==================== sort_serializer
sort_serializer, signal wires on met2:
Cells faint in the background.
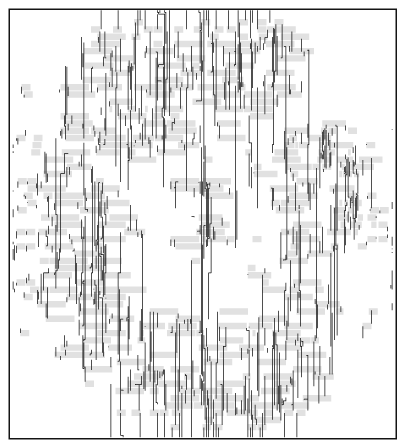
sort_serializer, clock routing:
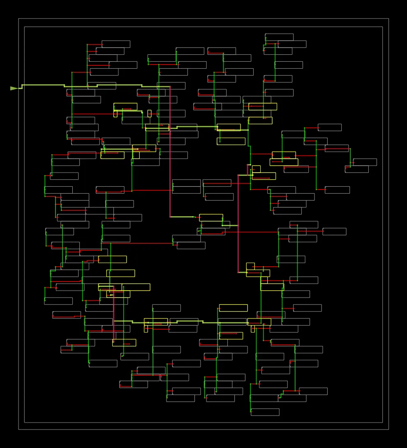
sort_serializer, routed metal, one color a layer:
Two of the layers only.
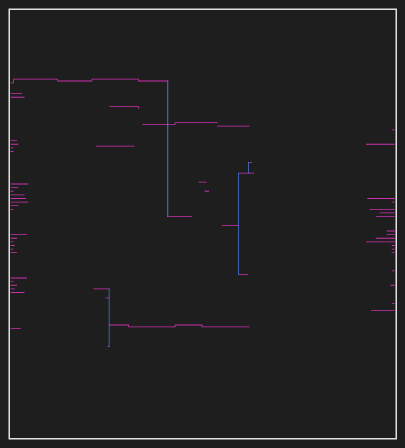
### src/rtl/sort_serializer.sv
// -----------------------------------------------------------------------------
// sort_serializer
//
// Purpose:
//   Downstream stage of the 4-entry sorter. It captures the four ranked values
//   on the sorter's one-cycle done strobe. It then replays each captured frame
//   as an AXI-stream packet of four beats, largest value first, and honours
//   TREADY backpressure. A two-slot ping-pong buffer holds up to two frames,
//   so the sorter can deliver a new frame while the previous one is still
//   draining.
//
// Parameters:
//   DATA_WIDTH  width of each ranked value and of m_tdata (default 16)
//
// Ports:
//   clk        in   ACLK, single clock domain
//   rst        in   ARESETn, asynchronous assert, active low
//   lvl1..lvl4 in   sorted values from the sorter, lvl1 = largest
//   done       in   one-cycle strobe, lvl1..lvl4 valid this cycle
//   m_tdata    out  output word (0 while idle)
//   m_tvalid   out  TVALID
//   m_tready   in   TREADY
//   m_tuser    out  start of frame, high on word 0 only
//   m_tlast    out  end of frame, high on word 3 only
//   busy       out  at least one frame buffered (same as m_tvalid)
//   ovf        out  sticky, a done strobe was dropped because both slots were
//                   full; cleared only by reset
//
// Configuration:
//   SORT_SERIALIZER_STATS_EN defined adds two status outputs:
//     frm_cnt   out 16  frames fully sent, wraps 0xFFFF -> 0
//     drop_cnt  out 16  done strobes dropped, saturates at 0xFFFF
//   When the macro is undefined, these ports and counters do not exist.
// -----------------------------------------------------------------------------
module sort_serializer #(
    parameter int DATA_WIDTH = 16
) (
    input  logic                  clk,
    input  logic                  rst,
    input  logic [DATA_WIDTH-1:0] lvl1,
    input  logic [DATA_WIDTH-1:0] lvl2,
    input  logic [DATA_WIDTH-1:0] lvl3,
    input  logic [DATA_WIDTH-1:0] lvl4,
    input  logic                  done,
    output logic [DATA_WIDTH-1:0] m_tdata,
    output logic                  m_tvalid,
    input  logic                  m_tready,
    output logic                  m_tuser,
    output logic                  m_tlast,
`ifdef SORT_SERIALIZER_STATS_EN
    output logic [15:0]           frm_cnt,
    output logic [15:0]           drop_cnt,
`endif
    output logic                  busy,
    output logic                  ovf
);

    typedef enum logic {
        S_IDLE = 1'b0,
        S_SEND = 1'b1
    } state_e;

    // Frame storage: two slots of four words each. Word 0 holds lvl1.
    logic [DATA_WIDTH-1:0] slot_q [2][4];

    state_e      state_q;
    logic        valid_q;    // registered TVALID, set and cleared with state_q
    logic [1:0]  count_q;    // frames buffered, 0..2
    logic [1:0]  count_d;
    logic        wr_ptr_q;   // slot that receives the next accepted frame
    logic        rd_ptr_q;   // slot currently being replayed
    logic [1:0]  idx_q;      // word index within the frame being replayed
    logic        ovf_q;

    logic        hs;         // beat handshake this cycle
    logic        pop;        // final-beat handshake, which frees a slot
    logic        push;       // done strobe accepted into a slot
    logic        drop;       // done strobe refused because both slots are full
    logic [1:0]  count_after_pop;

    // -------------------------------------------------------------------------
    // Push/pop decisions.
    // The pop is applied before the push. If the last beat of a frame leaves
    // in the same cycle that a new frame arrives, the freed slot takes the new
    // frame, even when both slots were full at the start of that cycle.
    // -------------------------------------------------------------------------
    always_comb begin
        // NOTE: every signal assigned here gets a default first, so no path
        // through the block leaves one unassigned and infers a latch.
        hs              = 1'b0;
        pop             = 1'b0;
        push            = 1'b0;
        drop            = 1'b0;
        count_after_pop = count_q;
        count_d         = count_q;

        hs              = valid_q & m_tready;
        pop             = hs & (idx_q == 2'd3);
        count_after_pop = count_q - {1'b0, pop};
        push            = done & (count_after_pop != 2'd2);
        drop            = done & ~push;
        count_d         = count_after_pop + {1'b0, push};
    end

    // -------------------------------------------------------------------------
    // Slot write port.
    // NOTE: the frame storage has no reset. The occupancy count and the
    // pointers decide which slots hold valid data, and m_tdata is forced to
    // zero while nothing is valid. The array can therefore stay plain RAM/flops
    // without reset fan-out.
    // -------------------------------------------------------------------------
    always_ff @(posedge clk) begin
        if (push) begin
            slot_q[wr_ptr_q][0] <= lvl1;
            slot_q[wr_ptr_q][1] <= lvl2;
            slot_q[wr_ptr_q][2] <= lvl3;
            slot_q[wr_ptr_q][3] <= lvl4;
        end
    end

    // -------------------------------------------------------------------------
    // Control FSM and buffer bookkeeping.
    // IDLE moves to SEND in the same edge that accepts the first frame. The
    // frame's word 0 is therefore on the bus one cycle after done. SEND
    // returns to IDLE only after the final beat of the last buffered frame
    // has handshaked, so TVALID never drops without a handshake.
    // NOTE: sequential state is updated only with non-blocking assignments.
    // Every register then samples values from before the edge, whatever order
    // the statements appear in.
    // -------------------------------------------------------------------------
    always_ff @(posedge clk or negedge rst) begin
        if (!rst) begin
            state_q  <= S_IDLE;
            valid_q  <= 1'b0;
            count_q  <= 2'd0;
            wr_ptr_q <= 1'b0;
            rd_ptr_q <= 1'b0;
            idx_q    <= 2'd0;
            ovf_q    <= 1'b0;
        end else begin
            count_q <= count_d;

            if (push) begin
                wr_ptr_q <= ~wr_ptr_q;
            end

            if (drop) begin
                ovf_q <= 1'b1;
            end

            case (state_q)
                S_IDLE: begin
                    idx_q <= 2'd0;
                    if (count_d != 2'd0) begin
                        state_q <= S_SEND;
                        valid_q <= 1'b1;
                    end
                end

                S_SEND: begin
                    if (hs) begin
                        if (idx_q == 2'd3) begin
                            idx_q    <= 2'd0;
                            rd_ptr_q <= ~rd_ptr_q;
                            // The next frame follows with no gap if one is
                            // waiting, or was accepted in this same edge.
                            if (count_d == 2'd0) begin
                                state_q <= S_IDLE;
                                valid_q <= 1'b0;
                            end
                        end else begin
                            idx_q <= idx_q + 2'd1;
                        end
                    end
                end

                default: begin
                    state_q <= S_IDLE;
                    valid_q <= 1'b0;
                end
            endcase
        end
    end

`ifdef SORT_SERIALIZER_STATS_EN
    // -------------------------------------------------------------------------
    // Statistics. The frame counter wraps. The drop counter saturates, so it
    // never reads low after a long overflow storm.
    // -------------------------------------------------------------------------
    logic [15:0] frm_cnt_q;
    logic [15:0] drop_cnt_q;

    always_ff @(posedge clk or negedge rst) begin
        if (!rst) begin
            frm_cnt_q  <= 16'd0;
            drop_cnt_q <= 16'd0;
        end else begin
            if (pop) begin
                frm_cnt_q <= frm_cnt_q + 16'd1;
            end
            if (drop && (drop_cnt_q != 16'hFFFF)) begin
                drop_cnt_q <= drop_cnt_q + 16'd1;
            end
        end
    end

    assign frm_cnt  = frm_cnt_q;
    assign drop_cnt = drop_cnt_q;
`endif

    // -------------------------------------------------------------------------
    // Outputs. Each one comes from registers only; there is no path from done
    // or lvl* to the stream. The data mux is gated with valid_q, so the bus
    // reads zero while idle and returns to zero as soon as reset asserts.
    // -------------------------------------------------------------------------
    assign m_tvalid = valid_q;
    assign m_tdata  = valid_q ? slot_q[rd_ptr_q][idx_q] : '0;
    assign m_tuser  = valid_q & (idx_q == 2'd0);
    assign m_tlast  = valid_q & (idx_q == 2'd3);
    assign busy     = valid_q;
    assign ovf      = ovf_q;

endmodule
### config.mk
export PLATFORM = sky130hd
export DESIGN_NAME = sort_serializer
export DESIGN_NICKNAME = d
export VERILOG_FILES = /design/src/rtl/sort_serializer.sv
export SDC_FILE = /design/constraint.sdc
export NUM_CORES = 1
export LEC_CHECK = 0
export ABC_CLOCK_PERIOD_IN_PS = 6450
export CORE_AREA = 2 2 143 159
export CTS_BUF_LIST = sky130_fd_sc_hd__clkbuf_8 sky130_fd_sc_hd__clkbuf_16
export DETAILED_ROUTE_END_ITERATION = 6
export DIE_AREA = 0 0 145 161
export PLACE_DENSITY = 0.48
export SLEW_MARGIN = 20
export SYNTH_ARGS = -nofsm -noshare
export SYNTH_HDL_FRONTEND = slang
export SYNTH_SLANG_ARGS = --single-unit
### constraint.sdc
create_clock -name clk -period 6.45 [get_ports clk]
set_input_delay 1.29 -clock clk [delete_from_list [all_inputs] [get_ports clk]]
set_output_delay 1.29 -clock clk [all_outputs]
set_load 0.05 [all_outputs]
==> summary.txt <==
Numbers from the implementation run.

The global routing met2 resource utilization is 16.28%. Hold timing on the final database bottoms out at a slack of 0.4625 ns. Per the post-run analysis, buffers plus inverters along the critical path come to 2.

The pre-CTS setup slack is 2.222 ns. The number of top-level design ports is 89. The capturing point of the worst reg2reg path is slot_q[0][41]. RePlAce ended its routability-driven mode at a weighted congestion of 0.6935.

As reported, the later end of the worst-skew pair has a clock insertion delay of 0.41 ns. The most common logic cell in the final layout is sky130_fd_sc_hd__edfxtp_1. In the final layout, flip-flops and latches occupy 4071 µm². The run finished with clean final reports. With fillers left out, the area of the finished cells amounts to 7196 µm². The cell resize tally after clock tree synthesis is 0.

Per the GRT log, the top usage layer is met2. The design draws 2.605 mW. Across all checked pins, the minimum headroom to the slew limit is 35.05%.
## Picture notes: 'signal wires on met2' of sort_serializer
main direction	vertical
nets with wire on the layer	371
longest straight run	69.7 µm

## Picture notes: 'clock routing' of sort_serializer
clock tree buffer count of the final layout: 17
Flops: 137
Clock Power: 1.12 mW
number of buffers inserted during clock tree synthesis: 17
Num Clock Sinks: 137

## Picture notes: 'routed metal, one color a layer' of sort_serializer
layer	color	wire length
metal 4	blue	115 µm
metal 3	magenta	375 µm

==> cell families after synthesis <==
kind of cell             after synthesis  synth area share, %
AND/OR/NAND/NOR                       20                1.948
multiplexers                          32                14.57
XOR/XNOR                               4               0.6572
adder cells (fa/ha/maj)                3               0.7041
flip-flops                           137                76.32
AND-OR/OR-AND                         24                3.520
buffers and inverters                 17                2.276
==> Yosys cell counts, drive strengths merged, types with 2 or more instances <==
library cell / number
xor2: 2
a31oi: 3
inv: 4
and3: 2
nor2: 2
and2: 3
dfrtp: 9
nor2b: 2
mux4: 32
o21ai: 2
nand2: 7
buf: 10
a21oi: 2
edfxtp: 128
a22o: 16
clkbuf: 3
ha: 3
xnor2: 2
==> power by group through the flow <==
stage | logic [mW] | registers (mW) | clock network (mW)
after floorplan | 0.150 | 1.25 | 0
after global placement | 0.260 | 1.24 | 0
after detailed placement | 0.265 | 1.25 | 0
after CTS | 0.266 | 1.24 | 1.14
after global routing | 0.284 | 1.25 | 1.18
final | 0.255 | 1.23 | 1.12
==> sequential cells by signal, summed over array words and instances, names as in the netlist <==
signal and flops:
slot_q 128, state_q 1, wr_ptr_q 1, idx_q 2
busy 1, ovf 1, count_q 2, rd_ptr_q 1

==================== cmp_search_flat
cmp_search_flat, routed metal, one color a layer:
Two of the layers only.
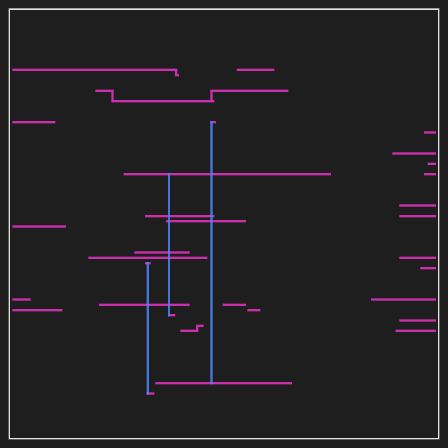
cmp_search_flat, the metal 1 layer:
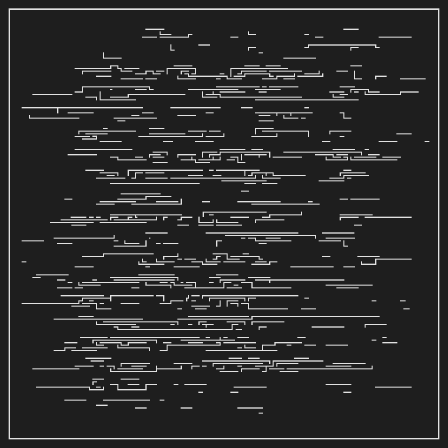
cmp_search_flat, drive-strength map:
Scale bar: 20 µm.
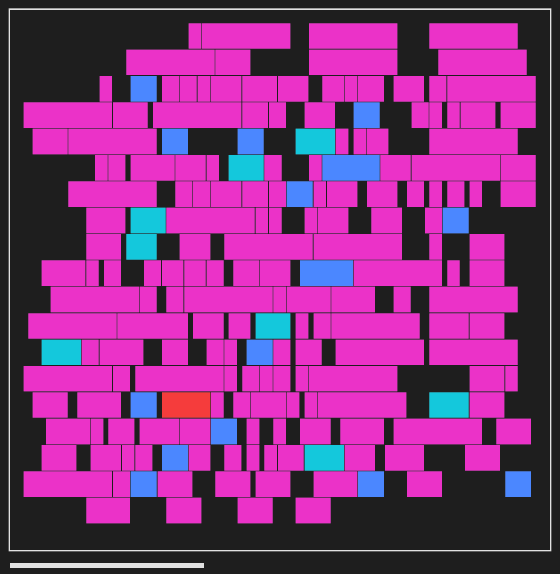
==> config.mk <==
export PLATFORM = sky130hd
export DESIGN_NAME = cmp_search_flat
export DESIGN_NICKNAME = d
export VERILOG_FILES = /design/src/rtl/cmp_search_if.sv /design/src/rtl/cmp_search.sv /design/src/flat_wrapper.sv
export SDC_FILE = /design/constraint.sdc
export NUM_CORES = 1
export LEC_CHECK = 0
export CAP_MARGIN = 10
export CORE_UTILIZATION = 57
export DETAILED_ROUTE_END_ITERATION = 12
export PLACE_DENSITY = 0.84
export SLEW_MARGIN = 20
export SYNTH_ARGS = -nofsm -noshare
export SYNTH_HDL_FRONTEND = slang
export SYNTH_SLANG_ARGS = --single-unit
==> constraint.sdc <==
create_clock -name clk -period 2.5 [get_ports clk]
set_input_delay 0.625 -clock clk [delete_from_list [all_inputs] [get_ports clk]]
set_output_delay 0.625 -clock clk [all_outputs]
set_load 0.005 [all_outputs]
==> src/rtl/cmp_search_if.sv <==
// Comparator-side bundle for the successive-approximation search controller.
// The controller (master) drives the probe and reports status; the comparator
// side (slave) returns the equal/more/less flags and issues start requests.
interface cmp_search_if #(
    parameter int DATALENGTH = 4
);
    logic                  start;
    logic                  equal;
    logic                  more;
    logic                  less;
    logic [DATALENGTH-1:0] probe;
    logic                  busy;
    logic                  done;
    logic                  found;
    logic [DATALENGTH-1:0] result;
    logic [7:0]            steps;

    modport master (
        input  start, equal, more, less,
        output probe, busy, done, found, result, steps
    );

    modport slave (
        output start, equal, more, less,
        input  probe, busy, done, found, result, steps
    );
endinterface

==> src/rtl/cmp_search.sv <==
// Successive-approximation search controller: walks the probe operand of an
// external comparator from MSB to LSB and reports the matched target value.
module cmp_search #(
    parameter int DATALENGTH = 4
) (
    input  logic          clk,
    input  logic          rst,
    cmp_search_if.master  bus
);
    localparam int IW = (DATALENGTH > 1) ? $clog2(DATALENGTH) : 1;

    typedef enum logic [1:0] {
        IDLE   = 2'd0,
        SEARCH = 2'd1,
        CHECK  = 2'd2
    } state_t;

    state_t                state_q, state_d;
    logic [DATALENGTH-1:0] probe_q, probe_d;
    logic [IW-1:0]         idx_q, idx_d;
    logic [7:0]            cnt_q, cnt_d;
    logic [7:0]            steps_q, steps_d;
    logic [DATALENGTH-1:0] result_q, result_d;
    logic                  found_q, found_d;
    logic                  done_q, done_d;

    logic                  flags_ok;
    logic [7:0]            cnt_inc;

    assign flags_ok = $onehot({bus.equal, bus.more, bus.less});
    assign cnt_inc  = cnt_q + 8'd1;

    // State and datapath registers, cleared asynchronously by rst.
    always_ff @(posedge clk or posedge rst) begin
        if (rst) begin
            state_q  <= IDLE;
            probe_q  <= '0;
            idx_q    <= '0;
            cnt_q    <= '0;
            steps_q  <= '0;
            result_q <= '0;
            found_q  <= 1'b0;
            done_q   <= 1'b0;
        end else begin
            state_q  <= state_d;
            probe_q  <= probe_d;
            idx_q    <= idx_d;
            cnt_q    <= cnt_d;
            steps_q  <= steps_d;
            result_q <= result_d;
            found_q  <= found_d;
            done_q   <= done_d;
        end
    end

    // Next-state logic: one comparator result consumed per clock while busy.
    always_comb begin
        state_d  = state_q;
        probe_d  = probe_q;
        idx_d    = idx_q;
        cnt_d    = cnt_q;
        steps_d  = steps_q;
        result_d = result_q;
        found_d  = found_q;
        done_d   = 1'b0;

        case (state_q)
            IDLE: begin
                if (bus.start) begin
                    idx_d                = IW'(DATALENGTH - 1);
                    probe_d              = '0;
                    probe_d[DATALENGTH-1] = 1'b1;
                    cnt_d                = '0;
                    found_d              = 1'b0;
                    state_d              = SEARCH;
                end
            end

            SEARCH: begin
                cnt_d = cnt_inc;
                if (!flags_ok) begin
                    // Invalid flag combination: abort with the current probe.
                    result_d = probe_q;
                    found_d  = 1'b0;
                    done_d   = 1'b1;
                    steps_d  = cnt_inc;
                    state_d  = IDLE;
                end else if (bus.equal) begin
                    result_d = probe_q;
                    found_d  = 1'b1;
                    done_d   = 1'b1;
                    steps_d  = cnt_inc;
                    state_d  = IDLE;
                end else begin
                    if (bus.more) begin
                        probe_d[idx_q] = 1'b0;
                    end
                    if (idx_q == '0) begin
                        state_d = CHECK;
                    end else begin
                        idx_d          = idx_q - 1'b1;
                        probe_d[idx_d] = 1'b1;
                    end
                end
            end

            CHECK: begin
                cnt_d    = cnt_inc;
                found_d  = flags_ok && bus.equal;
                result_d = probe_q;
                done_d   = 1'b1;
                steps_d  = cnt_inc;
                state_d  = IDLE;
            end

            default: state_d = IDLE;
        endcase
    end

    assign bus.probe  = probe_q;
    assign bus.busy   = (state_q != IDLE);
    assign bus.done   = done_q;
    assign bus.found  = found_q;
    assign bus.result = result_q;
    assign bus.steps  = steps_q;
endmodule

==> src/flat_wrapper.sv <==
// flat-port wrapper written by rule: the top's interface ports become plain ports
module cmp_search_flat 
#(
    parameter int DATALENGTH = 4
)
  (clk, rst, bus_start, bus_equal, bus_more, bus_less, bus_probe, bus_busy, bus_done, bus_found, bus_result, bus_steps);
  cmp_search_if #(.DATALENGTH(DATALENGTH)) bus_i ();
  input  logic clk;
  input  logic rst;
  input wire logic [$bits(bus_i.start)-1:0] bus_start;
  input wire logic [$bits(bus_i.equal)-1:0] bus_equal;
  input wire logic [$bits(bus_i.more)-1:0] bus_more;
  input wire logic [$bits(bus_i.less)-1:0] bus_less;
  output wire logic [$bits(bus_i.probe)-1:0] bus_probe;
  output wire logic [$bits(bus_i.busy)-1:0] bus_busy;
  output wire logic [$bits(bus_i.done)-1:0] bus_done;
  output wire logic [$bits(bus_i.found)-1:0] bus_found;
  output wire logic [$bits(bus_i.result)-1:0] bus_result;
  output wire logic [$bits(bus_i.steps)-1:0] bus_steps;
  assign bus_i.start = bus_start;
  assign bus_i.equal = bus_equal;
  assign bus_i.more = bus_more;
  assign bus_i.less = bus_less;
  assign bus_probe = bus_i.probe;
  assign bus_busy = bus_i.busy;
  assign bus_done = bus_i.done;
  assign bus_found = bus_i.found;
  assign bus_result = bus_i.result;
  assign bus_steps = bus_i.steps;
  cmp_search #(.DATALENGTH(DATALENGTH)) u_core (.clk(clk), .rst(rst), .bus(bus_i));
endmodule
==> summary.txt <==
Numbers from the implementation run.

The flow ran to the end, and the final reports show no timing, DRC or antenna violations. The core area is 2734 µm². Setup repair after global routing left no endpoint under its margin. At floorplan, the net count of the design was reported as 178. The critical path's top delay family is simple AND/OR/NAND/NOR gates. For met3 alone, demand over resource in global routing was 8.605%. Per report_power, the clock group accounts for 14.8% of the total. The global-route wire length before repair is 5713 µm. Summed over all nets, the switching power comes to 0.7260 mW. In this run the tools logged warnings totalling 33. The worst-case clock buffer depth is 2.

Between clock sinks in the finished design, the worst skew comes to 0.004677 ns. The number of multi-input combinational cells in the layout is 115. The slack of the critical path is 0.04822 ns. The repair_antennas step left the layout with diodes totalling 0.

The vertical extent of the die is 55.73 µm. The final routed wirelength across all metal layers is 3349 µm. STA classifies the critical path endpoint as a flop. The floorplan step records an initial core utilization of 60.18%.

The number of maximum-capacitance constraint violations is 0. Of the total synthesized cell area, the portion taken by AND-OR and OR-AND cells is 18.17%. The fraction of synthesized cell area taken by the top area cell type is 45.63%.

After layout, the minimum clock period comes to 2.452 ns. The half-perimeter wire length after detailed placement is 2494 µm. In the layout the commonest cells are sky130_fd_sc_hd__dfrtp_1 (30), sky130_fd_sc_hd__clkdlybuf4s50_1 (24), sky130_fd_sc_hd__nand2_1 (20). The width of the die is 55.73 µm. Per the STA report, the cell with the highest stage delay on the worst path is sky130_fd_sc_hd__fa_1. According to the cell report, flip-flops and latches in the layout number 30. The warning tally printed by Yosys for this design is 0.
About 'routed metal, one color a layer' of cmp_search_flat:
layer	color	wire length
metal 4	blue	69.4 µm
metal 3	magenta	222 µm

About 'the metal 1 layer' of cmp_search_flat:
main direction	horizontal
nets with wire on the layer	185
longest straight run	16.6 µm

About 'drive-strength map' of cmp_search_flat:
size	color	cells	share	most used
_3 and _4 cells	blue	15	7.8%	buf_4
_2 cells	cyan	8	4.1%	mux2_2
_0 and _1 cells	magenta	169	88%	dfrtp_1
_6 and larger	red	1	0.52%	clkbuf_8

## state kept, by name, summed over array words and instances, names as in the netlist
signal             cells
u_core.bus.result      4
u_core.bus.steps       8
u_core.bus.probe       4
u_core.state_q         2
u_core.bus.done        1
u_core.bus.found       1
u_core.cnt_q           8
u_core.idx_q           2
## synthesized netlist by cell type, drive strengths merged, types with 3 or more instances
library cell / count
inv: 10
dfrtp: 30
ha: 10
nand3: 5
a22o: 7
nor3: 4
nand2: 20
a21oi: 9
nor2: 6
a21o: 3
mux2: 8
buf: 5
xnor2: 3
xor2: 3
o21ai: 17
## worst paths after layout
kind / start / depth (start not counted) / slack, ns / end
max: bus_less / 5 / 0.05 / u_core.bus.result[1]
max reg2reg: u_core.state_q[0] / 7 / 0.51 / u_core.cnt_q[5]
min reg2reg: u_core.bus.steps[2] / 2 / 0.49 / u_core.bus.steps[2]
min in group asynchronous: rst / 3 / 0.67 / u_core.cnt_q[3]
min: u_core.bus.steps[2] / 2 / 0.49 / u_core.bus.steps[2]
max in group asynchronous: rst / 3 / 1.56 / u_core.bus.result[1]

==================== pdp8l_iop_sequencer
pdp8l_iop_sequencer, drive-strength map:
Scale bar: 20 µm.
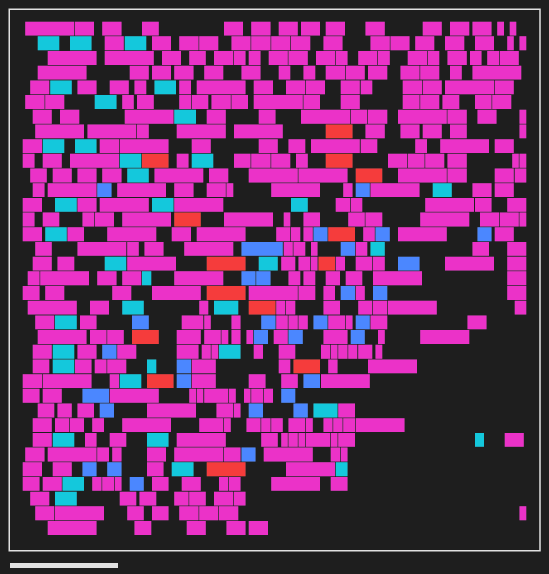
### src/rtl/pdp8l_iop_sequencer.sv
// rtl/pdp8l_iop_sequencer.sv - PDP-8/L IOT sequencer: start/settle/response/stop, response merge, IRQ mask.
// Optional trace register (ARM reg 3) is built only when IOPSEQ_TRACE_EN is defined.
module pdp8l_iop_sequencer #(
  parameter int NDEV    = 4,
  parameter int SETTLE  = 3,
  parameter int TIMEOUT = 1023
) (
  input  logic                 CLOCK,
  input  logic                 RESET_N,
  input  logic                 iot_valid,
  input  logic [11:0]          mb,
  input  logic [11:0]          ac,
  output logic [11:0]          cpu_data,
  output logic                 cpu_acclr,
  output logic                 cpu_skip,
  output logic                 cpu_ack,
  output logic                 cpu_intrq,
  output logic                 iopstart,
  output logic                 iopstop,
  output logic [11:0]          ioopcode,
  output logic [11:0]          cputodev,
  input  logic [12*NDEV-1:0]   dev_data,
  input  logic [NDEV-1:0]      dev_acclr,
  input  logic [NDEV-1:0]      dev_skip,
  input  logic [NDEV-1:0]      dev_intrq,
  input  logic                 armwrite,
  input  logic [1:0]           armraddr,
  input  logic [1:0]           armwaddr,
  input  logic [31:0]          armwdata,
  output logic [31:0]          armrdata
);
  localparam logic [3:0] ST_IDLE   = 4'd0;
  localparam logic [3:0] ST_SETTLE = 4'd1;
  localparam logic [3:0] ST_RESP   = 4'd2;
  localparam logic [3:0] ST_DRAIN  = 4'd3;
  localparam logic [7:0] SLOT_MASK = 8'((9'd1 << NDEV) - 9'd1);

  logic [3:0]  state_q, state_d;
  logic [3:0]  settle_cnt_q, settle_cnt_d;
  logic [9:0]  tmo_cnt_q, tmo_cnt_d;
  logic        dropped_q, dropped_d;
  logic        iopstart_q, iopstart_d, iopstop_q, iopstop_d;
  logic        cpu_ack_q, cpu_ack_d, cpu_acclr_q, cpu_acclr_d, cpu_skip_q, cpu_skip_d;
  logic [11:0] cpu_data_q, cpu_data_d, ioopcode_q, ioopcode_d, cputodev_q, cputodev_d;
  logic [7:0]  intmask_q, intmask_d;
  logic        enable_q, enable_d, tmoflag_q, tmoflag_d;
  logic [11:0] data_or;
  logic        unused_armwdata;

  assign unused_armwdata = ^armwdata[30:8];

  always_comb begin
    data_or = 12'd0;
    for (int i = 0; i < NDEV; i++) data_or = data_or | dev_data[12*i +: 12];
  end

  always_comb begin
    state_d      = state_q;
    settle_cnt_d = settle_cnt_q;
    tmo_cnt_d    = tmo_cnt_q;
    dropped_d    = dropped_q;
    iopstart_d   = 1'b0;
    iopstop_d    = 1'b0;
    cpu_ack_d    = cpu_ack_q;
    cpu_acclr_d  = cpu_acclr_q;
    cpu_skip_d   = cpu_skip_q;
    cpu_data_d   = cpu_data_q;
    ioopcode_d   = ioopcode_q;
    cputodev_d   = cputodev_q;
    intmask_d    = intmask_q;
    enable_d     = enable_q;
    tmoflag_d    = tmoflag_q;
    if (armwrite && armwaddr == 2'd1) begin
      enable_d  = armwdata[31];
      intmask_d = armwdata[7:0] & SLOT_MASK;
    end
    if (armwrite && armwaddr == 2'd2 && armwdata[31]) tmoflag_d = 1'b0;
    // enable only gates acceptance; a sequence in flight always runs to its stop pulse
    case (state_q)
      ST_IDLE: begin
        if (enable_q && iot_valid && mb[11:9] == 3'o6) begin
          ioopcode_d   = mb;
          cputodev_d   = ac;
          iopstart_d   = 1'b1;
          settle_cnt_d = 4'd0;
          dropped_d    = 1'b0;
          state_d      = ST_SETTLE;
        end
      end
      ST_SETTLE: begin
        if (!iot_valid) dropped_d = 1'b1;
        if (settle_cnt_q == 4'(SETTLE)) begin
          if (dropped_q || !iot_valid) begin
            iopstop_d = 1'b1;
            state_d   = ST_IDLE;
          end else begin
            cpu_data_d  = data_or;
            cpu_acclr_d = |dev_acclr;
            cpu_skip_d  = |dev_skip;
            cpu_ack_d   = 1'b1;
            tmo_cnt_d   = 10'd0;
            state_d     = ST_RESP;
          end
        end else begin
          settle_cnt_d = settle_cnt_q + 4'd1;
        end
      end
      ST_RESP: begin
        if (!iot_valid || tmo_cnt_q == 10'(TIMEOUT)) begin
          cpu_data_d  = 12'd0;
          cpu_acclr_d = 1'b0;
          cpu_skip_d  = 1'b0;
          cpu_ack_d   = 1'b0;
          iopstop_d   = 1'b1;
          if (!iot_valid) begin
            state_d = ST_IDLE;
          end else begin
            tmoflag_d = 1'b1;
            state_d   = ST_DRAIN;
          end
        end else begin
          tmo_cnt_d = tmo_cnt_q + 10'd1;
        end
      end
      ST_DRAIN: if (!iot_valid) state_d = ST_IDLE;
      default:  state_d = ST_IDLE;
    endcase
  end

  always_ff @(posedge CLOCK or negedge RESET_N) begin
    if (!RESET_N) begin
      state_q <= ST_IDLE;  settle_cnt_q <= 4'd0;  tmo_cnt_q <= 10'd0;  dropped_q <= 1'b0;
      iopstart_q <= 1'b0;  iopstop_q <= 1'b0;
      cpu_ack_q <= 1'b0;   cpu_acclr_q <= 1'b0;   cpu_skip_q <= 1'b0;  cpu_data_q <= 12'd0;
      ioopcode_q <= 12'd0; cputodev_q <= 12'd0;
      intmask_q <= 8'd0;   enable_q <= 1'b0;      tmoflag_q <= 1'b0;
    end else begin
      state_q <= state_d;  settle_cnt_q <= settle_cnt_d;  tmo_cnt_q <= tmo_cnt_d;  dropped_q <= dropped_d;
      iopstart_q <= iopstart_d;  iopstop_q <= iopstop_d;
      cpu_ack_q <= cpu_ack_d;    cpu_acclr_q <= cpu_acclr_d;  cpu_skip_q <= cpu_skip_d;  cpu_data_q <= cpu_data_d;
      ioopcode_q <= ioopcode_d;  cputodev_q <= cputodev_d;
      intmask_q <= intmask_d;    enable_q <= enable_d;        tmoflag_q <= tmoflag_d;
    end
  end

`ifdef IOPSEQ_TRACE_EN
  logic [15:0] iotcount_q, iotcount_d;
  logic [11:0] lastop_q, lastop_d;

  // ioopcode_q still holds the finishing IOT during its stop cycle
  always_comb begin
    iotcount_d = iotcount_q;
    lastop_d   = lastop_q;
    if (iopstop_q) begin
      iotcount_d = iotcount_q + 16'd1;
      lastop_d   = ioopcode_q;
    end
    if (armwrite && armwaddr == 2'd3) begin
      iotcount_d = 16'd0;
      lastop_d   = 12'd0;
    end
  end

  always_ff @(posedge CLOCK or negedge RESET_N) begin
    if (!RESET_N) begin
      iotcount_q <= 16'd0;
      lastop_q   <= 12'd0;
    end else begin
      iotcount_q <= iotcount_d;
      lastop_q   <= lastop_d;
    end
  end
`endif

  always_comb begin
    armrdata = 32'd0;
    case (armraddr)
      2'd0:    armrdata = 32'h4953_1005;
      2'd1:    armrdata = {enable_q, 22'b0, 1'b0, intmask_q};
      2'd2:    armrdata = {tmoflag_q, 3'b0, state_q, 12'b0, ioopcode_q};
`ifdef IOPSEQ_TRACE_EN
      default: armrdata = {iotcount_q, 4'b0, lastop_q};
`else
      default: armrdata = 32'd0;
`endif
    endcase
  end

  assign cpu_intrq = enable_q & |(dev_intrq & intmask_q[NDEV-1:0]);
  assign cpu_data  = cpu_data_q;
  assign cpu_acclr = cpu_acclr_q;
  assign cpu_skip  = cpu_skip_q;
  assign cpu_ack   = cpu_ack_q;
  assign iopstart  = iopstart_q;
  assign iopstop   = iopstop_q;
  assign ioopcode  = ioopcode_q;
  assign cputodev  = cputodev_q;
endmodule

### config.mk
export PLATFORM = sky130hd
export DESIGN_NAME = pdp8l_iop_sequencer
export DESIGN_NICKNAME = d
export VERILOG_FILES = /design/src/rtl/pdp8l_iop_sequencer.sv
export SDC_FILE = /design/constraint.sdc
export NUM_CORES = 1
export LEC_CHECK = 0
export CAP_MARGIN = 30
export CORE_AREA = 2 2 96 98
export CTS_CLUSTER_DIAMETER = 40
export CTS_CLUSTER_SIZE = 30
export DETAILED_ROUTE_END_ITERATION = 8
export DIE_AREA = 0 0 98 100
export HOLD_SLACK_MARGIN = 0.05
export PLACE_DENSITY_LB_ADDON = 0.2
export SLEW_MARGIN = 10
export SYNTH_ARGS = -nofsm -noshare
export SYNTH_HDL_FRONTEND = slang
export SYNTH_SLANG_ARGS = --single-unit
### constraint.sdc
create_clock -name CLOCK -period 2.25 [get_ports CLOCK]
set_clock_uncertainty 0.15 [all_clocks]
set_input_delay 0.45 -clock CLOCK [delete_from_list [all_inputs] [get_ports CLOCK]]
set_output_delay 0.45 -clock CLOCK [all_outputs]
set_load 0.01 [all_outputs]
==> summary.txt <==
Numbers from the implementation run.

The clock network burns 18.1% of the power. The clock network area share is 3.433%. The final critical-path required period is 2.143 ns. After layout, the clock buffer instance count stands at 10. The data arrival time reported for the critical path is 1.54 ns. Final hold analysis gives a worst-case slack of 0.3364 ns. The run finished with clean final reports. The area growth from synthesis to layout is 61.96%. The utilization after layout is 59.45%. The number of different library cells in the post-synthesis netlist is 52. The launch point of the worst register-to-register path is recorded as settle_cnt_q[0]. The worst-case reg-to-reg path depth is 6. The design draws 5.007 mW. In this run the worst hold path is classified as flop to flop. Counting the buffers created by CTS gives 9. Of the available clock period, the critical path in the final layout requires 95.25%.

The number of buffers and inverters on the critical path is 3. The met3 usage is 7.033%. The registers of the reported paths see a clock transition of 0.07 ns. The total negative slack is 0 ns. The yosys synthesis chip area is 3263 µm².
Notes on 'drive-strength map' of pdp8l_iop_sequencer above:
size	color	cells	share	most used
_6 and larger	red	14	2.9%	clkbuf_8
_3 and _4 cells	blue	32	6.7%	buf_4
_0 and _1 cells	magenta	395	83%	clkdlybuf4s50_1
_2 cells	cyan	37	7.7%	mux2_2

-- sequential cells by signal, indices dropped and copies added, names as in the netlist, 2 cells and up --
register,count
intmask_q,4
tmo_cnt_q,10
settle_cnt_q,4
state_q,2
cputodev,12
ioopcode,12
cpu_data,12
-- synth_stat cells, types with 7 or more instances --
master                      count  area (µm²)
sky130_fd_sc_hd__dfrtp_1       64        1602
sky130_fd_sc_hd__mux2_2        26       292.8
sky130_fd_sc_hd__buf_4         18       135.1
sky130_fd_sc_hd__o2bb2ai_1     16       140.1
sky130_fd_sc_hd__nor4_1        14       87.58
sky130_fd_sc_hd__nand3_1       11       55.05
sky130_fd_sc_hd__and2_1        10       62.56
sky130_fd_sc_hd__inv_1         10       37.54
sky130_fd_sc_hd__nand2_1       10       37.54
sky130_fd_sc_hd__o21ai_0        9       45.04
sky130_fd_sc_hd__a22o_1         8       70.07
sky130_fd_sc_hd__a21oi_1        7       35.03
sky130_fd_sc_hd__ha_1           7       87.58
sky130_fd_sc_hd__nand2b_1       7       43.79
-- routing by layer --
metal	up-vias	part of all wire, %
met5	-	0
met2	110	50
li1	1425	-
met4	0	1.3
met3	10	7.8
met1	1468	41

==================== uart_loader_wbm
uart_loader_wbm, met4 routing:
Scale bar: 50 µm. Cells faint in the background.
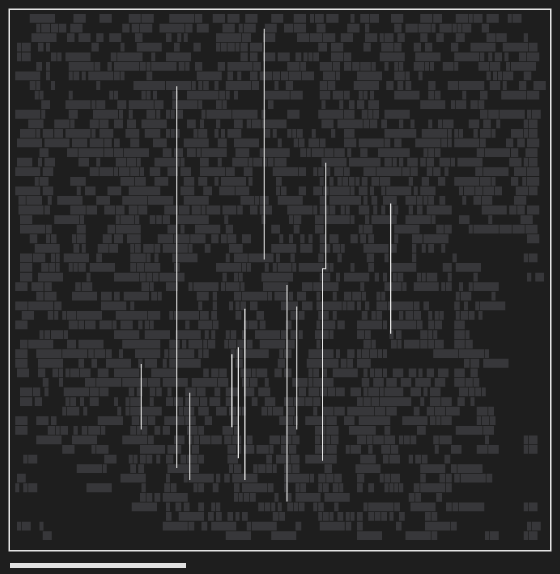
uart_loader_wbm, signal wires on met2:
Cells faint in the background.
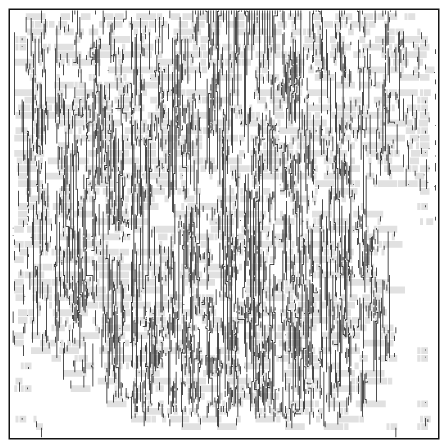
===== config.mk =====
export PLATFORM = sky130hd
export DESIGN_NAME = uart_loader_wbm
export DESIGN_NICKNAME = d
export VERILOG_FILES = /design/src/rtl/uart_loader_pkg.sv /design/src/rtl/uart_loader_wbm_byte_packer.sv /design/src/rtl/uart_loader_wbm.sv
export SDC_FILE = /design/constraint.sdc
export NUM_CORES = 1
export LEC_CHECK = 0
export CORE_UTILIZATION = 45
export CTS_CLUSTER_DIAMETER = 60
export CTS_CLUSTER_SIZE = 10
export DETAILED_ROUTE_END_ITERATION = 12
export GPL_TIMING_DRIVEN = 0
export PLACE_DENSITY_LB_ADDON = 0.1
export SKIP_CTS_REPAIR_TIMING = 1
export SLEW_MARGIN = 20
export SYNTH_ARGS = -nofsm -noshare
export SYNTH_HDL_FRONTEND = slang
export SYNTH_HIERARCHICAL = 1
export SYNTH_SLANG_ARGS = --single-unit

===== constraint.sdc =====
create_clock -name wb_clk_i -period 13.5 [get_ports wb_clk_i]
set_input_delay 2.7 -clock wb_clk_i [delete_from_list [all_inputs] [get_ports wb_clk_i]]
set_output_delay 2.7 -clock wb_clk_i [all_outputs]
set_load 0.03 [all_outputs]

===== src/rtl/uart_loader_pkg.sv =====
// uart_loader_pkg: shared states, UART register map and lane selects for the serial boot loader.
package uart_loader_pkg;
  typedef enum logic [3:0] {
    IDLE, SET_DIV, DIV_WAIT, POLL_REQ, POLL_WAIT, READ_REQ, READ_WAIT, STORE, MEM_WR, DONE, ERR
  } state_t;
  localparam logic SD = 1'b0;
  localparam logic CD = 1'b1;
  localparam int RXV = 8;
  localparam int TXB = 9;
  localparam logic [3:0] SEL_STAT = 4'b0010;
  localparam logic [3:0] SEL_DATA = 4'b0001;
  localparam logic [3:0] SEL_ALL = 4'hF;
endpackage


===== src/rtl/uart_loader_wbm_byte_packer.sv =====
// byte_packer: packs bytes little-endian into 32-bit words, flagging a word on lane 3 or on the last byte.
module byte_packer (
  input  logic        clk_i,
  input  logic        rst_i,
  input  logic        clr_i,
  input  logic [7:0]  byte_i,
  input  logic        valid_i,
  input  logic        last_i,
  output logic [31:0] word_o,
  output logic [3:0]  mask_o,
  output logic        wvalid_o
);
  logic [1:0] lane_q, lane_d;
  logic [31:0] acc_q, acc_d;
  logic [3:0] msk_q, msk_d;
  assign word_o = acc_q | ({24'b0, byte_i} << {lane_q, 3'b000});
  assign mask_o = msk_q | (4'b0001 << lane_q);
  assign wvalid_o = valid_i && (lane_q == 2'd3 || last_i);
  assign lane_d = !valid_i ? lane_q : wvalid_o ? 2'd0 : lane_q + 2'd1;
  assign acc_d = !valid_i ? acc_q : wvalid_o ? 32'd0 : word_o;
  assign msk_d = !valid_i ? msk_q : wvalid_o ? 4'd0 : mask_o;
  always_ff @(posedge clk_i) begin
    if (rst_i || clr_i) begin
      lane_q <= '0;
      acc_q <= '0;
      msk_q <= '0;
    end else begin
      lane_q <= lane_d;
      acc_q <= acc_d;
      msk_q <= msk_d;
    end
  end
endmodule


===== src/rtl/uart_loader_wbm.sv =====
// uart_loader_wbm: boot-time Wishbone master that reads a length-prefixed UART stream into RAM.
module uart_loader_wbm
  import uart_loader_pkg::*;
#(
  parameter logic [31:0] BASE_ADDR = 32'h0000_0000,
  parameter logic [31:0] UART_DIV = 32'd1,
  parameter logic [31:0] MAX_BYTES = 32'd65536
) (
  input  logic        wb_clk_i,
  input  logic        wb_rst_i,
  input  logic        start_i,
  output logic        busy_o,
  output logic        done_o,
  output logic        err_o,
  output logic [2:2]  uart_adr_o,
  output logic [31:0] uart_dat_o,
  input  logic [31:0] uart_dat_i,
  output logic        uart_we_o,
  output logic [3:0]  uart_sel_o,
  output logic        uart_stb_o,
  input  logic        uart_ack_i,
  output logic [31:0] mem_adr_o,
  output logic [31:0] mem_dat_o,
  output logic        mem_we_o,
  output logic [3:0]  mem_sel_o,
  output logic        mem_stb_o,
  input  logic        mem_ack_i
);
  state_t state_q, state_d;
  logic [31:0] len_q, len_d, cnt_q, cnt_d, widx_q, widx_d, wdat_q, wdat_d;
  logic [7:0] byte_q, byte_d;
  logic [3:0] wsel_q, wsel_d;
  logic last_q, last_d, done_q, done_d, err_q, err_d;
  logic [31:0] len_new, pk_word;
  logic [3:0] pk_mask;
  logic hdr, last, pk_valid, pk_wvalid, accept, unused;
  assign accept = state_q == IDLE && start_i;
  assign hdr = cnt_q < 32'd4;
  assign len_new = {byte_q, len_q[31:8]};
  assign last = cnt_q == len_q + 32'd3;
  assign pk_valid = state_q == STORE && !hdr;
  assign unused = ^{uart_dat_i[31:TXB], widx_q[31:30]};
  byte_packer u_packer (
    .clk_i(wb_clk_i), .rst_i(wb_rst_i), .clr_i(accept), .byte_i(byte_q), .valid_i(pk_valid),
    .last_i(last), .word_o(pk_word), .mask_o(pk_mask), .wvalid_o(pk_wvalid)
  );
  always_comb begin
    state_d = state_q;
    len_d = len_q;
    cnt_d = cnt_q;
    widx_d = widx_q;
    wdat_d = wdat_q;
    wsel_d = wsel_q;
    byte_d = byte_q;
    last_d = last_q;
    done_d = done_q;
    err_d = err_q;
    case (state_q)
      IDLE: if (start_i) begin
        state_d = SET_DIV;
        done_d = 1'b0;
        err_d = 1'b0;
        len_d = '0;
        cnt_d = '0;
        widx_d = '0;
      end
      SET_DIV: state_d = DIV_WAIT;
      DIV_WAIT: state_d = uart_ack_i ? POLL_REQ : DIV_WAIT;
      POLL_REQ: state_d = POLL_WAIT;
      POLL_WAIT: state_d = !uart_ack_i ? POLL_WAIT : uart_dat_i[RXV] ? READ_REQ : POLL_REQ;
      READ_REQ: state_d = READ_WAIT;
      READ_WAIT: if (uart_ack_i) begin
        byte_d = uart_dat_i[7:0];
        state_d = STORE;
      end
      STORE: begin
        cnt_d = cnt_q + 32'd1;
        if (hdr) begin
          len_d = len_new;
          state_d = cnt_q != 32'd3 ? POLL_REQ : len_new == '0 ? DONE : len_new > MAX_BYTES ? ERR : POLL_REQ;
        end else if (pk_wvalid) begin
          wdat_d = pk_word;
          wsel_d = pk_mask;
          last_d = last;
          state_d = MEM_WR;
        end else begin
          state_d = POLL_REQ;
        end
      end
      MEM_WR: if (mem_ack_i) begin
        widx_d = widx_q + 32'd1;
        state_d = last_q ? DONE : POLL_REQ;
      end
      DONE: begin
        done_d = 1'b1;
        state_d = IDLE;
      end
      ERR: begin
        err_d = 1'b1;
        state_d = IDLE;
      end
      default: state_d = IDLE;
    endcase
  end
  always_ff @(posedge wb_clk_i) begin
    if (wb_rst_i) begin
      state_q <= IDLE;
      len_q <= '0;
      cnt_q <= '0;
      widx_q <= '0;
      wdat_q <= '0;
      wsel_q <= '0;
      byte_q <= '0;
      last_q <= 1'b0;
      done_q <= 1'b0;
      err_q <= 1'b0;
    end else begin
      state_q <= state_d;
      len_q <= len_d;
      cnt_q <= cnt_d;
      widx_q <= widx_d;
      wdat_q <= wdat_d;
      wsel_q <= wsel_d;
      byte_q <= byte_d;
      last_q <= last_d;
      done_q <= done_d;
      err_q <= err_d;
    end
  end
  // Outputs are gated by reset so strobes drop in the very cycle reset is raised.
  assign busy_o = !wb_rst_i && !(state_q inside {IDLE, DONE, ERR});
  assign done_o = !wb_rst_i && (done_q || state_q == DONE);
  assign err_o = !wb_rst_i && (err_q || state_q == ERR);
  assign uart_stb_o = !wb_rst_i && state_q inside {SET_DIV, POLL_REQ, READ_REQ};
  assign uart_we_o = !wb_rst_i && state_q == SET_DIV;
  assign uart_adr_o = uart_we_o ? CD : SD;
  assign uart_dat_o = uart_we_o ? UART_DIV : 32'd0;
  assign uart_sel_o = !uart_stb_o ? 4'd0 : uart_we_o ? SEL_ALL : state_q == POLL_REQ ? SEL_STAT : SEL_DATA;
  assign mem_stb_o = !wb_rst_i && state_q == MEM_WR;
  assign mem_we_o = mem_stb_o;
  assign mem_adr_o = mem_stb_o ? BASE_ADDR + {widx_q[29:0], 2'b00} : 32'd0;
  assign mem_dat_o = mem_stb_o ? wdat_q : 32'd0;
  assign mem_sel_o = mem_stb_o ? wsel_q : 4'd0;
endmodule


==> summary.txt <==
Numbers from the implementation run.

The highest cell delay on the worst timing path is 0.63 ns. The initialized floorplan defines 55 standard-cell rows. Signal nets in the final route climb as high as met4. The post-route antenna net violation count is 0. In this run the vertical extent of the chip is 153.4 µm. Setup violations remaining at the end of the flow were counted as 0. The flow ran to the end, and the final reports show no timing, DRC or antenna violations.

The most numerous logic cell after layout is sky130_fd_sc_hd__dfxtp_1. The synthesized netlist handed to floorplanning was reported with a cell count of 1,312. The aggregate global routing overflow is 0. The synth_stat.txt file lists the number of cells as 1,312. The critical setup path kind is primary input to output port. Counting the buffers created by CTS gives 17. The number of maximum-capacitance constraint violations is 0. The script logs the mean routed wire length per placed instance as 16.34 µm. The number of buffers and inverters on the critical path is 5. The effective utilization at floorplan is 45.68%.
Notes on 'met4 routing' of uart_loader_wbm above:
longest straight run	108 µm
main direction	vertical
share of all routed wire	1.9%

Notes on 'signal wires on met2' of uart_loader_wbm above:
nets with wire on the layer	1,174
main direction	vertical
share of all routed wire	47%
longest straight run	54.6 µm
met2 global-route usage: 41.16%
detailed-route wire length: 28,670 µm
total number of vias: 9,605

-- synth_stat cells, drive strengths merged, types with 31 or more instances --
library cell    n
a21o           33
a21oi         104
and2           69
buf            79
clkbuf         73
dfxtp         183
inv            48
nand2         164
nand3          69
nor2           98
nor3           35
nor4           31
xor2           37
-- metal layers --
layer	up-vias	track usage, %
met1	4541	32.00
li1	4774	-
met2	256	41.16
met5	-	0
met3	34	3.714
met4	0	9.190
-- power groups by stage --
stage / Sequential (mW) / Combinational [mW] / Clock (mW)
finish: 0.540 / 0.0807 / 0.518
global route: 0.540 / 0.0867 / 0.546
CTS: 0.540 / 0.0804 / 0.528
detailed placement: 0.553 / 0.0801 / 0
global placement: 0.553 / 0.0800 / 0
floorplan: 0.553 / 0.0564 / 0
-- final timing paths --
kind	cells after the start	end	start
worst min-delay path	2	wdat_q[16]	wdat_q[16]
worst max register to register	18	wdat_q[14]	len_q[0]
worst min register to register	2	wdat_q[16]	wdat_q[16]
worst max-delay path	6	done_o	wb_rst_i
-- metrics by stage --
stage                     cells  power, mW
after floorplan            1344     0.6092
after global placement     1721     0.6329
after detailed placement   1722     0.6329
after CTS                  1754      1.148
after global routing       1754      1.172
final                      1754      1.139

==================== mrs_wb_sequencer_flat
--- src/rtl/mrs_pkg.sv ---
// Shared types and constants for the mrs write-back sequencer.
package mrs_pkg;

  // Sequencer states
  typedef enum logic [2:0] {
    ST_IDLE     = 3'd0,
    ST_ALU_WAIT = 3'd1,
    ST_MEM_REQ  = 3'd2,
    ST_MEM_WAIT = 3'd3,
    ST_WB       = 3'd4
  } mrs_state_e;

  // Select encoding of the mrs write-back mux
  localparam logic CHOICE_AC  = 1'b1;
  localparam logic CHOICE_MEM = 1'b0;

  // Default number of MEM_WAIT cycles before a load is abandoned
  localparam int MEM_TIMEOUT_DEFAULT = 15;

endpackage

--- src/rtl/mrs_wb_sequencer_if.sv ---
// Decode / memory / write-back signal bundle around the sequencer.
interface mrs_wb_sequencer_if #(
  parameter int REG_ADDR_W = 3
);
  logic                  op_valid;
  logic                  op_ready;
  logic                  op_load;
  logic [REG_ADDR_W-1:0] op_rd;
  logic                  ac_valid;
  logic                  mem_req;
  logic                  mem_rvalid;
  logic                  choice;
  logic                  wb_en;
  logic [REG_ADDR_W-1:0] wb_rd;
  logic                  err;

  // Sequencer side
  modport slave (
    input  op_valid, op_load, op_rd, ac_valid, mem_rvalid,
    output op_ready, mem_req, choice, wb_en, wb_rd, err
  );

  // Decode / memory / register-file side
  modport master (
    output op_valid, op_load, op_rd, ac_valid, mem_rvalid,
    input  op_ready, mem_req, choice, wb_en, wb_rd, err
  );
endinterface

--- src/rtl/mrs_wb_sequencer.sv ---
// Multi-cycle write-back sequencer: takes one register-writing op at a time,
// waits for the accumulator or a memory load, drives the mrs select and
// issues a single-cycle register-file write strobe.
module mrs_wb_sequencer
  import mrs_pkg::*;
#(
  parameter int REG_ADDR_W  = 3,
  parameter int MEM_TIMEOUT = MEM_TIMEOUT_DEFAULT
) (
  input  logic                clk,
  input  logic                rst_n,
  mrs_wb_sequencer_if.slave   bus
);

  localparam int                CNT_W    = $clog2(MEM_TIMEOUT + 1);
  // Counter value seen during the last permitted MEM_WAIT cycle
  localparam logic [CNT_W-1:0]  CNT_LAST = CNT_W'(MEM_TIMEOUT - 1);

  mrs_state_e            state_q;
  logic [CNT_W-1:0]      cnt_q;
  logic [REG_ADDR_W-1:0] rd_q;
  logic                  choice_q;
  logic                  err_q;

  // Sequencer FSM: state, timeout counter, latched rd, mux select, error pulse
  always_ff @(posedge clk or negedge rst_n) begin
    if (!rst_n) begin
      state_q  <= ST_IDLE;
      cnt_q    <= '0;
      rd_q     <= '0;
      choice_q <= CHOICE_AC;
      err_q    <= 1'b0;
    end else begin
      err_q <= 1'b0;
      unique case (state_q)
        ST_IDLE: begin
          if (bus.op_valid) begin
            rd_q    <= bus.op_rd;
            state_q <= bus.op_load ? ST_MEM_REQ : ST_ALU_WAIT;
          end
        end
        ST_ALU_WAIT: begin
          // no timeout: the accumulator always answers eventually
          if (bus.ac_valid) begin
            choice_q <= CHOICE_AC;
            state_q  <= ST_WB;
          end
        end
        ST_MEM_REQ: begin
          // request goes out this cycle; a response cannot be ours yet
          cnt_q   <= '0;
          state_q <= ST_MEM_WAIT;
        end
        ST_MEM_WAIT: begin
          cnt_q <= cnt_q + CNT_W'(1);
          // a response on the final cycle still beats the timeout
          if (bus.mem_rvalid) begin
            choice_q <= CHOICE_MEM;
            state_q  <= ST_WB;
          end else if (cnt_q == CNT_LAST) begin
            err_q   <= 1'b1;
            state_q <= ST_IDLE;
          end
        end
        ST_WB: begin
          state_q <= ST_IDLE;
        end
        default: begin
          state_q <= ST_IDLE;
        end
      endcase
    end
  end

  // Outputs are either registers or pure decodes of the state
  assign bus.op_ready = (state_q == ST_IDLE);
  assign bus.mem_req  = (state_q == ST_MEM_REQ);
  assign bus.wb_en    = (state_q == ST_WB);
  assign bus.wb_rd    = rd_q;
  assign bus.choice   = choice_q;
  assign bus.err      = err_q;

endmodule

--- src/flat_wrapper.sv ---
// flat-port wrapper written by rule: the top's interface ports become plain ports
module mrs_wb_sequencer_flat import mrs_pkg::*;
#(
  parameter int REG_ADDR_W  = 3,
  parameter int MEM_TIMEOUT = MEM_TIMEOUT_DEFAULT
)
  (clk, rst_n, bus_op_valid, bus_op_load, bus_op_rd, bus_ac_valid, bus_mem_rvalid, bus_op_ready, bus_mem_req, bus_choice, bus_wb_en, bus_wb_rd, bus_err);
  mrs_wb_sequencer_if #(.REG_ADDR_W(REG_ADDR_W)) bus_i ();
  input  logic clk;
  input  logic rst_n;
  input wire logic [$bits(bus_i.op_valid)-1:0] bus_op_valid;
  input wire logic [$bits(bus_i.op_load)-1:0] bus_op_load;
  input wire logic [$bits(bus_i.op_rd)-1:0] bus_op_rd;
  input wire logic [$bits(bus_i.ac_valid)-1:0] bus_ac_valid;
  input wire logic [$bits(bus_i.mem_rvalid)-1:0] bus_mem_rvalid;
  output wire logic [$bits(bus_i.op_ready)-1:0] bus_op_ready;
  output wire logic [$bits(bus_i.mem_req)-1:0] bus_mem_req;
  output wire logic [$bits(bus_i.choice)-1:0] bus_choice;
  output wire logic [$bits(bus_i.wb_en)-1:0] bus_wb_en;
  output wire logic [$bits(bus_i.wb_rd)-1:0] bus_wb_rd;
  output wire logic [$bits(bus_i.err)-1:0] bus_err;
  assign bus_i.op_valid = bus_op_valid;
  assign bus_i.op_load = bus_op_load;
  assign bus_i.op_rd = bus_op_rd;
  assign bus_i.ac_valid = bus_ac_valid;
  assign bus_i.mem_rvalid = bus_mem_rvalid;
  assign bus_op_ready = bus_i.op_ready;
  assign bus_mem_req = bus_i.mem_req;
  assign bus_choice = bus_i.choice;
  assign bus_wb_en = bus_i.wb_en;
  assign bus_wb_rd = bus_i.wb_rd;
  assign bus_err = bus_i.err;
  mrs_wb_sequencer #(.REG_ADDR_W(REG_ADDR_W), .MEM_TIMEOUT(MEM_TIMEOUT)) u_core (.clk(clk), .rst_n(rst_n), .bus(bus_i));
endmodule
--- config.mk ---
export PLATFORM = sky130hd
export DESIGN_NAME = mrs_wb_sequencer_flat
export DESIGN_NICKNAME = d
export VERILOG_FILES = /design/src/rtl/mrs_pkg.sv /design/src/rtl/mrs_wb_sequencer_if.sv /design/src/rtl/mrs_wb_sequencer.sv /design/src/flat_wrapper.sv
export SDC_FILE = /design/constraint.sdc
export NUM_CORES = 1
export LEC_CHECK = 0
export CAP_MARGIN = 10
export CORE_AREA = 2 2 54 56
export DETAILED_ROUTE_END_ITERATION = 10
export DIE_AREA = 0 0 56 58
export PLACE_DENSITY = 0.44
export SYNTH_ARGS = -nofsm -noshare
export SYNTH_HDL_FRONTEND = slang
export SYNTH_SLANG_ARGS = --single-unit
--- constraint.sdc ---
create_clock -name clk -period 1.78 [get_ports clk]
set_clock_uncertainty 0.15 [all_clocks]
set_input_delay 0.178 -clock clk [delete_from_list [all_inputs] [get_ports clk]]
set_output_delay 0.178 -clock clk [all_outputs]
set_load 0.02 [all_outputs]
==> summary.txt <==
Numbers from the implementation run.

The flow ran to the end, and the final reports show no timing, DRC or antenna violations. The leakage power of the design is 0.3932 nW. The total design power is 1.383 mW. The utilization after layout is 33.41%. For the pin with the worst max-slew slack, the measured transition is 0.5821 ns. The layout has 279 filler cells. In the Yosys report, the sequential cells make up 47.07% of the chip area. The maximum vdd ir drop is 0.7999 mV. Before antenna repair, the detailed router went through 4 iterations. The critical path ends at u_core.state_q[0]. The vias after detailed routing is 505. Timing would allow up to 0.6089 GHz. The fraction of layout instances using a drive strength above 1 is 22.22%. The cell type that accounts for the most area after synthesis is sky130_fd_sc_hd__dfrtp_1.

The last weighted congestion value of the routability-driven placer is 0.6423. Looking at the clock tree report, the root buffer type is sky130_fd_sc_hd__clkbuf_4. The worst-case clock buffer depth is 2. The clock tree from TritonCTS is done. The cell-mix breakdown from Yosys lists the simple-gate area share as 19.92%.

Setup repair after global routing left no endpoint under its margin. Multi-input logic gates represent a cell area share of 35.02%. The clock slew seen by the registers of the worst setup and hold paths is 0.08 ns.

The complex-gate fraction of the synthesized area is 11.91%. Per the post-route antenna check, the number of violating nets is 0. The width of the die is 56 µm. The number of buffers and inverters on the critical path is 1. Of the available clock period, the critical path in the final layout requires 92.27%.

After routing, the total negative slack on setup checks comes to 0 ns.
routing by layer:
| metal | track usage, % | part of all wire, % | routed length (µm) |
|---|---|---|---|
| met3 | 5.580 | 10 | 131 |
| met4 | 4.082 | 1.3 | 17 |
| met2 | 13.28 | 40 | 509 |
| met1 | 12.67 | 48 | 607 |
| met5 | 0 | 0 | 0 |
per-stage QoR:
stage                     hold slack (ns)  area, µm²  cells
final                              0.1198      889.6    112
after global placement             0.3386      853.3    108
after detailed placement           0.3444      853.3    108
after floorplan                   -0.2676      645.6     60
after CTS                          0.1402      885.9    112
after global routing               0.1403      889.6    112
power by group through the flow:
stage,Sequential [mW],Clock (mW),Combinational [mW]
2_1_floorplan,0.528,0,0.407
3_3_place_gp,0.493,0,0.710
3_5_place_dp,0.492,0,0.709
4_1_cts,0.488,0.232,0.690
5_1_grt,0.509,0.245,0.757
6_report,0.485,0.220,0.679
sequential cells by signal, indices dropped and copies added, names as in the netlist:
| signal | flops |
|---|---|
| u_core.bus.err | 1 |
| u_core.state_q | 3 |
| u_core.bus.wb_rd | 3 |
| u_core.bus.choice | 1 |
| u_core.cnt_q | 4 |
mrs_wb_sequencer_flat, drive-strength map:
Scale bar: 20 µm.
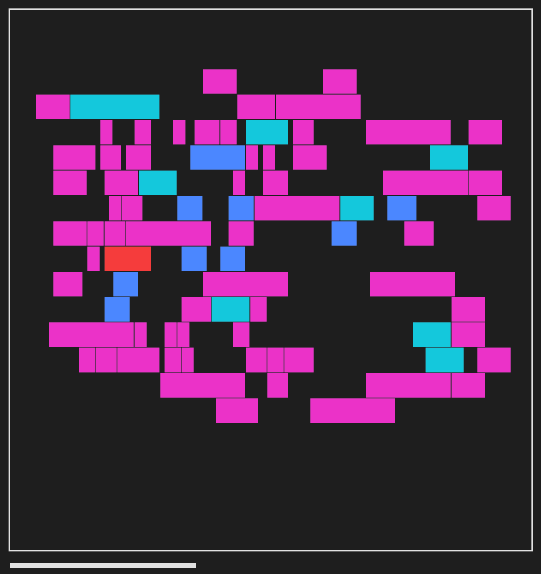
size	color	cells	share	most used
_3 and _4 cells	blue	9	11%	buf_4
_6 and larger	red	1	1.2%	clkbuf_8
_0 and _1 cells	magenta	63	78%	clkdlybuf4s50_1
_2 cells	cyan	8	9.9%	mux2_2
final instance area: 889.6 µm²
smallest setup slack after layout: 0.1376 ns

mrs_wb_sequencer_flat, signal wires on met2:
Cells faint in the background.
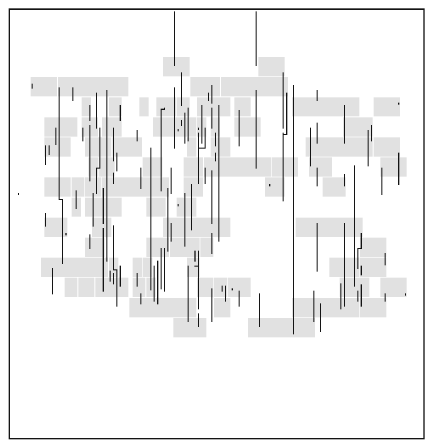
longest straight run	33.7 µm
main direction	vertical
wire length on this layer	510 µm
nets with wire on the layer	76
share of all routed wire	40%


==================== dyn_reconf_ctrl
dyn_reconf_ctrl, met4 routing:
Scale bar: 20 µm. Cells faint in the background.
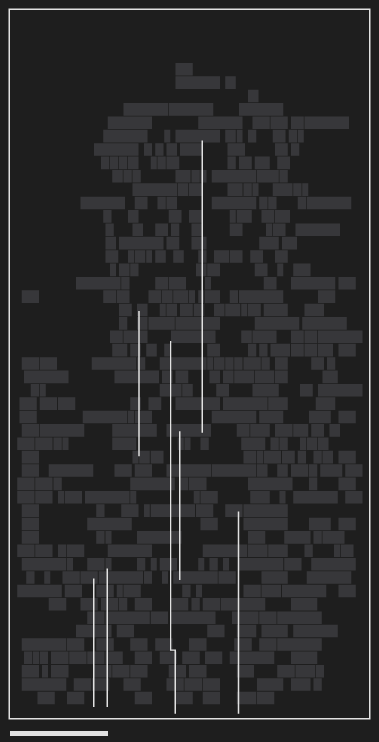
dyn_reconf_ctrl, drive-strength map:
Scale bar: 20 µm.
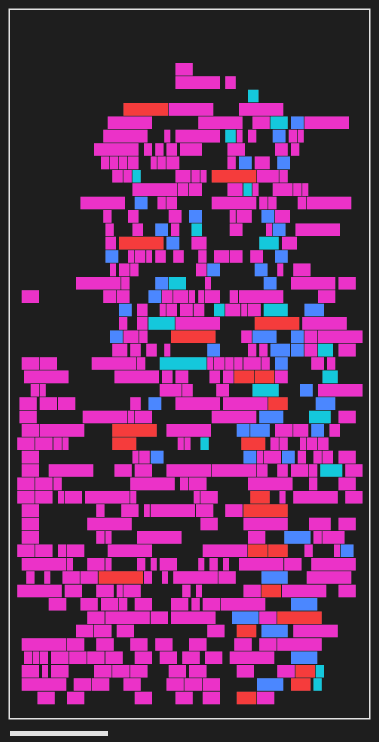
## src/rtl/dyn_reconf_ctrl.sv

```systemverilog
// DRP reprogramming sequencer: holds the PLL in reset, walks a table of (addr, mask, data)
// entries doing a read-modify-write per entry, then releases reset and waits for lock.
module dyn_reconf_ctrl #(
    parameter int NUM_ENTRIES  = 23,
    parameter int DRDY_TIMEOUT = 64,
    parameter int LOCK_TIMEOUT = 4096
) (
    input  logic        dclk_i,
    input  logic        rst_n_i,
    input  logic        sstart_i,
    output logic        srdy_o,
    output logic        sdone_o,
    output logic        serr_o,
    output logic [6:0]  tbl_idx_o,
    input  logic [38:0] tbl_data_i,
    output logic [6:0]  daddr_o,
    output logic        den_o,
    output logic        dwe_o,
    output logic [15:0] di_o,
    input  logic [15:0] do_i,
    input  logic        drdy_i,
    input  logic        locked_i,
    output logic        pll_rst_o
);

    localparam int DTW = $clog2(DRDY_TIMEOUT) + 1;
    localparam int LTW = $clog2(LOCK_TIMEOUT) + 1;
    localparam logic [DTW-1:0] DRDY_TC  = DTW'(DRDY_TIMEOUT - 1);
    localparam logic [LTW-1:0] LOCK_TC  = LTW'(LOCK_TIMEOUT - 1);
    localparam logic [6:0]     LAST_IDX = 7'(NUM_ENTRIES - 1);

    // state | meaning: IDLE ready | ASSERT_RST PLL into reset | RD/WR DRP strobe cycle |
    // RD_WAIT/WR_WAIT await DRDY | RELEASE drop PLL reset | LOCK_WAIT await LOCKED
    typedef enum logic [2:0] {
        IDLE, ASSERT_RST, RD, RD_WAIT, WR, WR_WAIT, RELEASE, LOCK_WAIT
    } state_t;

    state_t             state_q;
    logic               srdy_q, sdone_q, serr_q, den_q, dwe_q, pll_rst_q;
    logic [6:0]         tbl_idx_q, daddr_q;
    logic [15:0]        di_q, di_d;
    logic [DTW-1:0]     drdy_tmr_q;
    logic [LTW-1:0]     lock_tmr_q;
    logic [6:0]         tbl_addr;
    logic [15:0]        tbl_mask, tbl_wdata;

    assign tbl_addr  = tbl_data_i[38:32];
    assign tbl_mask  = tbl_data_i[31:16];
    assign tbl_wdata = tbl_data_i[15:0];

    // Mask bit set keeps the bit read back from the PLL.
    assign di_d = (do_i & tbl_mask) | (tbl_wdata & ~tbl_mask);

    always_ff @(posedge dclk_i or negedge rst_n_i) begin
        if (!rst_n_i) begin
            state_q    <= IDLE;
            srdy_q     <= 1'b1;
            sdone_q    <= 1'b0;
            serr_q     <= 1'b0;
            den_q      <= 1'b0;
            dwe_q      <= 1'b0;
            pll_rst_q  <= 1'b0;
            tbl_idx_q  <= '0;
            daddr_q    <= '0;
            di_q       <= '0;
            drdy_tmr_q <= '0;
            lock_tmr_q <= '0;
        end else begin
            sdone_q <= 1'b0;
            den_q   <= 1'b0;
            dwe_q   <= 1'b0;
            unique case (state_q)
                IDLE: begin
                    if (sstart_i) begin
                        srdy_q    <= 1'b0;
                        serr_q    <= 1'b0;
                        tbl_idx_q <= '0;
                        pll_rst_q <= 1'b1;
                        state_q   <= ASSERT_RST;
                    end
                end
                ASSERT_RST: begin
                    den_q   <= 1'b1;
                    state_q <= RD;
                end
                RD: begin
                    daddr_q    <= tbl_addr;
                    drdy_tmr_q <= '0;
                    state_q    <= RD_WAIT;
                end
                RD_WAIT: begin
                    if (drdy_i) begin
                        di_q    <= di_d;
                        den_q   <= 1'b1;
                        dwe_q   <= 1'b1;
                        state_q <= WR;
                    end else if (drdy_tmr_q == DRDY_TC) begin
                        serr_q  <= 1'b1;
                        state_q <= RELEASE;
                    end else if (drdy_tmr_q != '1) begin
                        drdy_tmr_q <= drdy_tmr_q + 1'b1;
                    end
                end
                WR: begin
                    drdy_tmr_q <= '0;
                    state_q    <= WR_WAIT;
                end
                WR_WAIT: begin
                    if (drdy_i) begin
                        if (tbl_idx_q == LAST_IDX) begin
                            state_q <= RELEASE;
                        end else begin
                            tbl_idx_q <= tbl_idx_q + 7'd1;
                            den_q     <= 1'b1;
                            state_q   <= RD;
                        end
                    end else if (drdy_tmr_q == DRDY_TC) begin
                        serr_q  <= 1'b1;
                        state_q <= RELEASE;
                    end else if (drdy_tmr_q != '1) begin
                        drdy_tmr_q <= drdy_tmr_q + 1'b1;
                    end
                end
                RELEASE: begin
                    pll_rst_q  <= 1'b0;
                    lock_tmr_q <= '0;
                    state_q    <= LOCK_WAIT;
                end
                LOCK_WAIT: begin
                    if (locked_i) begin
                        sdone_q <= 1'b1;
                        srdy_q  <= 1'b1;
                        state_q <= IDLE;
                    end else if (lock_tmr_q == LOCK_TC) begin
                        serr_q  <= 1'b1;
                        sdone_q <= 1'b1;
                        srdy_q  <= 1'b1;
                        state_q <= IDLE;
                    end else if (lock_tmr_q != '1) begin
                        lock_tmr_q <= lock_tmr_q + 1'b1;
                    end
                end
                default: state_q <= IDLE;
            endcase
        end
    end

    // The table lookup follows tbl_idx_o combinationally, so the address for the read strobe
    // is taken straight from the table and held in daddr_q for the rest of the entry.
    assign daddr_o   = (state_q == RD) ? tbl_addr : daddr_q;
    assign srdy_o    = srdy_q;
    assign sdone_o   = sdone_q;
    assign serr_o    = serr_q;
    assign den_o     = den_q;
    assign dwe_o     = dwe_q;
    assign di_o      = di_q;
    assign tbl_idx_o = tbl_idx_q;
    assign pll_rst_o = pll_rst_q;

endmodule
```

## config.mk

```make
export PLATFORM = sky130hd
export DESIGN_NAME = dyn_reconf_ctrl
export DESIGN_NICKNAME = d
export VERILOG_FILES = /design/src/rtl/dyn_reconf_ctrl.sv
export SDC_FILE = /design/constraint.sdc
export NUM_CORES = 1
export LEC_CHECK = 0
export ABC_AREA = 0
export CAP_MARGIN = 10
export CORE_ASPECT_RATIO = 2
export CORE_UTILIZATION = 30
export DETAILED_ROUTE_END_ITERATION = 12
export HOLD_SLACK_MARGIN = 0.02
export RECOVER_POWER = 100
export SLEW_MARGIN = 20
export SYNTH_ARGS = -nofsm -noshare
export SYNTH_HDL_FRONTEND = slang
export SYNTH_SLANG_ARGS = --single-unit
```

## constraint.sdc

```tcl
create_clock -name dclk_i -period 1.9 [get_ports dclk_i]
set_input_delay 0.38 -clock dclk_i [delete_from_list [all_inputs] [get_ports dclk_i]]
set_output_delay 0.38 -clock dclk_i [all_outputs]
set_load 0.02 [all_outputs]
```

==> summary.txt <==
Numbers from the implementation run.

The final timing report lists a max-slew violation count of 0. The dominant non-sequential cell family after synthesis is simple AND/OR/NAND/NOR gates. For this block, the routed nets add up to 8589 µm of wire.

The final setup violation count is 9. The number of multi-input logic gates is 221. The number of hold buffers added after CTS was 0.

Looking at the reg2reg group, the worst path ends at drdy_tmr_q[0]. There are 59 flip-flops and latches. The initial antenna violation count is 0.

The run finished, with violations left. The slack of the critical path is -0.03954 ns. The width of the die is 72.98 µm. The synthesized netlist devotes 0.2897% of its cell area to XOR and XNOR gates. The timing report shows that the slowest cell on the worst path is sky130_fd_sc_hd__dfrtp_1. The final reports fail on negative setup slack.

The endpoint of the worst hold path is reported as di_o[15]. The total global-route track usage is 18.22%. The timing report shows the most common cell along the critical path to be sky130_fd_sc_hd__buf_6. For this run, the slowest stage of the critical path takes 0.38 ns.

The post-route antenna net violation count is 0. The floorplan report lists the tap cell count as 132. The switching power of the nets is 2.453 mW.

OpenROAD emitted warnings numbering 29. The leakage power of the design is 2.057 nW.
## Picture notes: 'met4 routing' of dyn_reconf_ctrl
nets with wire on the layer	6
wire length on this layer	289 µm

## Picture notes: 'drive-strength map' of dyn_reconf_ctrl
size	color	cells	share	most used
_3 and _4 cells	blue	44	10%	buf_4
_6 and larger	red	22	5.1%	buf_6
_0 and _1 cells	magenta	344	80%	clkdlybuf4s50_1
_2 cells	cyan	20	4.7%	or2_2
final instance area: 4705 µm²
Area growth, synth to finish: 55.63%
Non-clock buffers: 130

power by group through the flow:
stage	Combinational, mW	Sequential [mW]	Clock (mW)
3_5_place_dp	2.96	2.02	0
6_report	3.13	2.02	1.52
5_1_grt	3.40	2.08	1.62
4_1_cts	3.13	2.02	1.57
2_1_floorplan	1.28	2.29	0
3_3_place_gp	2.92	2.00	0
per-layer routing:
layer | routed length (µm) | GRT usage [%] | up-vias | part of all wire, %
li1 | - | - | 1367 | -
met1 | 3115 | 17.82 | 1360 | 36
met2 | 4907 | 33.58 | 58 | 57
met3 | 276 | 4.628 | 17 | 3.2
met4 | 289 | 10.22 | 0 | 3.4
met5 | 0 | 0 | - | 0
metrics by stage:
stage	hold slack, ns	area (µm²)
finish	0.4793	4705
global route	0.5052	4705
CTS	0.05496	4681
detailed placement	0.4164	4320
global placement	0.4146	4320
floorplan	0.08441	3023
flip-flops by register name, summed over array words and instances (netlist names), 3 cells and up:
register,flops
daddr_q,7
lock_tmr_q,13
state_q,3
tbl_idx_o,7
drdy_tmr_q,7
di_o,16

==================== huffman_decode_flat
huffman_decode_flat, signal wires on met2:
Cells faint in the background.
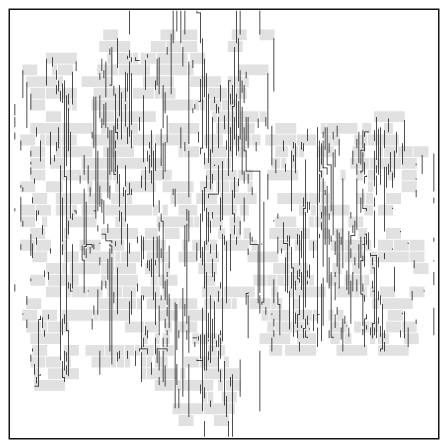
huffman_decode_flat, routed metal, one color a layer:
Two of the layers only.
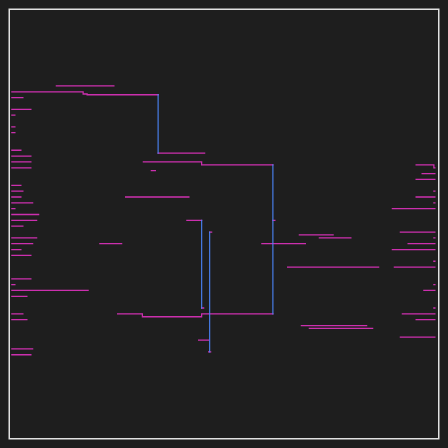
huffman_decode_flat, the metal 1 layer:
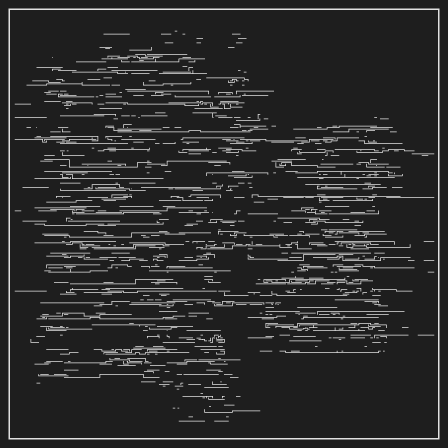
<file path="src/rtl/huffman_decode_pkg.sv">
// Shared types and helpers for the Huffman receive-side decoder.
// Holds state/mode encodings, entry layout, symbol tags and the codeword lookup.
package huffman_decode_pkg;
  localparam int DEF_FREQ_W = 4;
  localparam int DEF_SYM_W  = 4;
  localparam int DEF_CNT_W  = 16;
  localparam int NUM_ENT    = 4;
  // Within an entry the symbol tag sits at the bottom, frequency directly above it
  localparam int SYM_LSB    = 0;

  localparam logic [3:0] SYM_A = 4'hA;
  localparam logic [3:0] SYM_B = 4'hB;
  localparam logic [3:0] SYM_C = 4'hC;
  localparam logic [3:0] SYM_D = 4'hD;

  typedef enum logic [1:0] {S_IDLE, S_LOAD, S_DECODE, S_EMIT} state_e;
  typedef enum logic {MODE_SKEW = 1'b0, MODE_BAL = 1'b1} mode_e;

  typedef struct packed {
    logic       done;
    logic [1:0] ent;
  } hit_t;

  // len is the codeword length including the newest bit, which sits in code[0]
  function automatic hit_t code_lookup(mode_e mode, logic [1:0] len, logic [2:0] code);
    hit_t h;
    h = '0;
    if (mode == MODE_BAL) begin
      if (len == 2'd2) begin
        h.done = 1'b1;
        h.ent  = 2'd3 - code[1:0];
      end
    end else begin
      case (len)
        2'd1: if (!code[0]) begin h.done = 1'b1; h.ent = 2'd3; end
        2'd2: if (code[1:0] == 2'b10) begin h.done = 1'b1; h.ent = 2'd2; end
        2'd3: begin h.done = 1'b1; h.ent = code[0] ? 2'd0 : 2'd1; end
        default: ;
      endcase
    end
    return h;
  endfunction
endpackage

</file>
<file path="src/rtl/huffman_decode_if.sv">
// Table/bitstream/symbol bundle between the channel, the decoder and the consumer.
interface huffman_decode_if
  import huffman_decode_pkg::*;
#(
  parameter int FREQ_W = DEF_FREQ_W,
  parameter int SYM_W  = DEF_SYM_W,
  parameter int CNT_W  = DEF_CNT_W
);
  logic [NUM_ENT*(FREQ_W+SYM_W)-1:0] table_in;
  logic              table_load;
  logic              bit_in;
  logic              bit_valid;
  logic              bit_ready;
  logic [SYM_W-1:0]  sym_out;
  logic              sym_valid;
  logic              sym_ready;
  logic              table_err;
  logic [CNT_W-1:0]  sym_cnt;

  modport master (output table_in, table_load, bit_in, bit_valid, sym_ready,
                  input  bit_ready, sym_out, sym_valid, table_err, sym_cnt);
  modport slave  (input  table_in, table_load, bit_in, bit_valid, sym_ready,
                  output bit_ready, sym_out, sym_valid, table_err, sym_cnt);
endinterface

</file>
<file path="src/rtl/huffman_decode_tree_build.sv">
// Combinational tree rebuild from the captured weight table: sort check,
// merged weight of the two lightest entries and tree shape selection.
module huffman_tree_build
  import huffman_decode_pkg::*;
#(
  parameter int FREQ_W = DEF_FREQ_W,
  parameter int SYM_W  = DEF_SYM_W
) (
  input  logic [NUM_ENT*(FREQ_W+SYM_W)-1:0] table_i,
  output logic                              sorted_o,
  output mode_e                             mode_o,
  output logic [NUM_ENT-1:0][SYM_W-1:0]     sym_o
);
  localparam int EW = FREQ_W + SYM_W;

  logic [NUM_ENT-1:0][FREQ_W-1:0] f;
  logic [FREQ_W:0]                s;

  always_comb begin
    for (int i = 0; i < NUM_ENT; i++) begin
      sym_o[i] = table_i[i*EW + SYM_LSB +: SYM_W];
      f[i]     = table_i[i*EW + SYM_LSB + SYM_W +: FREQ_W];
    end
    sorted_o = (f[0] <= f[1]) && (f[1] <= f[2]) && (f[2] <= f[3]);
    s        = {1'b0, f[0]} + {1'b0, f[1]};
    // When the merged pair does not outweigh the heaviest entry the tree is a chain
    mode_o   = (s <= {1'b0, f[3]}) ? MODE_SKEW : MODE_BAL;
  end
endmodule

</file>
<file path="src/rtl/huffman_decode.sv">
// Huffman bitstream decoder: rebuilds the 4-leaf tree from the sorted weight
// table, then walks serial code bits into symbol tags with valid/ready output.
module huffman_decode
  import huffman_decode_pkg::*;
#(
  parameter int FREQ_W = DEF_FREQ_W,
  parameter int SYM_W  = DEF_SYM_W,
  parameter int CNT_W  = DEF_CNT_W
) (
  input  logic             clk_i,
  input  logic             rst_i,
  huffman_decode_if.slave  bus
);
  state_e state_q, state_d;
  mode_e  mode_q, mode_w;

  logic [NUM_ENT*(FREQ_W+SYM_W)-1:0] table_q;
  logic [NUM_ENT-1:0][SYM_W-1:0]     sym_w;
  logic                              sorted_w;
  logic [2:0]                        code_q;
  logic [1:0]                        len_q;
  logic [SYM_W-1:0]                  sym_q;
  logic [CNT_W-1:0]                  cnt_q;
  logic                              err_q;
  logic                              bit_acc;
  logic                              sym_hs;
  logic [2:0]                        code_nx;
  hit_t                              hit;

  huffman_tree_build #(.FREQ_W(FREQ_W), .SYM_W(SYM_W)) u_tree (
    .table_i  (table_q),
    .sorted_o (sorted_w),
    .mode_o   (mode_w),
    .sym_o    (sym_w)
  );

  assign bit_acc = bus.bit_valid && (state_q == S_DECODE);
  assign sym_hs  = bus.sym_ready && (state_q == S_EMIT);
  assign code_nx = {code_q[1:0], bus.bit_in};
  assign hit     = code_lookup(mode_q, len_q + 2'd1, code_nx);

  always_ff @(posedge clk_i) begin
    if (rst_i) state_q <= S_IDLE;
    else       state_q <= state_d;
  end

  always_comb begin
    state_d = state_q;
    if (bus.table_load) state_d = S_LOAD;
    else begin
      case (state_q)
        S_IDLE:   state_d = S_IDLE;
        S_LOAD:   state_d = sorted_w ? S_DECODE : S_IDLE;
        S_DECODE: if (bit_acc && hit.done) state_d = S_EMIT;
        S_EMIT:   if (bus.sym_ready) state_d = S_DECODE;
        default:  state_d = S_IDLE;
      endcase
    end
  end

  always_comb begin
    bus.bit_ready = (state_q == S_DECODE);
    bus.sym_valid = (state_q == S_EMIT);
    bus.sym_out   = sym_q;
    bus.table_err = err_q;
    bus.sym_cnt   = cnt_q;
  end

  always_ff @(posedge clk_i) begin
    if (rst_i) begin
      table_q <= '0;
      mode_q  <= MODE_SKEW;
      code_q  <= '0;
      len_q   <= '0;
      sym_q   <= '0;
      cnt_q   <= '0;
      err_q   <= 1'b0;
    end else begin
      if (bus.table_load) table_q <= bus.table_in;

      if (state_q == S_LOAD && !bus.table_load) begin
        err_q <= !sorted_w;
        if (sorted_w) begin
          mode_q <= mode_w;
          cnt_q  <= '0;
        end
      end

      // Partial codewords never survive outside DECODE
      if (state_q != S_DECODE || hit.done) begin
        if (state_q != S_DECODE || bit_acc) begin
          code_q <= '0;
          len_q  <= '0;
        end
      end else if (bit_acc) begin
        code_q <= code_nx;
        len_q  <= len_q + 2'd1;
      end

      if (bit_acc && hit.done && !bus.table_load) sym_q <= sym_w[hit.ent];

      // A coincident table load clears the count instead
      if (sym_hs && !bus.table_load && cnt_q != '1) cnt_q <= cnt_q + CNT_W'(1);
    end
  end
endmodule
</file>
<file path="src/flat_wrapper.sv">
// flat-port wrapper written by rule: the top's interface ports become plain ports
module huffman_decode_flat import huffman_decode_pkg::*;
#(
  parameter int FREQ_W = DEF_FREQ_W,
  parameter int SYM_W  = DEF_SYM_W,
  parameter int CNT_W  = DEF_CNT_W
)
  (clk_i, rst_i, bus_table_in, bus_table_load, bus_bit_in, bus_bit_valid, bus_sym_ready, bus_bit_ready, bus_sym_out, bus_sym_valid, bus_table_err, bus_sym_cnt);
  huffman_decode_if #(.FREQ_W(FREQ_W), .SYM_W(SYM_W), .CNT_W(CNT_W)) bus_i ();
  input  logic clk_i;
  input  logic rst_i;
  input wire logic [$bits(bus_i.table_in)-1:0] bus_table_in;
  input wire logic [$bits(bus_i.table_load)-1:0] bus_table_load;
  input wire logic [$bits(bus_i.bit_in)-1:0] bus_bit_in;
  input wire logic [$bits(bus_i.bit_valid)-1:0] bus_bit_valid;
  input wire logic [$bits(bus_i.sym_ready)-1:0] bus_sym_ready;
  output wire logic [$bits(bus_i.bit_ready)-1:0] bus_bit_ready;
  output wire logic [$bits(bus_i.sym_out)-1:0] bus_sym_out;
  output wire logic [$bits(bus_i.sym_valid)-1:0] bus_sym_valid;
  output wire logic [$bits(bus_i.table_err)-1:0] bus_table_err;
  output wire logic [$bits(bus_i.sym_cnt)-1:0] bus_sym_cnt;
  assign bus_i.table_in = bus_table_in;
  assign bus_i.table_load = bus_table_load;
  assign bus_i.bit_in = bus_bit_in;
  assign bus_i.bit_valid = bus_bit_valid;
  assign bus_i.sym_ready = bus_sym_ready;
  assign bus_bit_ready = bus_i.bit_ready;
  assign bus_sym_out = bus_i.sym_out;
  assign bus_sym_valid = bus_i.sym_valid;
  assign bus_table_err = bus_i.table_err;
  assign bus_sym_cnt = bus_i.sym_cnt;
  huffman_decode #(.FREQ_W(FREQ_W), .SYM_W(SYM_W), .CNT_W(CNT_W)) u_core (.clk_i(clk_i), .rst_i(rst_i), .bus(bus_i));
endmodule
</file>
<file path="config.mk">
export PLATFORM = sky130hd
export DESIGN_NAME = huffman_decode_flat
export DESIGN_NICKNAME = d
export VERILOG_FILES = /design/src/rtl/huffman_decode_pkg.sv /design/src/rtl/huffman_decode_if.sv /design/src/rtl/huffman_decode_tree_build.sv /design/src/rtl/huffman_decode.sv /design/src/flat_wrapper.sv
export SDC_FILE = /design/constraint.sdc
export NUM_CORES = 1
export LEC_CHECK = 0
export ABC_AREA = 0
export CORE_MARGIN = 2
export CORE_UTILIZATION = 35
export DETAILED_ROUTE_END_ITERATION = 10
export GPL_TIMING_DRIVEN = 0
export SYNTH_ARGS = -nofsm -noshare
export SYNTH_HDL_FRONTEND = slang
export SYNTH_SLANG_ARGS = --single-unit
</file>
<file path="constraint.sdc">
create_clock -name clk_i -period 2.6 [get_ports clk_i]
set_input_delay 0.39 -clock clk_i [delete_from_list [all_inputs] [get_ports clk_i]]
set_output_delay 0.39 -clock clk_i [all_outputs]
set_load 0.02 [all_outputs]
</file>
==> summary.txt <==
Numbers from the implementation run.

The flow ran to the end, and the final reports show no timing, DRC or antenna violations. Combinational cells account for 13.5% of the total power. The clock slew seen by the registers of the worst setup and hold paths is 0.08 ns. The area growth from synthesis to layout is 29.09%. The most frequent cell after synthesis is sky130_fd_sc_hd__dfxtp_1.

The utilization after layout is 46.92%. The post-layout net count is 488. The final setup violation count is 0.

The type of element capturing the critical path is a flop. Clock buffers in the final layout number 9. Routing resource usage on met3 recorded by global route was 4.006%. Setup repair after global routing left no endpoint under its margin. The mean instance size in the synthesized netlist is 9.016 µm². The number of different library cells in the post-synthesis netlist is 49. The tightest slew margin relative to the limit is 53.04%.

For this run, asynchronously set or reset flops after synthesis account for 0%. In the Yosys report, the sequential cells make up 36.90% of the chip area. In this run the tools logged warnings totalling 33. The most numerous logic cell after layout is sky130_fd_sc_hd__dfxtp_1.
Notes on 'signal wires on met2' of huffman_decode_flat above:
share of all routed wire	44%
main direction	vertical
nets with wire on the layer	385
wire length on this layer	3,230 µm
longest straight run	45.6 µm
met2 global-route usage: 24.69%
total number of vias: 2,716
detailed-route wire length: 7263 µm

Notes on 'routed metal, one color a layer' of huffman_decode_flat above:
layer	color	wire length
metal 3	magenta	424 µm
metal 4	blue	96.6 µm

Notes on 'the metal 1 layer' of huffman_decode_flat above:
main direction	horizontal
longest straight run	33.1 µm
nets with wire on the layer	428
met1 usage in global routing: 20.71%

==> repair_timing <==
item	in CTS	in global routing
gates resized	0	1
setup buffers	0	0
hold buffers	0	0
setup endpoints to repair	0	9
==> power groups by stage <==
| stage | sequential [mW] | clock, mW | combinational (mW) |
|---|---|---|---|
| floorplan | 0.974 | 0 | 0.184 |
| global placement | 0.982 | 0 | 0.279 |
| detailed placement | 0.984 | 0 | 0.287 |
| CTS | 0.963 | 0.911 | 0.289 |
| global route | 0.967 | 0.961 | 0.326 |
| finish | 0.962 | 0.888 | 0.289 |
==> path summary, 6_finish.rpt <==
check                      endpoint                from  cells after the start  slack, ns
hold reg to reg   u_core.table_q[1]   u_core.table_q[1]                      2       0.50
setup / recovery      u_core.mode_q  u_core.table_q[12]                     10       0.27
hold / removal    u_core.table_q[2]      bus_table_load                      3       0.38
setup reg to reg      u_core.mode_q  u_core.table_q[12]                     10       0.27
==> cell families after synthesis <==
group | count (synthesis)
buf+inv | 37
simple gates | 135
mux | 41
flops | 59
xor+xnor | 4
compound gates | 53
fa+ha+maj | 26

==================== iommu_tlb
--- config.mk ---
export PLATFORM = sky130hd
export DESIGN_NAME = iommu_tlb
export DESIGN_NICKNAME = d
export VERILOG_FILES = /design/src/rtl/iommu_tlb.sv
export SDC_FILE = /design/constraint.sdc
export NUM_CORES = 1
export LEC_CHECK = 0
export CAP_MARGIN = 20
export CORE_AREA = 8 8 252 279
export DETAILED_ROUTE_END_ITERATION = 12
export DIE_AREA = 0 0 260 287
export GPL_TIMING_DRIVEN = 0
export MAX_ROUTING_LAYER = met4
export SKIP_LAST_GASP = 1
export SLEW_MARGIN = 40
export SYNTH_ARGS = -nofsm -noshare
export SYNTH_HDL_FRONTEND = slang
export SYNTH_SLANG_ARGS = --single-unit
--- constraint.sdc ---
create_clock -name clk -period 7.2 [get_ports clk]
set_input_delay 1.44 -clock clk [delete_from_list [all_inputs] [get_ports clk]]
set_output_delay 1.44 -clock clk [all_outputs]
set_load 0.005 [all_outputs]
--- src/rtl/iommu_tlb.sv ---
// Fully-associative IOMMU translation cache with 4 KB pages. Lookup is combinational;
// fills, single-page invalidates and flushes update the entries on the clock edge.
module iommu_tlb #(
   parameter int ENTRIES = 8,
   parameter int IDX_W   = $clog2(ENTRIES)
) (
   input  logic             clk,
   input  logic             reset,
   input  logic             query_valid,
   input  logic [31:0]      query_vaddr,
   output logic             hit,
   output logic [31:0]      paddr,
   input  logic             update_valid,
   input  logic [31:0]      update_vaddr,
   input  logic [31:0]      update_paddr,
   input  logic             inv_valid,
   input  logic [31:0]      inv_vaddr,
   input  logic             flush,
   output logic [31:0]      hit_count,
   output logic [31:0]      miss_count,
   output logic [IDX_W:0]   valid_count
);

   localparam logic [31:0] CNT_MAX = '1;

   logic [ENTRIES-1:0] valid_q, valid_d;
   logic [19:0]        vpn_q [ENTRIES];
   logic [19:0]        ppn_q [ENTRIES];
   logic [IDX_W-1:0]   ptr_q, ptr_d;
   logic [31:0]        hit_cnt_q, hit_cnt_d;
   logic [31:0]        miss_cnt_q, miss_cnt_d;
   logic [IDX_W:0]     vcnt_q, vcnt_d;

   logic [19:0]        upd_vpn, inv_vpn;
   logic               upd_hit, free_found, wr_en;
   logic [IDX_W-1:0]   upd_hit_idx, free_idx, wr_idx;

   assign upd_vpn = update_vaddr[31:12];
   assign inv_vpn = inv_vaddr[31:12];

   // At most one entry can match because fills never create duplicate VPNs.
   always_comb begin
      // NOTE: every combinationally assigned signal gets a default first, so no path leaves it unassigned (no latch).
      hit   = 1'b0;
      paddr = '0;
      if (query_valid) begin
         for (int i = 0; i < ENTRIES; i++) begin
            if (valid_q[i] && vpn_q[i] == query_vaddr[31:12]) begin
               hit   = 1'b1;
               paddr = {ppn_q[i], query_vaddr[11:0]};
            end
         end
      end
   end

   // Descending scan so the lowest matching / lowest free index wins.
   always_comb begin
      upd_hit     = 1'b0;
      upd_hit_idx = '0;
      free_found  = 1'b0;
      free_idx    = '0;
      for (int i = ENTRIES - 1; i >= 0; i--) begin
         if (valid_q[i] && vpn_q[i] == upd_vpn) begin
            upd_hit     = 1'b1;
            upd_hit_idx = IDX_W'(i);
         end
         if (!valid_q[i]) begin
            free_found = 1'b1;
            free_idx   = IDX_W'(i);
         end
      end
   end

   // Invalidate clears pre-edge matches first; the fill then sets its own entry,
   // unless it targets the very page being invalidated.
   always_comb begin
      valid_d = valid_q;
      ptr_d   = ptr_q;
      wr_en   = 1'b0;
      wr_idx  = '0;
      if (flush) begin
         valid_d = '0;
         ptr_d   = '0;
      end else begin
         if (inv_valid) begin
            for (int i = 0; i < ENTRIES; i++) begin
               if (valid_q[i] && vpn_q[i] == inv_vpn) valid_d[i] = 1'b0;
            end
         end
         if (update_valid) begin
            wr_en = 1'b1;
            if (upd_hit) begin
               wr_idx = upd_hit_idx;
            end else if (free_found) begin
               wr_idx = free_idx;
            end else begin
               wr_idx = ptr_q;
               ptr_d  = ptr_q + IDX_W'(1);
            end
            valid_d[wr_idx] = !(inv_valid && inv_vpn == upd_vpn);
         end
      end
   end

   always_comb begin
      vcnt_d = '0;
      for (int i = 0; i < ENTRIES; i++) vcnt_d = vcnt_d + (IDX_W+1)'(valid_d[i]);
   end

   always_comb begin
      hit_cnt_d  = hit_cnt_q;
      miss_cnt_d = miss_cnt_q;
      if (query_valid) begin
         if (hit) begin
            if (hit_cnt_q != CNT_MAX) hit_cnt_d = hit_cnt_q + 32'd1;
         end else begin
            if (miss_cnt_q != CNT_MAX) miss_cnt_d = miss_cnt_q + 32'd1;
         end
      end
   end

   // NOTE: sequential state uses non-blocking assignments so every register samples pre-edge values.
   always_ff @(posedge clk or negedge reset) begin
      if (!reset) begin
         valid_q    <= '0;
         ptr_q      <= '0;
         hit_cnt_q  <= '0;
         miss_cnt_q <= '0;
         vcnt_q     <= '0;
      end else begin
         valid_q    <= valid_d;
         ptr_q      <= ptr_d;
         hit_cnt_q  <= hit_cnt_d;
         miss_cnt_q <= miss_cnt_d;
         vcnt_q     <= vcnt_d;
      end
   end

   // NOTE: tag/PPN storage has no reset; the valid bits alone decide whether an entry is usable.
   always_ff @(posedge clk) begin
      if (wr_en) begin
         vpn_q[wr_idx] <= upd_vpn;
         ppn_q[wr_idx] <= update_paddr[31:12];
      end
   end

   assign hit_count   = hit_cnt_q;
   assign miss_count  = miss_cnt_q;
   assign valid_count = vcnt_q;

endmodule
==> summary.txt <==
Numbers from the implementation run.

From bottom edge to top edge, the die measures 287 µm. The number of rows created at floorplan is 99. For this run the detailed placement stage logged an HPWL of 55,020 µm. In this run the horizontal extent of the chip is 260 µm. The iteration tally of the first detailed-router pass is 5.

The proportion of total power due to net switching is 25.14%. For reference, the top logic cell family by area is XOR/XNOR gates. The number of register bits inferred by synthesis is 399. Per the cell usage report, the commonest logic cells after layout are sky130_fd_sc_hd__xnor2_1 (374), sky130_fd_sc_hd__edfxtp_1 (320), sky130_fd_sc_hd__xor2_1 (191).

The run finished with clean final reports. The pre-CTS setup check shows a worst slack of -0.7908 ns. The most common cell in the synthesized netlist is sky130_fd_sc_hd__xnor2_1. The commonest register cell after synthesis is sky130_fd_sc_hd__edfxtp_1. The cell type that accounts for the most area after synthesis is sky130_fd_sc_hd__edfxtp_1. The leakage power of the design is 8.730 nW. For reference, simple AND, OR, NAND and NOR cells occupy 10.78% of the area reported after synthesis. The registers of the reported paths see a clock transition of 0.06 ns.

After the last flow step, the layout net total stands at 2,028. The number of buffers inserted by port buffering is 156. The number of warning messages in the logs is 62.

The repair_antennas step left the layout with diodes totalling 0. The internal power is 4.084 mW. The launch point of the worst min-delay path is recorded as hit_count[27].
==> path summary, 6_finish.rpt <==
check	end	slack, ns	cells past startpoint
min in group asynchronous	ptr_q[0]	0.73	1
min	hit_count[27]	0.48	1
max reg2reg	valid_count[2]	1.58	17
min reg2reg	hit_count[27]	0.48	1
max in group asynchronous	hit_count[1]	5.94	2
max	valid_count[2]	0.07	19
==> routing by layer <==
| layer | share of wire (%) | vias to the layer above | GRT usage [%] |
|---|---|---|---|
| li1 | - | 6472 | - |
| met1 | 42 | 7490 | 27.29 |
| met2 | 46 | 658 | 33.13 |
| met3 | 7.5 | 161 | 3.670 |
| met4 | 4.0 | 0 | 8.029 |
| met5 | 0 | - | - |
==> layout make-up <==
type,instances,area [µm²]
Sequential cell,399,11590
Timing Repair Buffer,196,1988
Inverter,38,142.6
Fill cell,6206,40150
Clock buffer,59,1239
Tap cell,858,1074
Buffer,91,504.2
Clock inverter,24,234.0
Multi-Input combinational cell,1113,8608
==> power by group through the flow <==
stage	clock network [mW]	logic (mW)	registers, mW
final	2.31	0.560	2.59
after CTS	2.36	0.555	2.59
after detailed placement	0	0.554	2.64
after global placement	0	0.535	2.64
after global routing	2.43	0.586	2.59
after floorplan	0	0.274	2.63
iommu_tlb, clock routing:
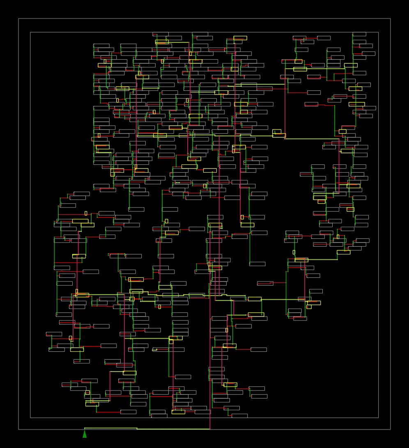
clock tree buffer count of the final layout: 59
clock latency on the worst-skew pair: 0.60 ns
Clock Power: 2.31 mW
Worst Skew: 0.05703 ns


==================== wb_rr_arbiter
## src/rtl/wb_rr_arbiter.sv

```systemverilog
// wb_rr_arbiter: two-master Wishbone classic arbiter with round-robin lock-per-cycle grant and bus watchdog
module wb_rr_arbiter #(
  parameter int TIMEOUT = 16,
  parameter int CNT_W = 8
) (
  input  logic        clk,
  input  logic        rstn_i,
  input  logic        m0_cyc_i,
  input  logic        m0_stb_i,
  input  logic        m0_we_i,
  input  logic [3:0]  m0_sel_i,
  input  logic [31:0] m0_adr_i,
  input  logic [31:0] m0_dat_i,
  output logic [31:0] m0_dat_o,
  output logic        m0_ack_o,
  output logic        m0_err_o,
  input  logic        m1_cyc_i,
  input  logic        m1_stb_i,
  input  logic        m1_we_i,
  input  logic [3:0]  m1_sel_i,
  input  logic [31:0] m1_adr_i,
  input  logic [31:0] m1_dat_i,
  output logic [31:0] m1_dat_o,
  output logic        m1_ack_o,
  output logic        m1_err_o,
  output logic        wb_cyc_o,
  output logic        wb_stb_o,
  output logic        wb_we_o,
  output logic [3:0]  wb_sel_o,
  output logic [31:0] wb_adr_o,
  output logic [31:0] wb_dat_o,
  input  logic [31:0] wb_dat_i,
  input  logic        wb_ack_i,
  input  logic        wb_err_i,
  output logic [1:0]  gnt_o
);
  typedef enum logic [1:0] {IDLE, GNT0, GNT1} state_t;
  state_t state, state_n;
  logic pref_m1, pref_m1_n;
  logic [CNT_W-1:0] cnt;
  logic g0, g1, stb, wd_err;
  assign g0 = state == GNT0;
  assign g1 = state == GNT1;
  // Next state looks only at cyc lines and the rr pointer, never at slave terminations
  always_comb begin
    state_n = state;
    pref_m1_n = pref_m1;
    if (state == IDLE)
      state_n = (m0_cyc_i && (!m1_cyc_i || !pref_m1)) ? GNT0 : m1_cyc_i ? GNT1 : IDLE;
    else if (g0 && !m0_cyc_i) begin
      pref_m1_n = 1'b1;
      state_n = m1_cyc_i ? GNT1 : IDLE;
    end else if (g1 && !m1_cyc_i) begin
      pref_m1_n = 1'b0;
      state_n = m0_cyc_i ? GNT0 : IDLE;
    end
  end
  assign stb = g0 ? m0_stb_i : g1 ? m1_stb_i : 1'b0;
  assign wd_err = stb && !wb_ack_i && !wb_err_i && cnt == CNT_W'(TIMEOUT - 1);
  always_ff @(posedge clk or negedge rstn_i) begin
    if (!rstn_i) begin
      state <= IDLE;
      pref_m1 <= 1'b0;
      cnt <= '0;
    end else begin
      state <= state_n;
      pref_m1 <= pref_m1_n;
      cnt <= (state_n != state || !stb || wb_ack_i || wb_err_i || wd_err) ? '0 : cnt + CNT_W'(1);
    end
  end
  assign gnt_o    = {g1, g0};
  assign wb_cyc_o = g0 ? m0_cyc_i : g1 ? m1_cyc_i : 1'b0;
  assign wb_stb_o = stb && !wd_err;
  assign wb_we_o  = g0 ? m0_we_i : g1 ? m1_we_i : 1'b0;
  assign wb_sel_o = g0 ? m0_sel_i : g1 ? m1_sel_i : 4'b0;
  assign wb_adr_o = g0 ? m0_adr_i : g1 ? m1_adr_i : 32'b0;
  assign wb_dat_o = g0 ? m0_dat_i : g1 ? m1_dat_i : 32'b0;
  assign m0_ack_o = g0 && wb_ack_i;
  assign m0_err_o = g0 && (wb_err_i || wd_err);
  assign m0_dat_o = g0 ? wb_dat_i : 32'b0;
  assign m1_ack_o = g1 && wb_ack_i;
  assign m1_err_o = g1 && (wb_err_i || wd_err);
  assign m1_dat_o = g1 ? wb_dat_i : 32'b0;
endmodule

```

## config.mk

```make
export PLATFORM = sky130hd
export DESIGN_NAME = wb_rr_arbiter
export DESIGN_NICKNAME = d
export VERILOG_FILES = /design/src/rtl/wb_rr_arbiter.sv
export SDC_FILE = /design/constraint.sdc
export NUM_CORES = 1
export LEC_CHECK = 0
export ABC_AREA = 0
export CAP_MARGIN = 20
export CORE_AREA = 2 2 125 127
export DETAILED_ROUTE_END_ITERATION = 6
export DIE_AREA = 0 0 127 129
export PLACE_DENSITY_LB_ADDON = 0.1
export SLEW_MARGIN = 20
export SYNTH_ARGS = -nofsm -noshare
export SYNTH_HDL_FRONTEND = slang
export SYNTH_SLANG_ARGS = --single-unit
```

## constraint.sdc

```tcl
create_clock -name clk -period 2.35 [get_ports clk]
set_clock_uncertainty 0.15 [all_clocks]
set_input_delay 0.3525 -clock clk [delete_from_list [all_inputs] [get_ports clk]]
set_output_delay 0.3525 -clock clk [all_outputs]
set_load 0.02 [all_outputs]
```

wb_rr_arbiter, the metal 1 layer:
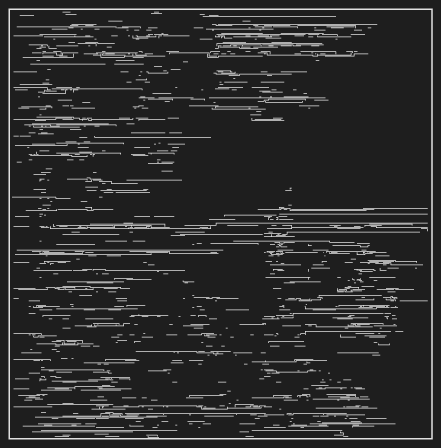
share of all routed wire	37%
wire length on this layer	4,940 µm
nets with wire on the layer	635
main direction	horizontal

==> summary.txt <==
Numbers from the implementation run.

The post-synthesis share of cell area spent on full adders, half adders and majority gates is 0.7305%. The final reports fail on design-rule violations. The logic depth of the worst setup path including buffers is 5.

The routed wire length on met2 is 7382 µm. The most frequently used library cell after synthesis is sky130_fd_sc_hd__a22o_1. The final weighted congestion recorded by global placement is 0.8649. The number of cells reported by Yosys stat comes to 225. The net count entering floorplan is 404. The run finished, with violations left. Per the detail_route report, DRC violations left total 1. The top cell type in the final layout, fill and taps aside, is sky130_fd_sc_hd__clkdlybuf4s50_1.

The highest layer used for signal routing is met4. Global routing finished with a remaining overflow of 0. The registers reported with the highest flop counts are cnt: 8 flops, state: 2 flops, pref_m1: 1 flops.

The number of synthesized flops with an enable pin is 0. The number of buffers and inverters on the critical path is 3. The cell sitting at the root of the clock tree is a sky130_fd_sc_hd__clkbuf_16.

The total count of max-transition violations in the final report is 0. The total global-route track usage is 14.81%. The via count of the first global-routing pass is 2,996.
wb_rr_arbiter, clock routing:
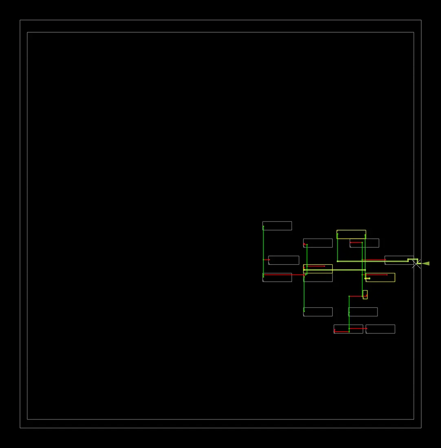
Num Clock Sinks: 11
Flops: 11
number of buffers inserted during clock tree synthesis: 3

==> layer usage <==
metal | up-vias | track usage (%)
li1 | 1461 | -
met1 | 1403 | 16.53
met2 | 124 | 28.65
met3 | 6 | 4.200
met4 | 0 | 1.810
met5 | - | 0
==> per-stage QoR <==
| stage | utilization [%] | std cells | hold slack, ns | setup TNS, ns |
|---|---|---|---|---|
| final | 34.71 | 735 | 0.3143 | 0 |
| after global routing | 34.71 | 735 | 0.3745 | -0.01136 |
| after CTS | 35.27 | 735 | 0.3463 | -0.3788 |
| after detailed placement | 35.15 | 730 | 0.3955 | -1.924 |
| after global placement | 35.15 | 730 | 0.3632 | -1.735 |
| after floorplan | - | 225 | -0.09309 | 0 |
==> report_power, final <==
| group | leakage [nW] | switching (mW) | total, mW | internal [mW] |
|---|---|---|---|---|
| logic | 2.33 | 2.02 | 3.65 | 1.64 |
| registers | 0.141 | 0.0295 | 0.243 | 0.213 |
| clock network | 0.0382 | 0.0851 | 0.313 | 0.228 |
==> final cells by class <==
class                      count  share of cell area, %
clock buffer                   4                  1.516
inverter                       6                 0.4813
multi-input combinational    183                  25.66
sequential                    11                  5.319
tap                          188                  4.525
timing repair buffer         343                  62.50

==================== wb_copy_master
### src/rtl/wb_copy_master.sv
// Wishbone classic initiator that copies a block of 32-bit words from src to dst, one
// single transfer at a time, with retry/error/timeout handling and registered outputs.
module wb_copy_master #(
  parameter int AW        = 32,
  parameter int DW        = 32,
  parameter int LW        = 16,
  parameter int TIMEOUT   = 255,
  parameter int MAX_RETRY = 7
) (
  input  logic          clk,
  input  logic          rst,
  input  logic          start,
  input  logic [AW-1:0] src_adr,
  input  logic [AW-1:0] dst_adr,
  input  logic [LW-1:0] len,
  output logic          busy,
  output logic          done,
  output logic          error,
  output logic [LW-1:0] words_done,
  output logic [AW-1:0] wb_adr_o,
  output logic [DW-1:0] wb_dat_o,
  output logic [3:0]    wb_sel_o,
  output logic          wb_we_o,
  output logic          wb_cyc_o,
  output logic          wb_stb_o,
  input  logic [DW-1:0] wb_dat_i,
  input  logic          wb_ack_i,
  input  logic          wb_err_i,
  input  logic          wb_rty_i
);
  localparam int TW = $clog2(TIMEOUT + 1);
  localparam int RW = $clog2(MAX_RETRY + 2);

  typedef enum logic [2:0] {IDLE, RD, WR, GAP, FIN} state_t;

  state_t        state, nxt, ret_q, ret_nxt;
  logic [AW-1:0] src_q, dst_q;
  logic [LW-1:0] len_q;
  logic [DW-1:0] rdata_q;
  logic [TW-1:0] tmo_cnt;
  logic [RW-1:0] rty_cnt;
  logic          on_bus, t_ack, t_rty, t_err, tmo_hit, rty_ovf, last_wr, start_ok, abort;
  logic          stb_d, we_d, busy_d, done_d;
  logic [AW-1:0] adr_d;
  logic [DW-1:0] dat_d;

  // stb is high exactly in RD/WR, so terminations outside those states are ignored
  assign on_bus   = (state == RD) || (state == WR);
  assign t_err    = on_bus && wb_err_i;
  assign t_rty    = on_bus && wb_rty_i && !wb_err_i;
  assign t_ack    = on_bus && wb_ack_i && !wb_err_i && !wb_rty_i;
  assign tmo_hit  = on_bus && !wb_ack_i && !wb_err_i && !wb_rty_i && (tmo_cnt == TW'(TIMEOUT - 1));
  assign rty_ovf  = t_rty && (rty_cnt == RW'(MAX_RETRY));
  assign last_wr  = (state == WR) && ((words_done + LW'(1)) == len_q);
  assign start_ok = (state == IDLE) && start;
  assign abort    = t_err || rty_ovf || tmo_hit;

  always_ff @(posedge clk or negedge rst) begin
    if (!rst) state <= IDLE;
    else      state <= nxt;
  end

  // ret_nxt remembers where GAP goes: reissue on rty, advance on ack
  always_comb begin
    nxt     = state;
    ret_nxt = ret_q;
    case (state)
      IDLE: if (start) nxt = (len != '0) ? RD : FIN;
      RD, WR: begin
        if (abort) nxt = FIN;
        else if (t_rty) begin
          nxt     = GAP;
          ret_nxt = state;
        end else if (t_ack) begin
          nxt     = GAP;
          ret_nxt = (state == RD) ? WR : (last_wr ? FIN : RD);
        end
      end
      GAP:     nxt = ret_q;
      FIN:     nxt = IDLE;
      default: nxt = IDLE;
    endcase
  end

  // Outputs are decoded from the next state and registered below
  always_comb begin
    stb_d  = (nxt == RD) || (nxt == WR);
    we_d   = (nxt == WR);
    busy_d = stb_d || (nxt == GAP);
    done_d = (nxt == FIN);
    adr_d  = '0;
    if (stb_d) adr_d = (state == IDLE) ? {src_adr[AW-1:2], 2'b00} : (we_d ? dst_q : src_q);
    dat_d  = we_d ? rdata_q : '0;
  end

  always_ff @(posedge clk or negedge rst) begin
    if (!rst) begin
      busy     <= 1'b0;
      done     <= 1'b0;
      wb_cyc_o <= 1'b0;
      wb_stb_o <= 1'b0;
      wb_we_o  <= 1'b0;
      wb_sel_o <= '0;
      wb_adr_o <= '0;
      wb_dat_o <= '0;
    end else begin
      busy     <= busy_d;
      done     <= done_d;
      wb_cyc_o <= stb_d;
      wb_stb_o <= stb_d;
      wb_we_o  <= we_d;
      wb_sel_o <= {4{stb_d}};
      wb_adr_o <= adr_d;
      wb_dat_o <= dat_d;
    end
  end

  always_ff @(posedge clk or negedge rst) begin
    if (!rst) begin
      ret_q      <= IDLE;
      src_q      <= '0;
      dst_q      <= '0;
      len_q      <= '0;
      rdata_q    <= '0;
      tmo_cnt    <= '0;
      rty_cnt    <= '0;
      words_done <= '0;
      error      <= 1'b0;
    end else begin
      ret_q   <= ret_nxt;
      tmo_cnt <= on_bus ? tmo_cnt + TW'(1) : '0;
      if (start_ok) begin
        src_q      <= {src_adr[AW-1:2], 2'b00};
        dst_q      <= {dst_adr[AW-1:2], 2'b00};
        len_q      <= len;
        words_done <= '0;
        error      <= 1'b0;
        rty_cnt    <= '0;
      end
      if (abort) error <= 1'b1;
      if (t_rty) rty_cnt <= rty_cnt + RW'(1);
      if (t_ack) begin
        rty_cnt <= '0;
        if (state == RD) rdata_q <= wb_dat_i;
        else begin
          words_done <= words_done + LW'(1);
          src_q      <= src_q + AW'(4);
          dst_q      <= dst_q + AW'(4);
        end
      end
    end
  end
endmodule

### config.mk
export PLATFORM = sky130hd
export DESIGN_NAME = wb_copy_master
export DESIGN_NICKNAME = d
export VERILOG_FILES = /design/src/rtl/wb_copy_master.sv
export SDC_FILE = /design/constraint.sdc
export NUM_CORES = 1
export LEC_CHECK = 0
export CORE_MARGIN = 2
export CORE_UTILIZATION = 55
export CTS_CLUSTER_SIZE = 24
export DETAILED_ROUTE_END_ITERATION = 6
export HOLD_SLACK_MARGIN = 0.05
export PLACE_DENSITY_LB_ADDON = 0.2
export REMOVE_ABC_BUFFERS = 1
export SKIP_LAST_GASP = 1
export SLEW_MARGIN = 10
export SYNTH_ARGS = -nofsm -noshare
export SYNTH_HDL_FRONTEND = slang
export SYNTH_SLANG_ARGS = --single-unit
### constraint.sdc
create_clock -name clk -period 7.75 [get_ports clk]
set_clock_uncertainty 0.15 [all_clocks]
set_input_delay 0.775 -clock clk [delete_from_list [all_inputs] [get_ports clk]]
set_output_delay 0.775 -clock clk [all_outputs]
set_load 0.05 [all_outputs]
wb_copy_master, routed metal, one color a layer:
Two of the layers only.
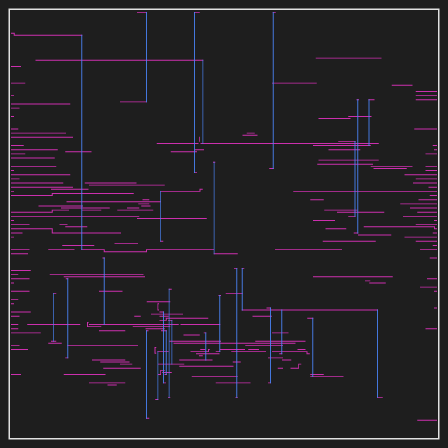
layer	color	wire length
metal 4	blue	723 µm
metal 3	magenta	1,990 µm

wb_copy_master, drive-strength map:
Scale bar: 50 µm.
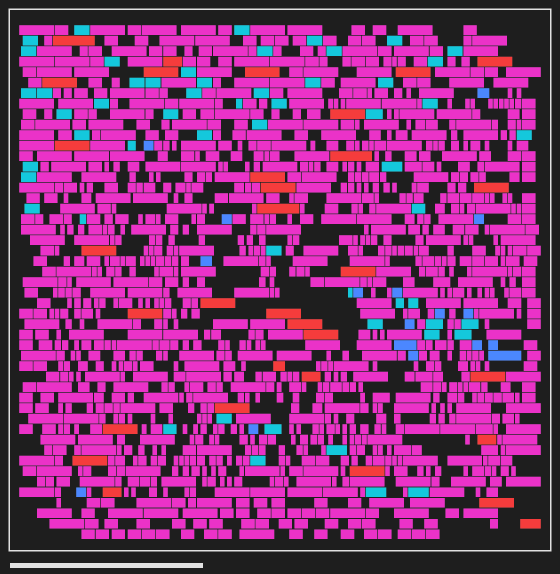
size	color	cells	share	most used
_2 cells	cyan	55	4.4%	mux2_2
_6 and larger	red	32	2.6%	clkbuf_16
_0 and _1 cells	magenta	1,141	92%	dfrtp_1
_3 and _4 cells	blue	17	1.4%	buf_4

wb_copy_master, met4 routing:
Scale bar: 50 µm. Cells faint in the background.
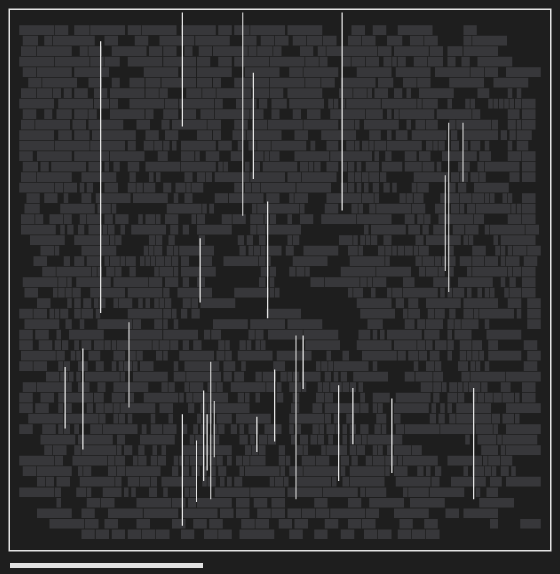
longest straight run	70.0 µm
wire length on this layer	723 µm

registers in the layout, indices dropped and copies added, names as in the netlist, 3 cells and up:
name,count
ret_q,3
src_q,32
dst_q,32
tmo_cnt,8
rdata_q,32
wb_adr_o,32
words_done,16
rty_cnt,4
state,3
len_q,16
wb_dat_o,32
area by class of cell:
cell class / count / area share (%)
Multi-Input combinational cell: 758 / 33.94
Sequential cell: 215 / 41.15
Inverter: 17 / 0.4880
Tap cell: 229 / 2.191
Clock buffer: 31 / 4.938
Timing Repair Buffer: 215 / 16.27
Clock inverter: 9 / 1.024
report_power, final:
part | total [mW] | switching [mW] | internal (mW)
logic | 1.72 | 1.07 | 0.650
clock network | 1.14 | 0.451 | 0.685
registers | 1.82 | 0.329 | 1.49
metrics by stage:
step                      cell area [µm²]  setup WS, ns  utilization [%]  power [mW]  hold slack (ns)
after detailed placement            12300         3.255            68.21       3.537           0.3098
after floorplan                      9861         3.061                -       2.904           0.2952
after global routing                13080         3.440            72.54       4.925           0.3482
after global placement              12300         3.373            68.21       3.475           0.3010
after CTS                           13080         3.758            72.54       4.689           0.3093
final                               13080         3.749            72.54       4.681           0.2727
==> summary.txt <==
Numbers from the implementation run.

The most critical setup path has its startpoint at wb_err_i. The via count of the first global-routing pass is 8,702. The run finished with clean final reports. Once placement completed, the tool counted placed cells totaling 1,434.

The report shows a maximum critical-path fanout of 68. For this run, the number of Yosys warnings is 0. The synthesized design spends more area on one cell type than any other, namely sky130_fd_sc_hd__dfrtp_1. The region available for standard cell placement spans 18,020 µm². The dominant non-sequential cell family after synthesis is simple AND/OR/NAND/NOR gates. According to the finish report, the design has a final net count of 1,354.

For this run, global-route usage on met2 was measured as 46.37%. Global routing consumed, on the met1 layer, 37.41% of the routing resources. Per the synthesis report, the XOR/XNOR share of the synthesized area is 2.330%. The most common cell in the synthesized netlist is sky130_fd_sc_hd__dfrtp_1. The number of top-level design ports is 208.

Checking hold timing, the worst path is listed with class primary input to asynchronous set/reset pin. The cell family contributing the most delay on the critical path is AND-OR/OR-AND gates. The flow measured a signed area growth from synthesis to layout of 28.84%. 0 antenna diodes ended up in the layout. The number of standard cells after synthesis is 1,057. The vertical extent of the die is 139.8 µm. Summing all flip-flop and latch instances after layout gives 5380 µm². The most numerous logic cell after layout is sky130_fd_sc_hd__dfrtp_1. The H-tree depth is 1.

The final setup violation count is 0. Measured along the x axis, the die boundary spans 139.8 µm. STA puts the critical path data arrival time at 4.23 ns.

==================== tpu_matmul_sequencer
tpu_matmul_sequencer, routed metal, one color a layer:
Two of the layers only.
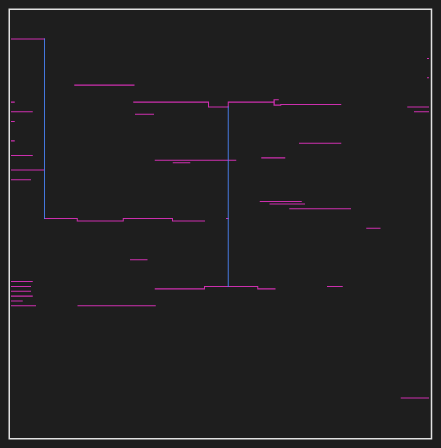
tpu_matmul_sequencer, drive-strength map:
Scale bar: 20 µm.
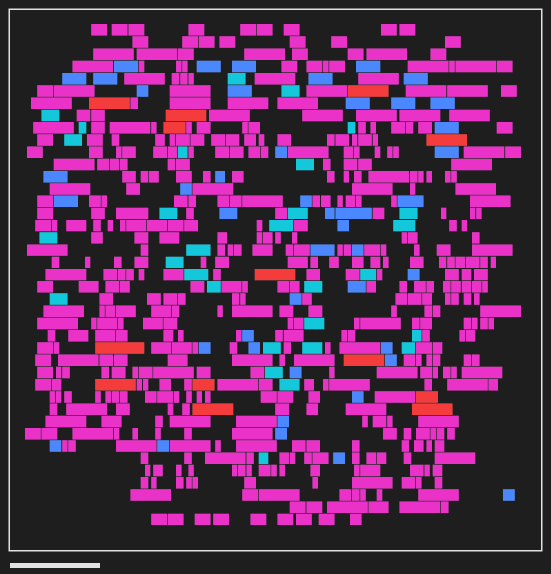
==> config.mk <==
export PLATFORM = sky130hd
export DESIGN_NAME = tpu_matmul_sequencer
export DESIGN_NICKNAME = d
export VERILOG_FILES = /design/src/rtl/tpu_matmul_sequencer.sv
export SDC_FILE = /design/constraint.sdc
export NUM_CORES = 1
export LEC_CHECK = 0
export CAP_MARGIN = 15
export CORE_AREA = 3 3 115 117
export DETAILED_ROUTE_END_ITERATION = 8
export DIE_AREA = 0 0 118 120
export PLACE_DENSITY_LB_ADDON = 0.05
export SYNTH_ARGS = -nofsm -noshare
export SYNTH_HDL_FRONTEND = slang
export SYNTH_SLANG_ARGS = --single-unit
==> constraint.sdc <==
create_clock -name clk -period 3.82 [get_ports clk]
set_clock_uncertainty 0.1 [all_clocks]
set_input_delay 0.573 -clock clk [delete_from_list [all_inputs] [get_ports clk]]
set_output_delay 0.573 -clock clk [all_outputs]
set_load 0.01 [all_outputs]
==> src/rtl/tpu_matmul_sequencer.sv <==
// Matrix-multiply job sequencer: fetches weights, reloads the systolic array, then streams
// unified-buffer rows and writes the deskewed result rows back after a fixed latency.
module tpu_matmul_sequencer #(
   parameter int ADDRESSSIZE = 10,
   parameter int MATRIX_SIZE = 16,
   parameter int WLOAD_LAT   = 2,
   parameter int RESULT_LAT  = 2*MATRIX_SIZE+1
) (
   input  logic                   clk,
   input  logic                   rstn,
   input  logic                   start,
   input  logic                   abort,
   input  logic [ADDRESSSIZE-1:0] base_addr,
   input  logic [ADDRESSSIZE-1:0] num_rows,
   output logic                   busy,
   output logic                   done,
   output logic                   fifo_read_enable,
   output logic                   we_rl,
   output logic [ADDRESSSIZE-1:0] ub_address,
   output logic                   ub_read_valid,
   output logic                   res_write_enable,
   output logic [ADDRESSSIZE-1:0] res_address,
   output logic [2:0]             state
);

   localparam int TW = ADDRESSSIZE + 8;
   localparam logic [TW-1:0] RL      = TW'(RESULT_LAT);
   localparam logic [7:0]    WL_LAST = (WLOAD_LAT > 0) ? 8'(WLOAD_LAT - 1) : 8'd0;

   typedef enum logic [2:0] {
      S_IDLE    = 3'd0,
      S_W_FETCH = 3'd1,
      S_W_WAIT  = 3'd2,
      S_W_LOAD  = 3'd3,
      S_RUN     = 3'd4
   } state_t;

   state_t                 r_state;
   logic [TW-1:0]          r_t;
   logic [7:0]             r_wait;
   logic [ADDRESSSIZE-1:0] r_base;
   logic [ADDRESSSIZE-1:0] r_rows;
   logic                   r_busy;
   logic                   r_done;
   logic                   r_fre;
   logic                   r_we_rl;
   logic                   r_ub_valid;
   logic [ADDRESSSIZE-1:0] r_ub_addr;
   logic                   r_res_we;
   logic [ADDRESSSIZE-1:0] r_res_addr;

   // Outputs are registered one cycle ahead, so the run-phase decode looks at the
   // value t will hold in the next cycle (0 when entering RUN from W_LOAD).
   logic [TW-1:0]          w_t_next;
   logic [TW-1:0]          w_rows_ext;
   logic                   w_stream;
   logic                   w_write;
   logic                   w_fin;
   logic [ADDRESSSIZE-1:0] w_ub_addr;
   logic [ADDRESSSIZE-1:0] w_res_addr;

   assign w_t_next   = (r_state == S_RUN) ? r_t + TW'(1) : '0;
   assign w_rows_ext = TW'(r_rows);
   assign w_stream   = (w_t_next < w_rows_ext);
   assign w_write    = (w_t_next >= RL) && (w_t_next < RL + w_rows_ext);
   assign w_fin      = (w_t_next == RL + w_rows_ext);
   assign w_ub_addr  = r_base + w_t_next[ADDRESSSIZE-1:0];
   assign w_res_addr = w_t_next[ADDRESSSIZE-1:0] - RL[ADDRESSSIZE-1:0];

   always_ff @(posedge clk or negedge rstn) begin
      if (!rstn) begin
         r_state    <= S_IDLE;
         r_t        <= '0;
         r_wait     <= '0;
         r_base     <= '0;
         r_rows     <= '0;
         r_busy     <= 1'b0;
         r_done     <= 1'b0;
         r_fre      <= 1'b0;
         r_we_rl    <= 1'b0;
         r_ub_valid <= 1'b0;
         r_ub_addr  <= '0;
         r_res_we   <= 1'b0;
         r_res_addr <= '0;
      end else begin
         r_fre      <= 1'b0;
         r_we_rl    <= 1'b0;
         r_ub_valid <= 1'b0;
         r_res_we   <= 1'b0;
         r_done     <= 1'b0;
         if (abort && (r_state != S_IDLE)) begin
            r_state <= S_IDLE;
            r_busy  <= 1'b0;
         end else begin
            case (r_state)
               S_IDLE: begin
                  if (start && (num_rows != '0) && !abort) begin
                     r_base  <= base_addr;
                     r_rows  <= num_rows;
                     r_state <= S_W_FETCH;
                     r_busy  <= 1'b1;
                     r_fre   <= 1'b1;
                  end
               end
               S_W_FETCH: begin
                  r_wait <= '0;
                  if (WLOAD_LAT == 0) begin
                     r_state <= S_W_LOAD;
                     r_we_rl <= 1'b1;
                  end else begin
                     r_state <= S_W_WAIT;
                  end
               end
               S_W_WAIT: begin
                  if (r_wait == WL_LAST) begin
                     r_state <= S_W_LOAD;
                     r_we_rl <= 1'b1;
                  end else begin
                     r_wait <= r_wait + 8'd1;
                  end
               end
               S_W_LOAD, S_RUN: begin
                  if ((r_state == S_RUN) && r_done) begin
                     r_state <= S_IDLE;
                     r_busy  <= 1'b0;
                  end else begin
                     r_state    <= S_RUN;
                     r_t        <= w_t_next;
                     r_ub_valid <= w_stream;
                     r_res_we   <= w_write;
                     r_done     <= w_fin;
                     if (w_stream) r_ub_addr  <= w_ub_addr;
                     if (w_write)  r_res_addr <= w_res_addr;
                  end
               end
               default: begin
                  r_state <= S_IDLE;
                  r_busy  <= 1'b0;
               end
            endcase
         end
      end
   end

   assign busy             = r_busy;
   assign done             = r_done;
   assign fifo_read_enable = r_fre;
   assign we_rl            = r_we_rl;
   assign ub_address       = r_ub_addr;
   assign ub_read_valid    = r_ub_valid;
   assign res_write_enable = r_res_we;
   assign res_address      = r_res_addr;
   assign state            = r_state;

endmodule

==> summary.txt <==
Numbers from the implementation run.

The flow ran to the end, and the final reports show no timing, DRC or antenna violations. The async set or reset register ratio after synthesis is 100.0%. The global-route track usage on met1 is 24.52%.

The worst-margin pin slew is 1.052 ns. The detailed-route wire length on metal 1 is 5929 µm. Detailed placement reports a standard cell area of 5658 µm². Wires add up to 12,460 µm. The global-route wire length before repair is 20,530 µm. The routed design uses 6056 µm of met2 wire. The slowest library cell on the worst path is sky130_fd_sc_hd__dfrtp_1.

The maximum fanout along the worst path is 9. The clock network area share is 5.259%. The well tap count is 172.

The number of multi-input logic gates is 387. The H-tree depth is 3. For this run, the number of standard cells in the final layout without fillers is 752.

The clock tree from TritonCTS is done. The script extracted a total leakage power of 2.610 nW. The logic share of the area is 46.62%.

At the end of the flow, the number of nets in the layout was 622.
## Picture notes: 'routed metal, one color a layer' of tpu_matmul_sequencer
layer	color	wire length
metal 4	blue	101 µm
metal 3	magenta	371 µm

## Picture notes: 'drive-strength map' of tpu_matmul_sequencer
size	color	cells	share	most used
_0 and _1 cells	magenta	494	85%	dfrtp_1
_3 and _4 cells	blue	44	7.6%	buf_4
_6 and larger	red	13	2.2%	clkbuf_16
_2 cells	cyan	29	5.0%	mux2_2

[worst max-delay path by stage]
stage,to,slack (ns),depth (start not counted)
6_report,ub_address[4],0.28,13
5_1_grt,ub_address[3],0.08,13
4_1_cts,ub_address[4],0.30,12
3_5_place_dp,ub_address[6],0.29,12
3_3_place_gp,ub_address[3],0.39,12
2_1_floorplan,ub_address[0],0.34,13
[state kept, by name (all words and copies together), names as in the netlist]
name	flops
we_rl	1
res_address	10
res_write_enable	1
r_base	10
r_wait	8
fifo_read_enable	1
ub_read_valid	1
ub_address	10
busy	1
r_rows	10
state	3
done	1
r_t	18
[logic make-up (layout without fill, tap and decap cells)]
group	after synthesis	after routing	synth area share [%]
and+or+nand+nor	175	175	18.62
AOI/OAI and AO/OA	111	111	15.00
DFF	75	75	38.47
adders and majority gates	27	27	6.899
xor gates and xnor gates	41	41	7.361
muxes	33	33	9.130
buffers and inverters	49	118	4.514
[power by group]
part | total (mW) | internal, mW | switching (mW)
combinational | 0.756 | 0.404 | 0.352
clock | 0.885 | 0.557 | 0.328
sequential | 1.09 | 0.941 | 0.151
total | 2.73 | 1.90 | 0.831


==> notes/layouts.md <==
Pictures saved along the way, in no particular order.

The metal 1 layer.
shot_01.png
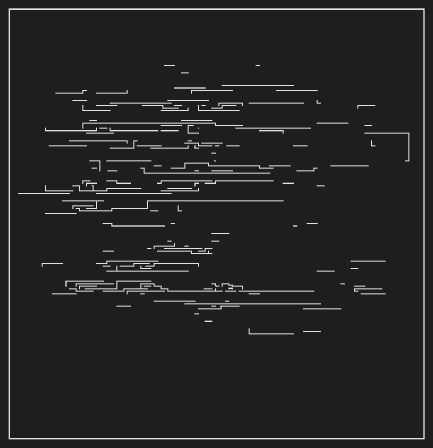
shot_02.png
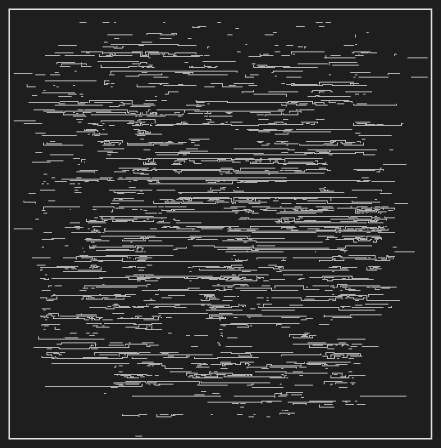
shot_03.png
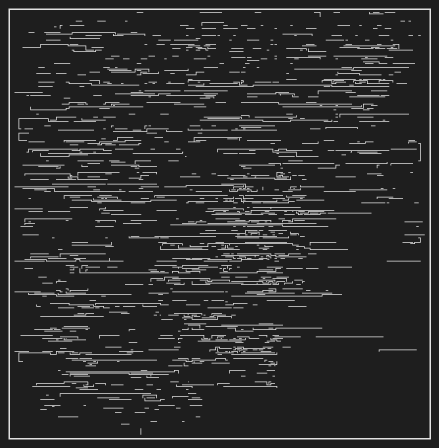
shot_04.png
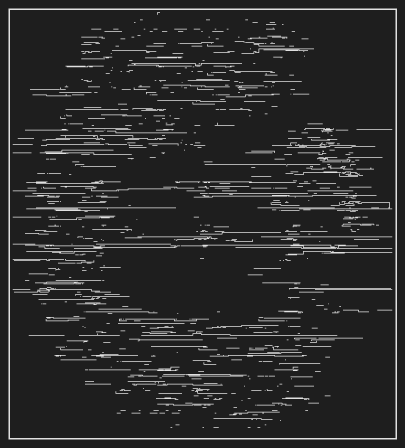
For sort_serializer, see shot_04.png.
For tpu_matmul_sequencer, see shot_02.png.
For pdp8l_iop_sequencer, see shot_03.png.
For mrs_wb_sequencer_flat, see shot_01.png.

Key to shot_02.png:
nets with wire on the layer	565
longest straight run	43.2 µm
main direction	horizontal


==> gallery <==
Signal wires on met2.
Cells faint in the background.
image #1
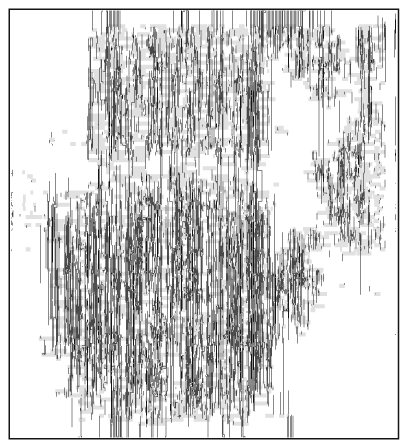
image #2
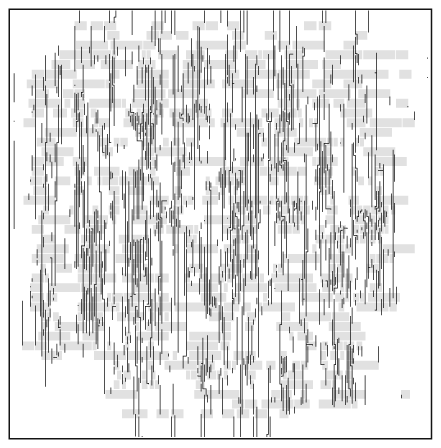
image #3
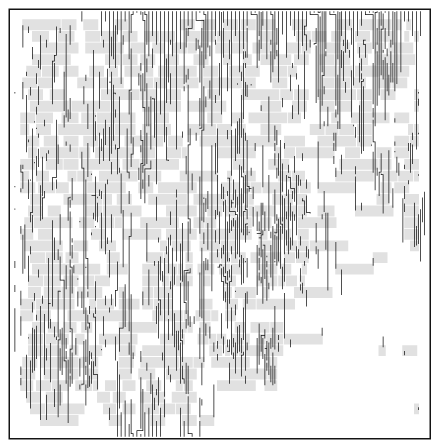
image #4
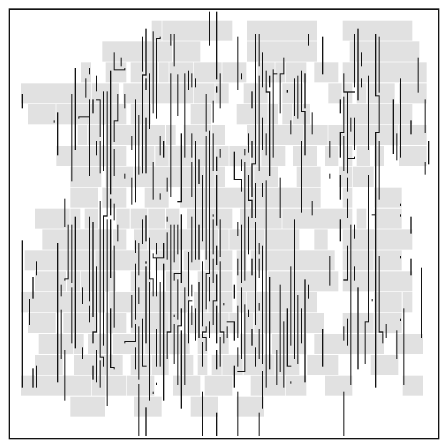
image #5
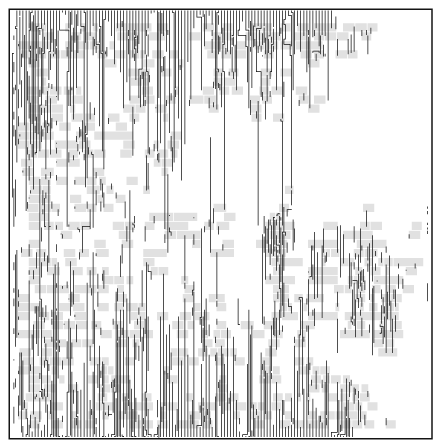
image #6
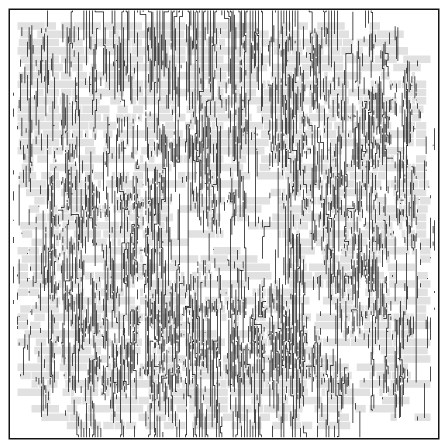
image #6 -> wb_copy_master
image #5 -> wb_rr_arbiter
image #3 -> pdp8l_iop_sequencer
image #2 -> tpu_matmul_sequencer
image #1 -> iommu_tlb
image #4 -> cmp_search_flat

Key to image #1:
nets with wire on the layer	1,704
wire length on this layer	36.9 mm
share of all routed wire	46%

No activity file was given, so power comes from the tool's default toggle rates.
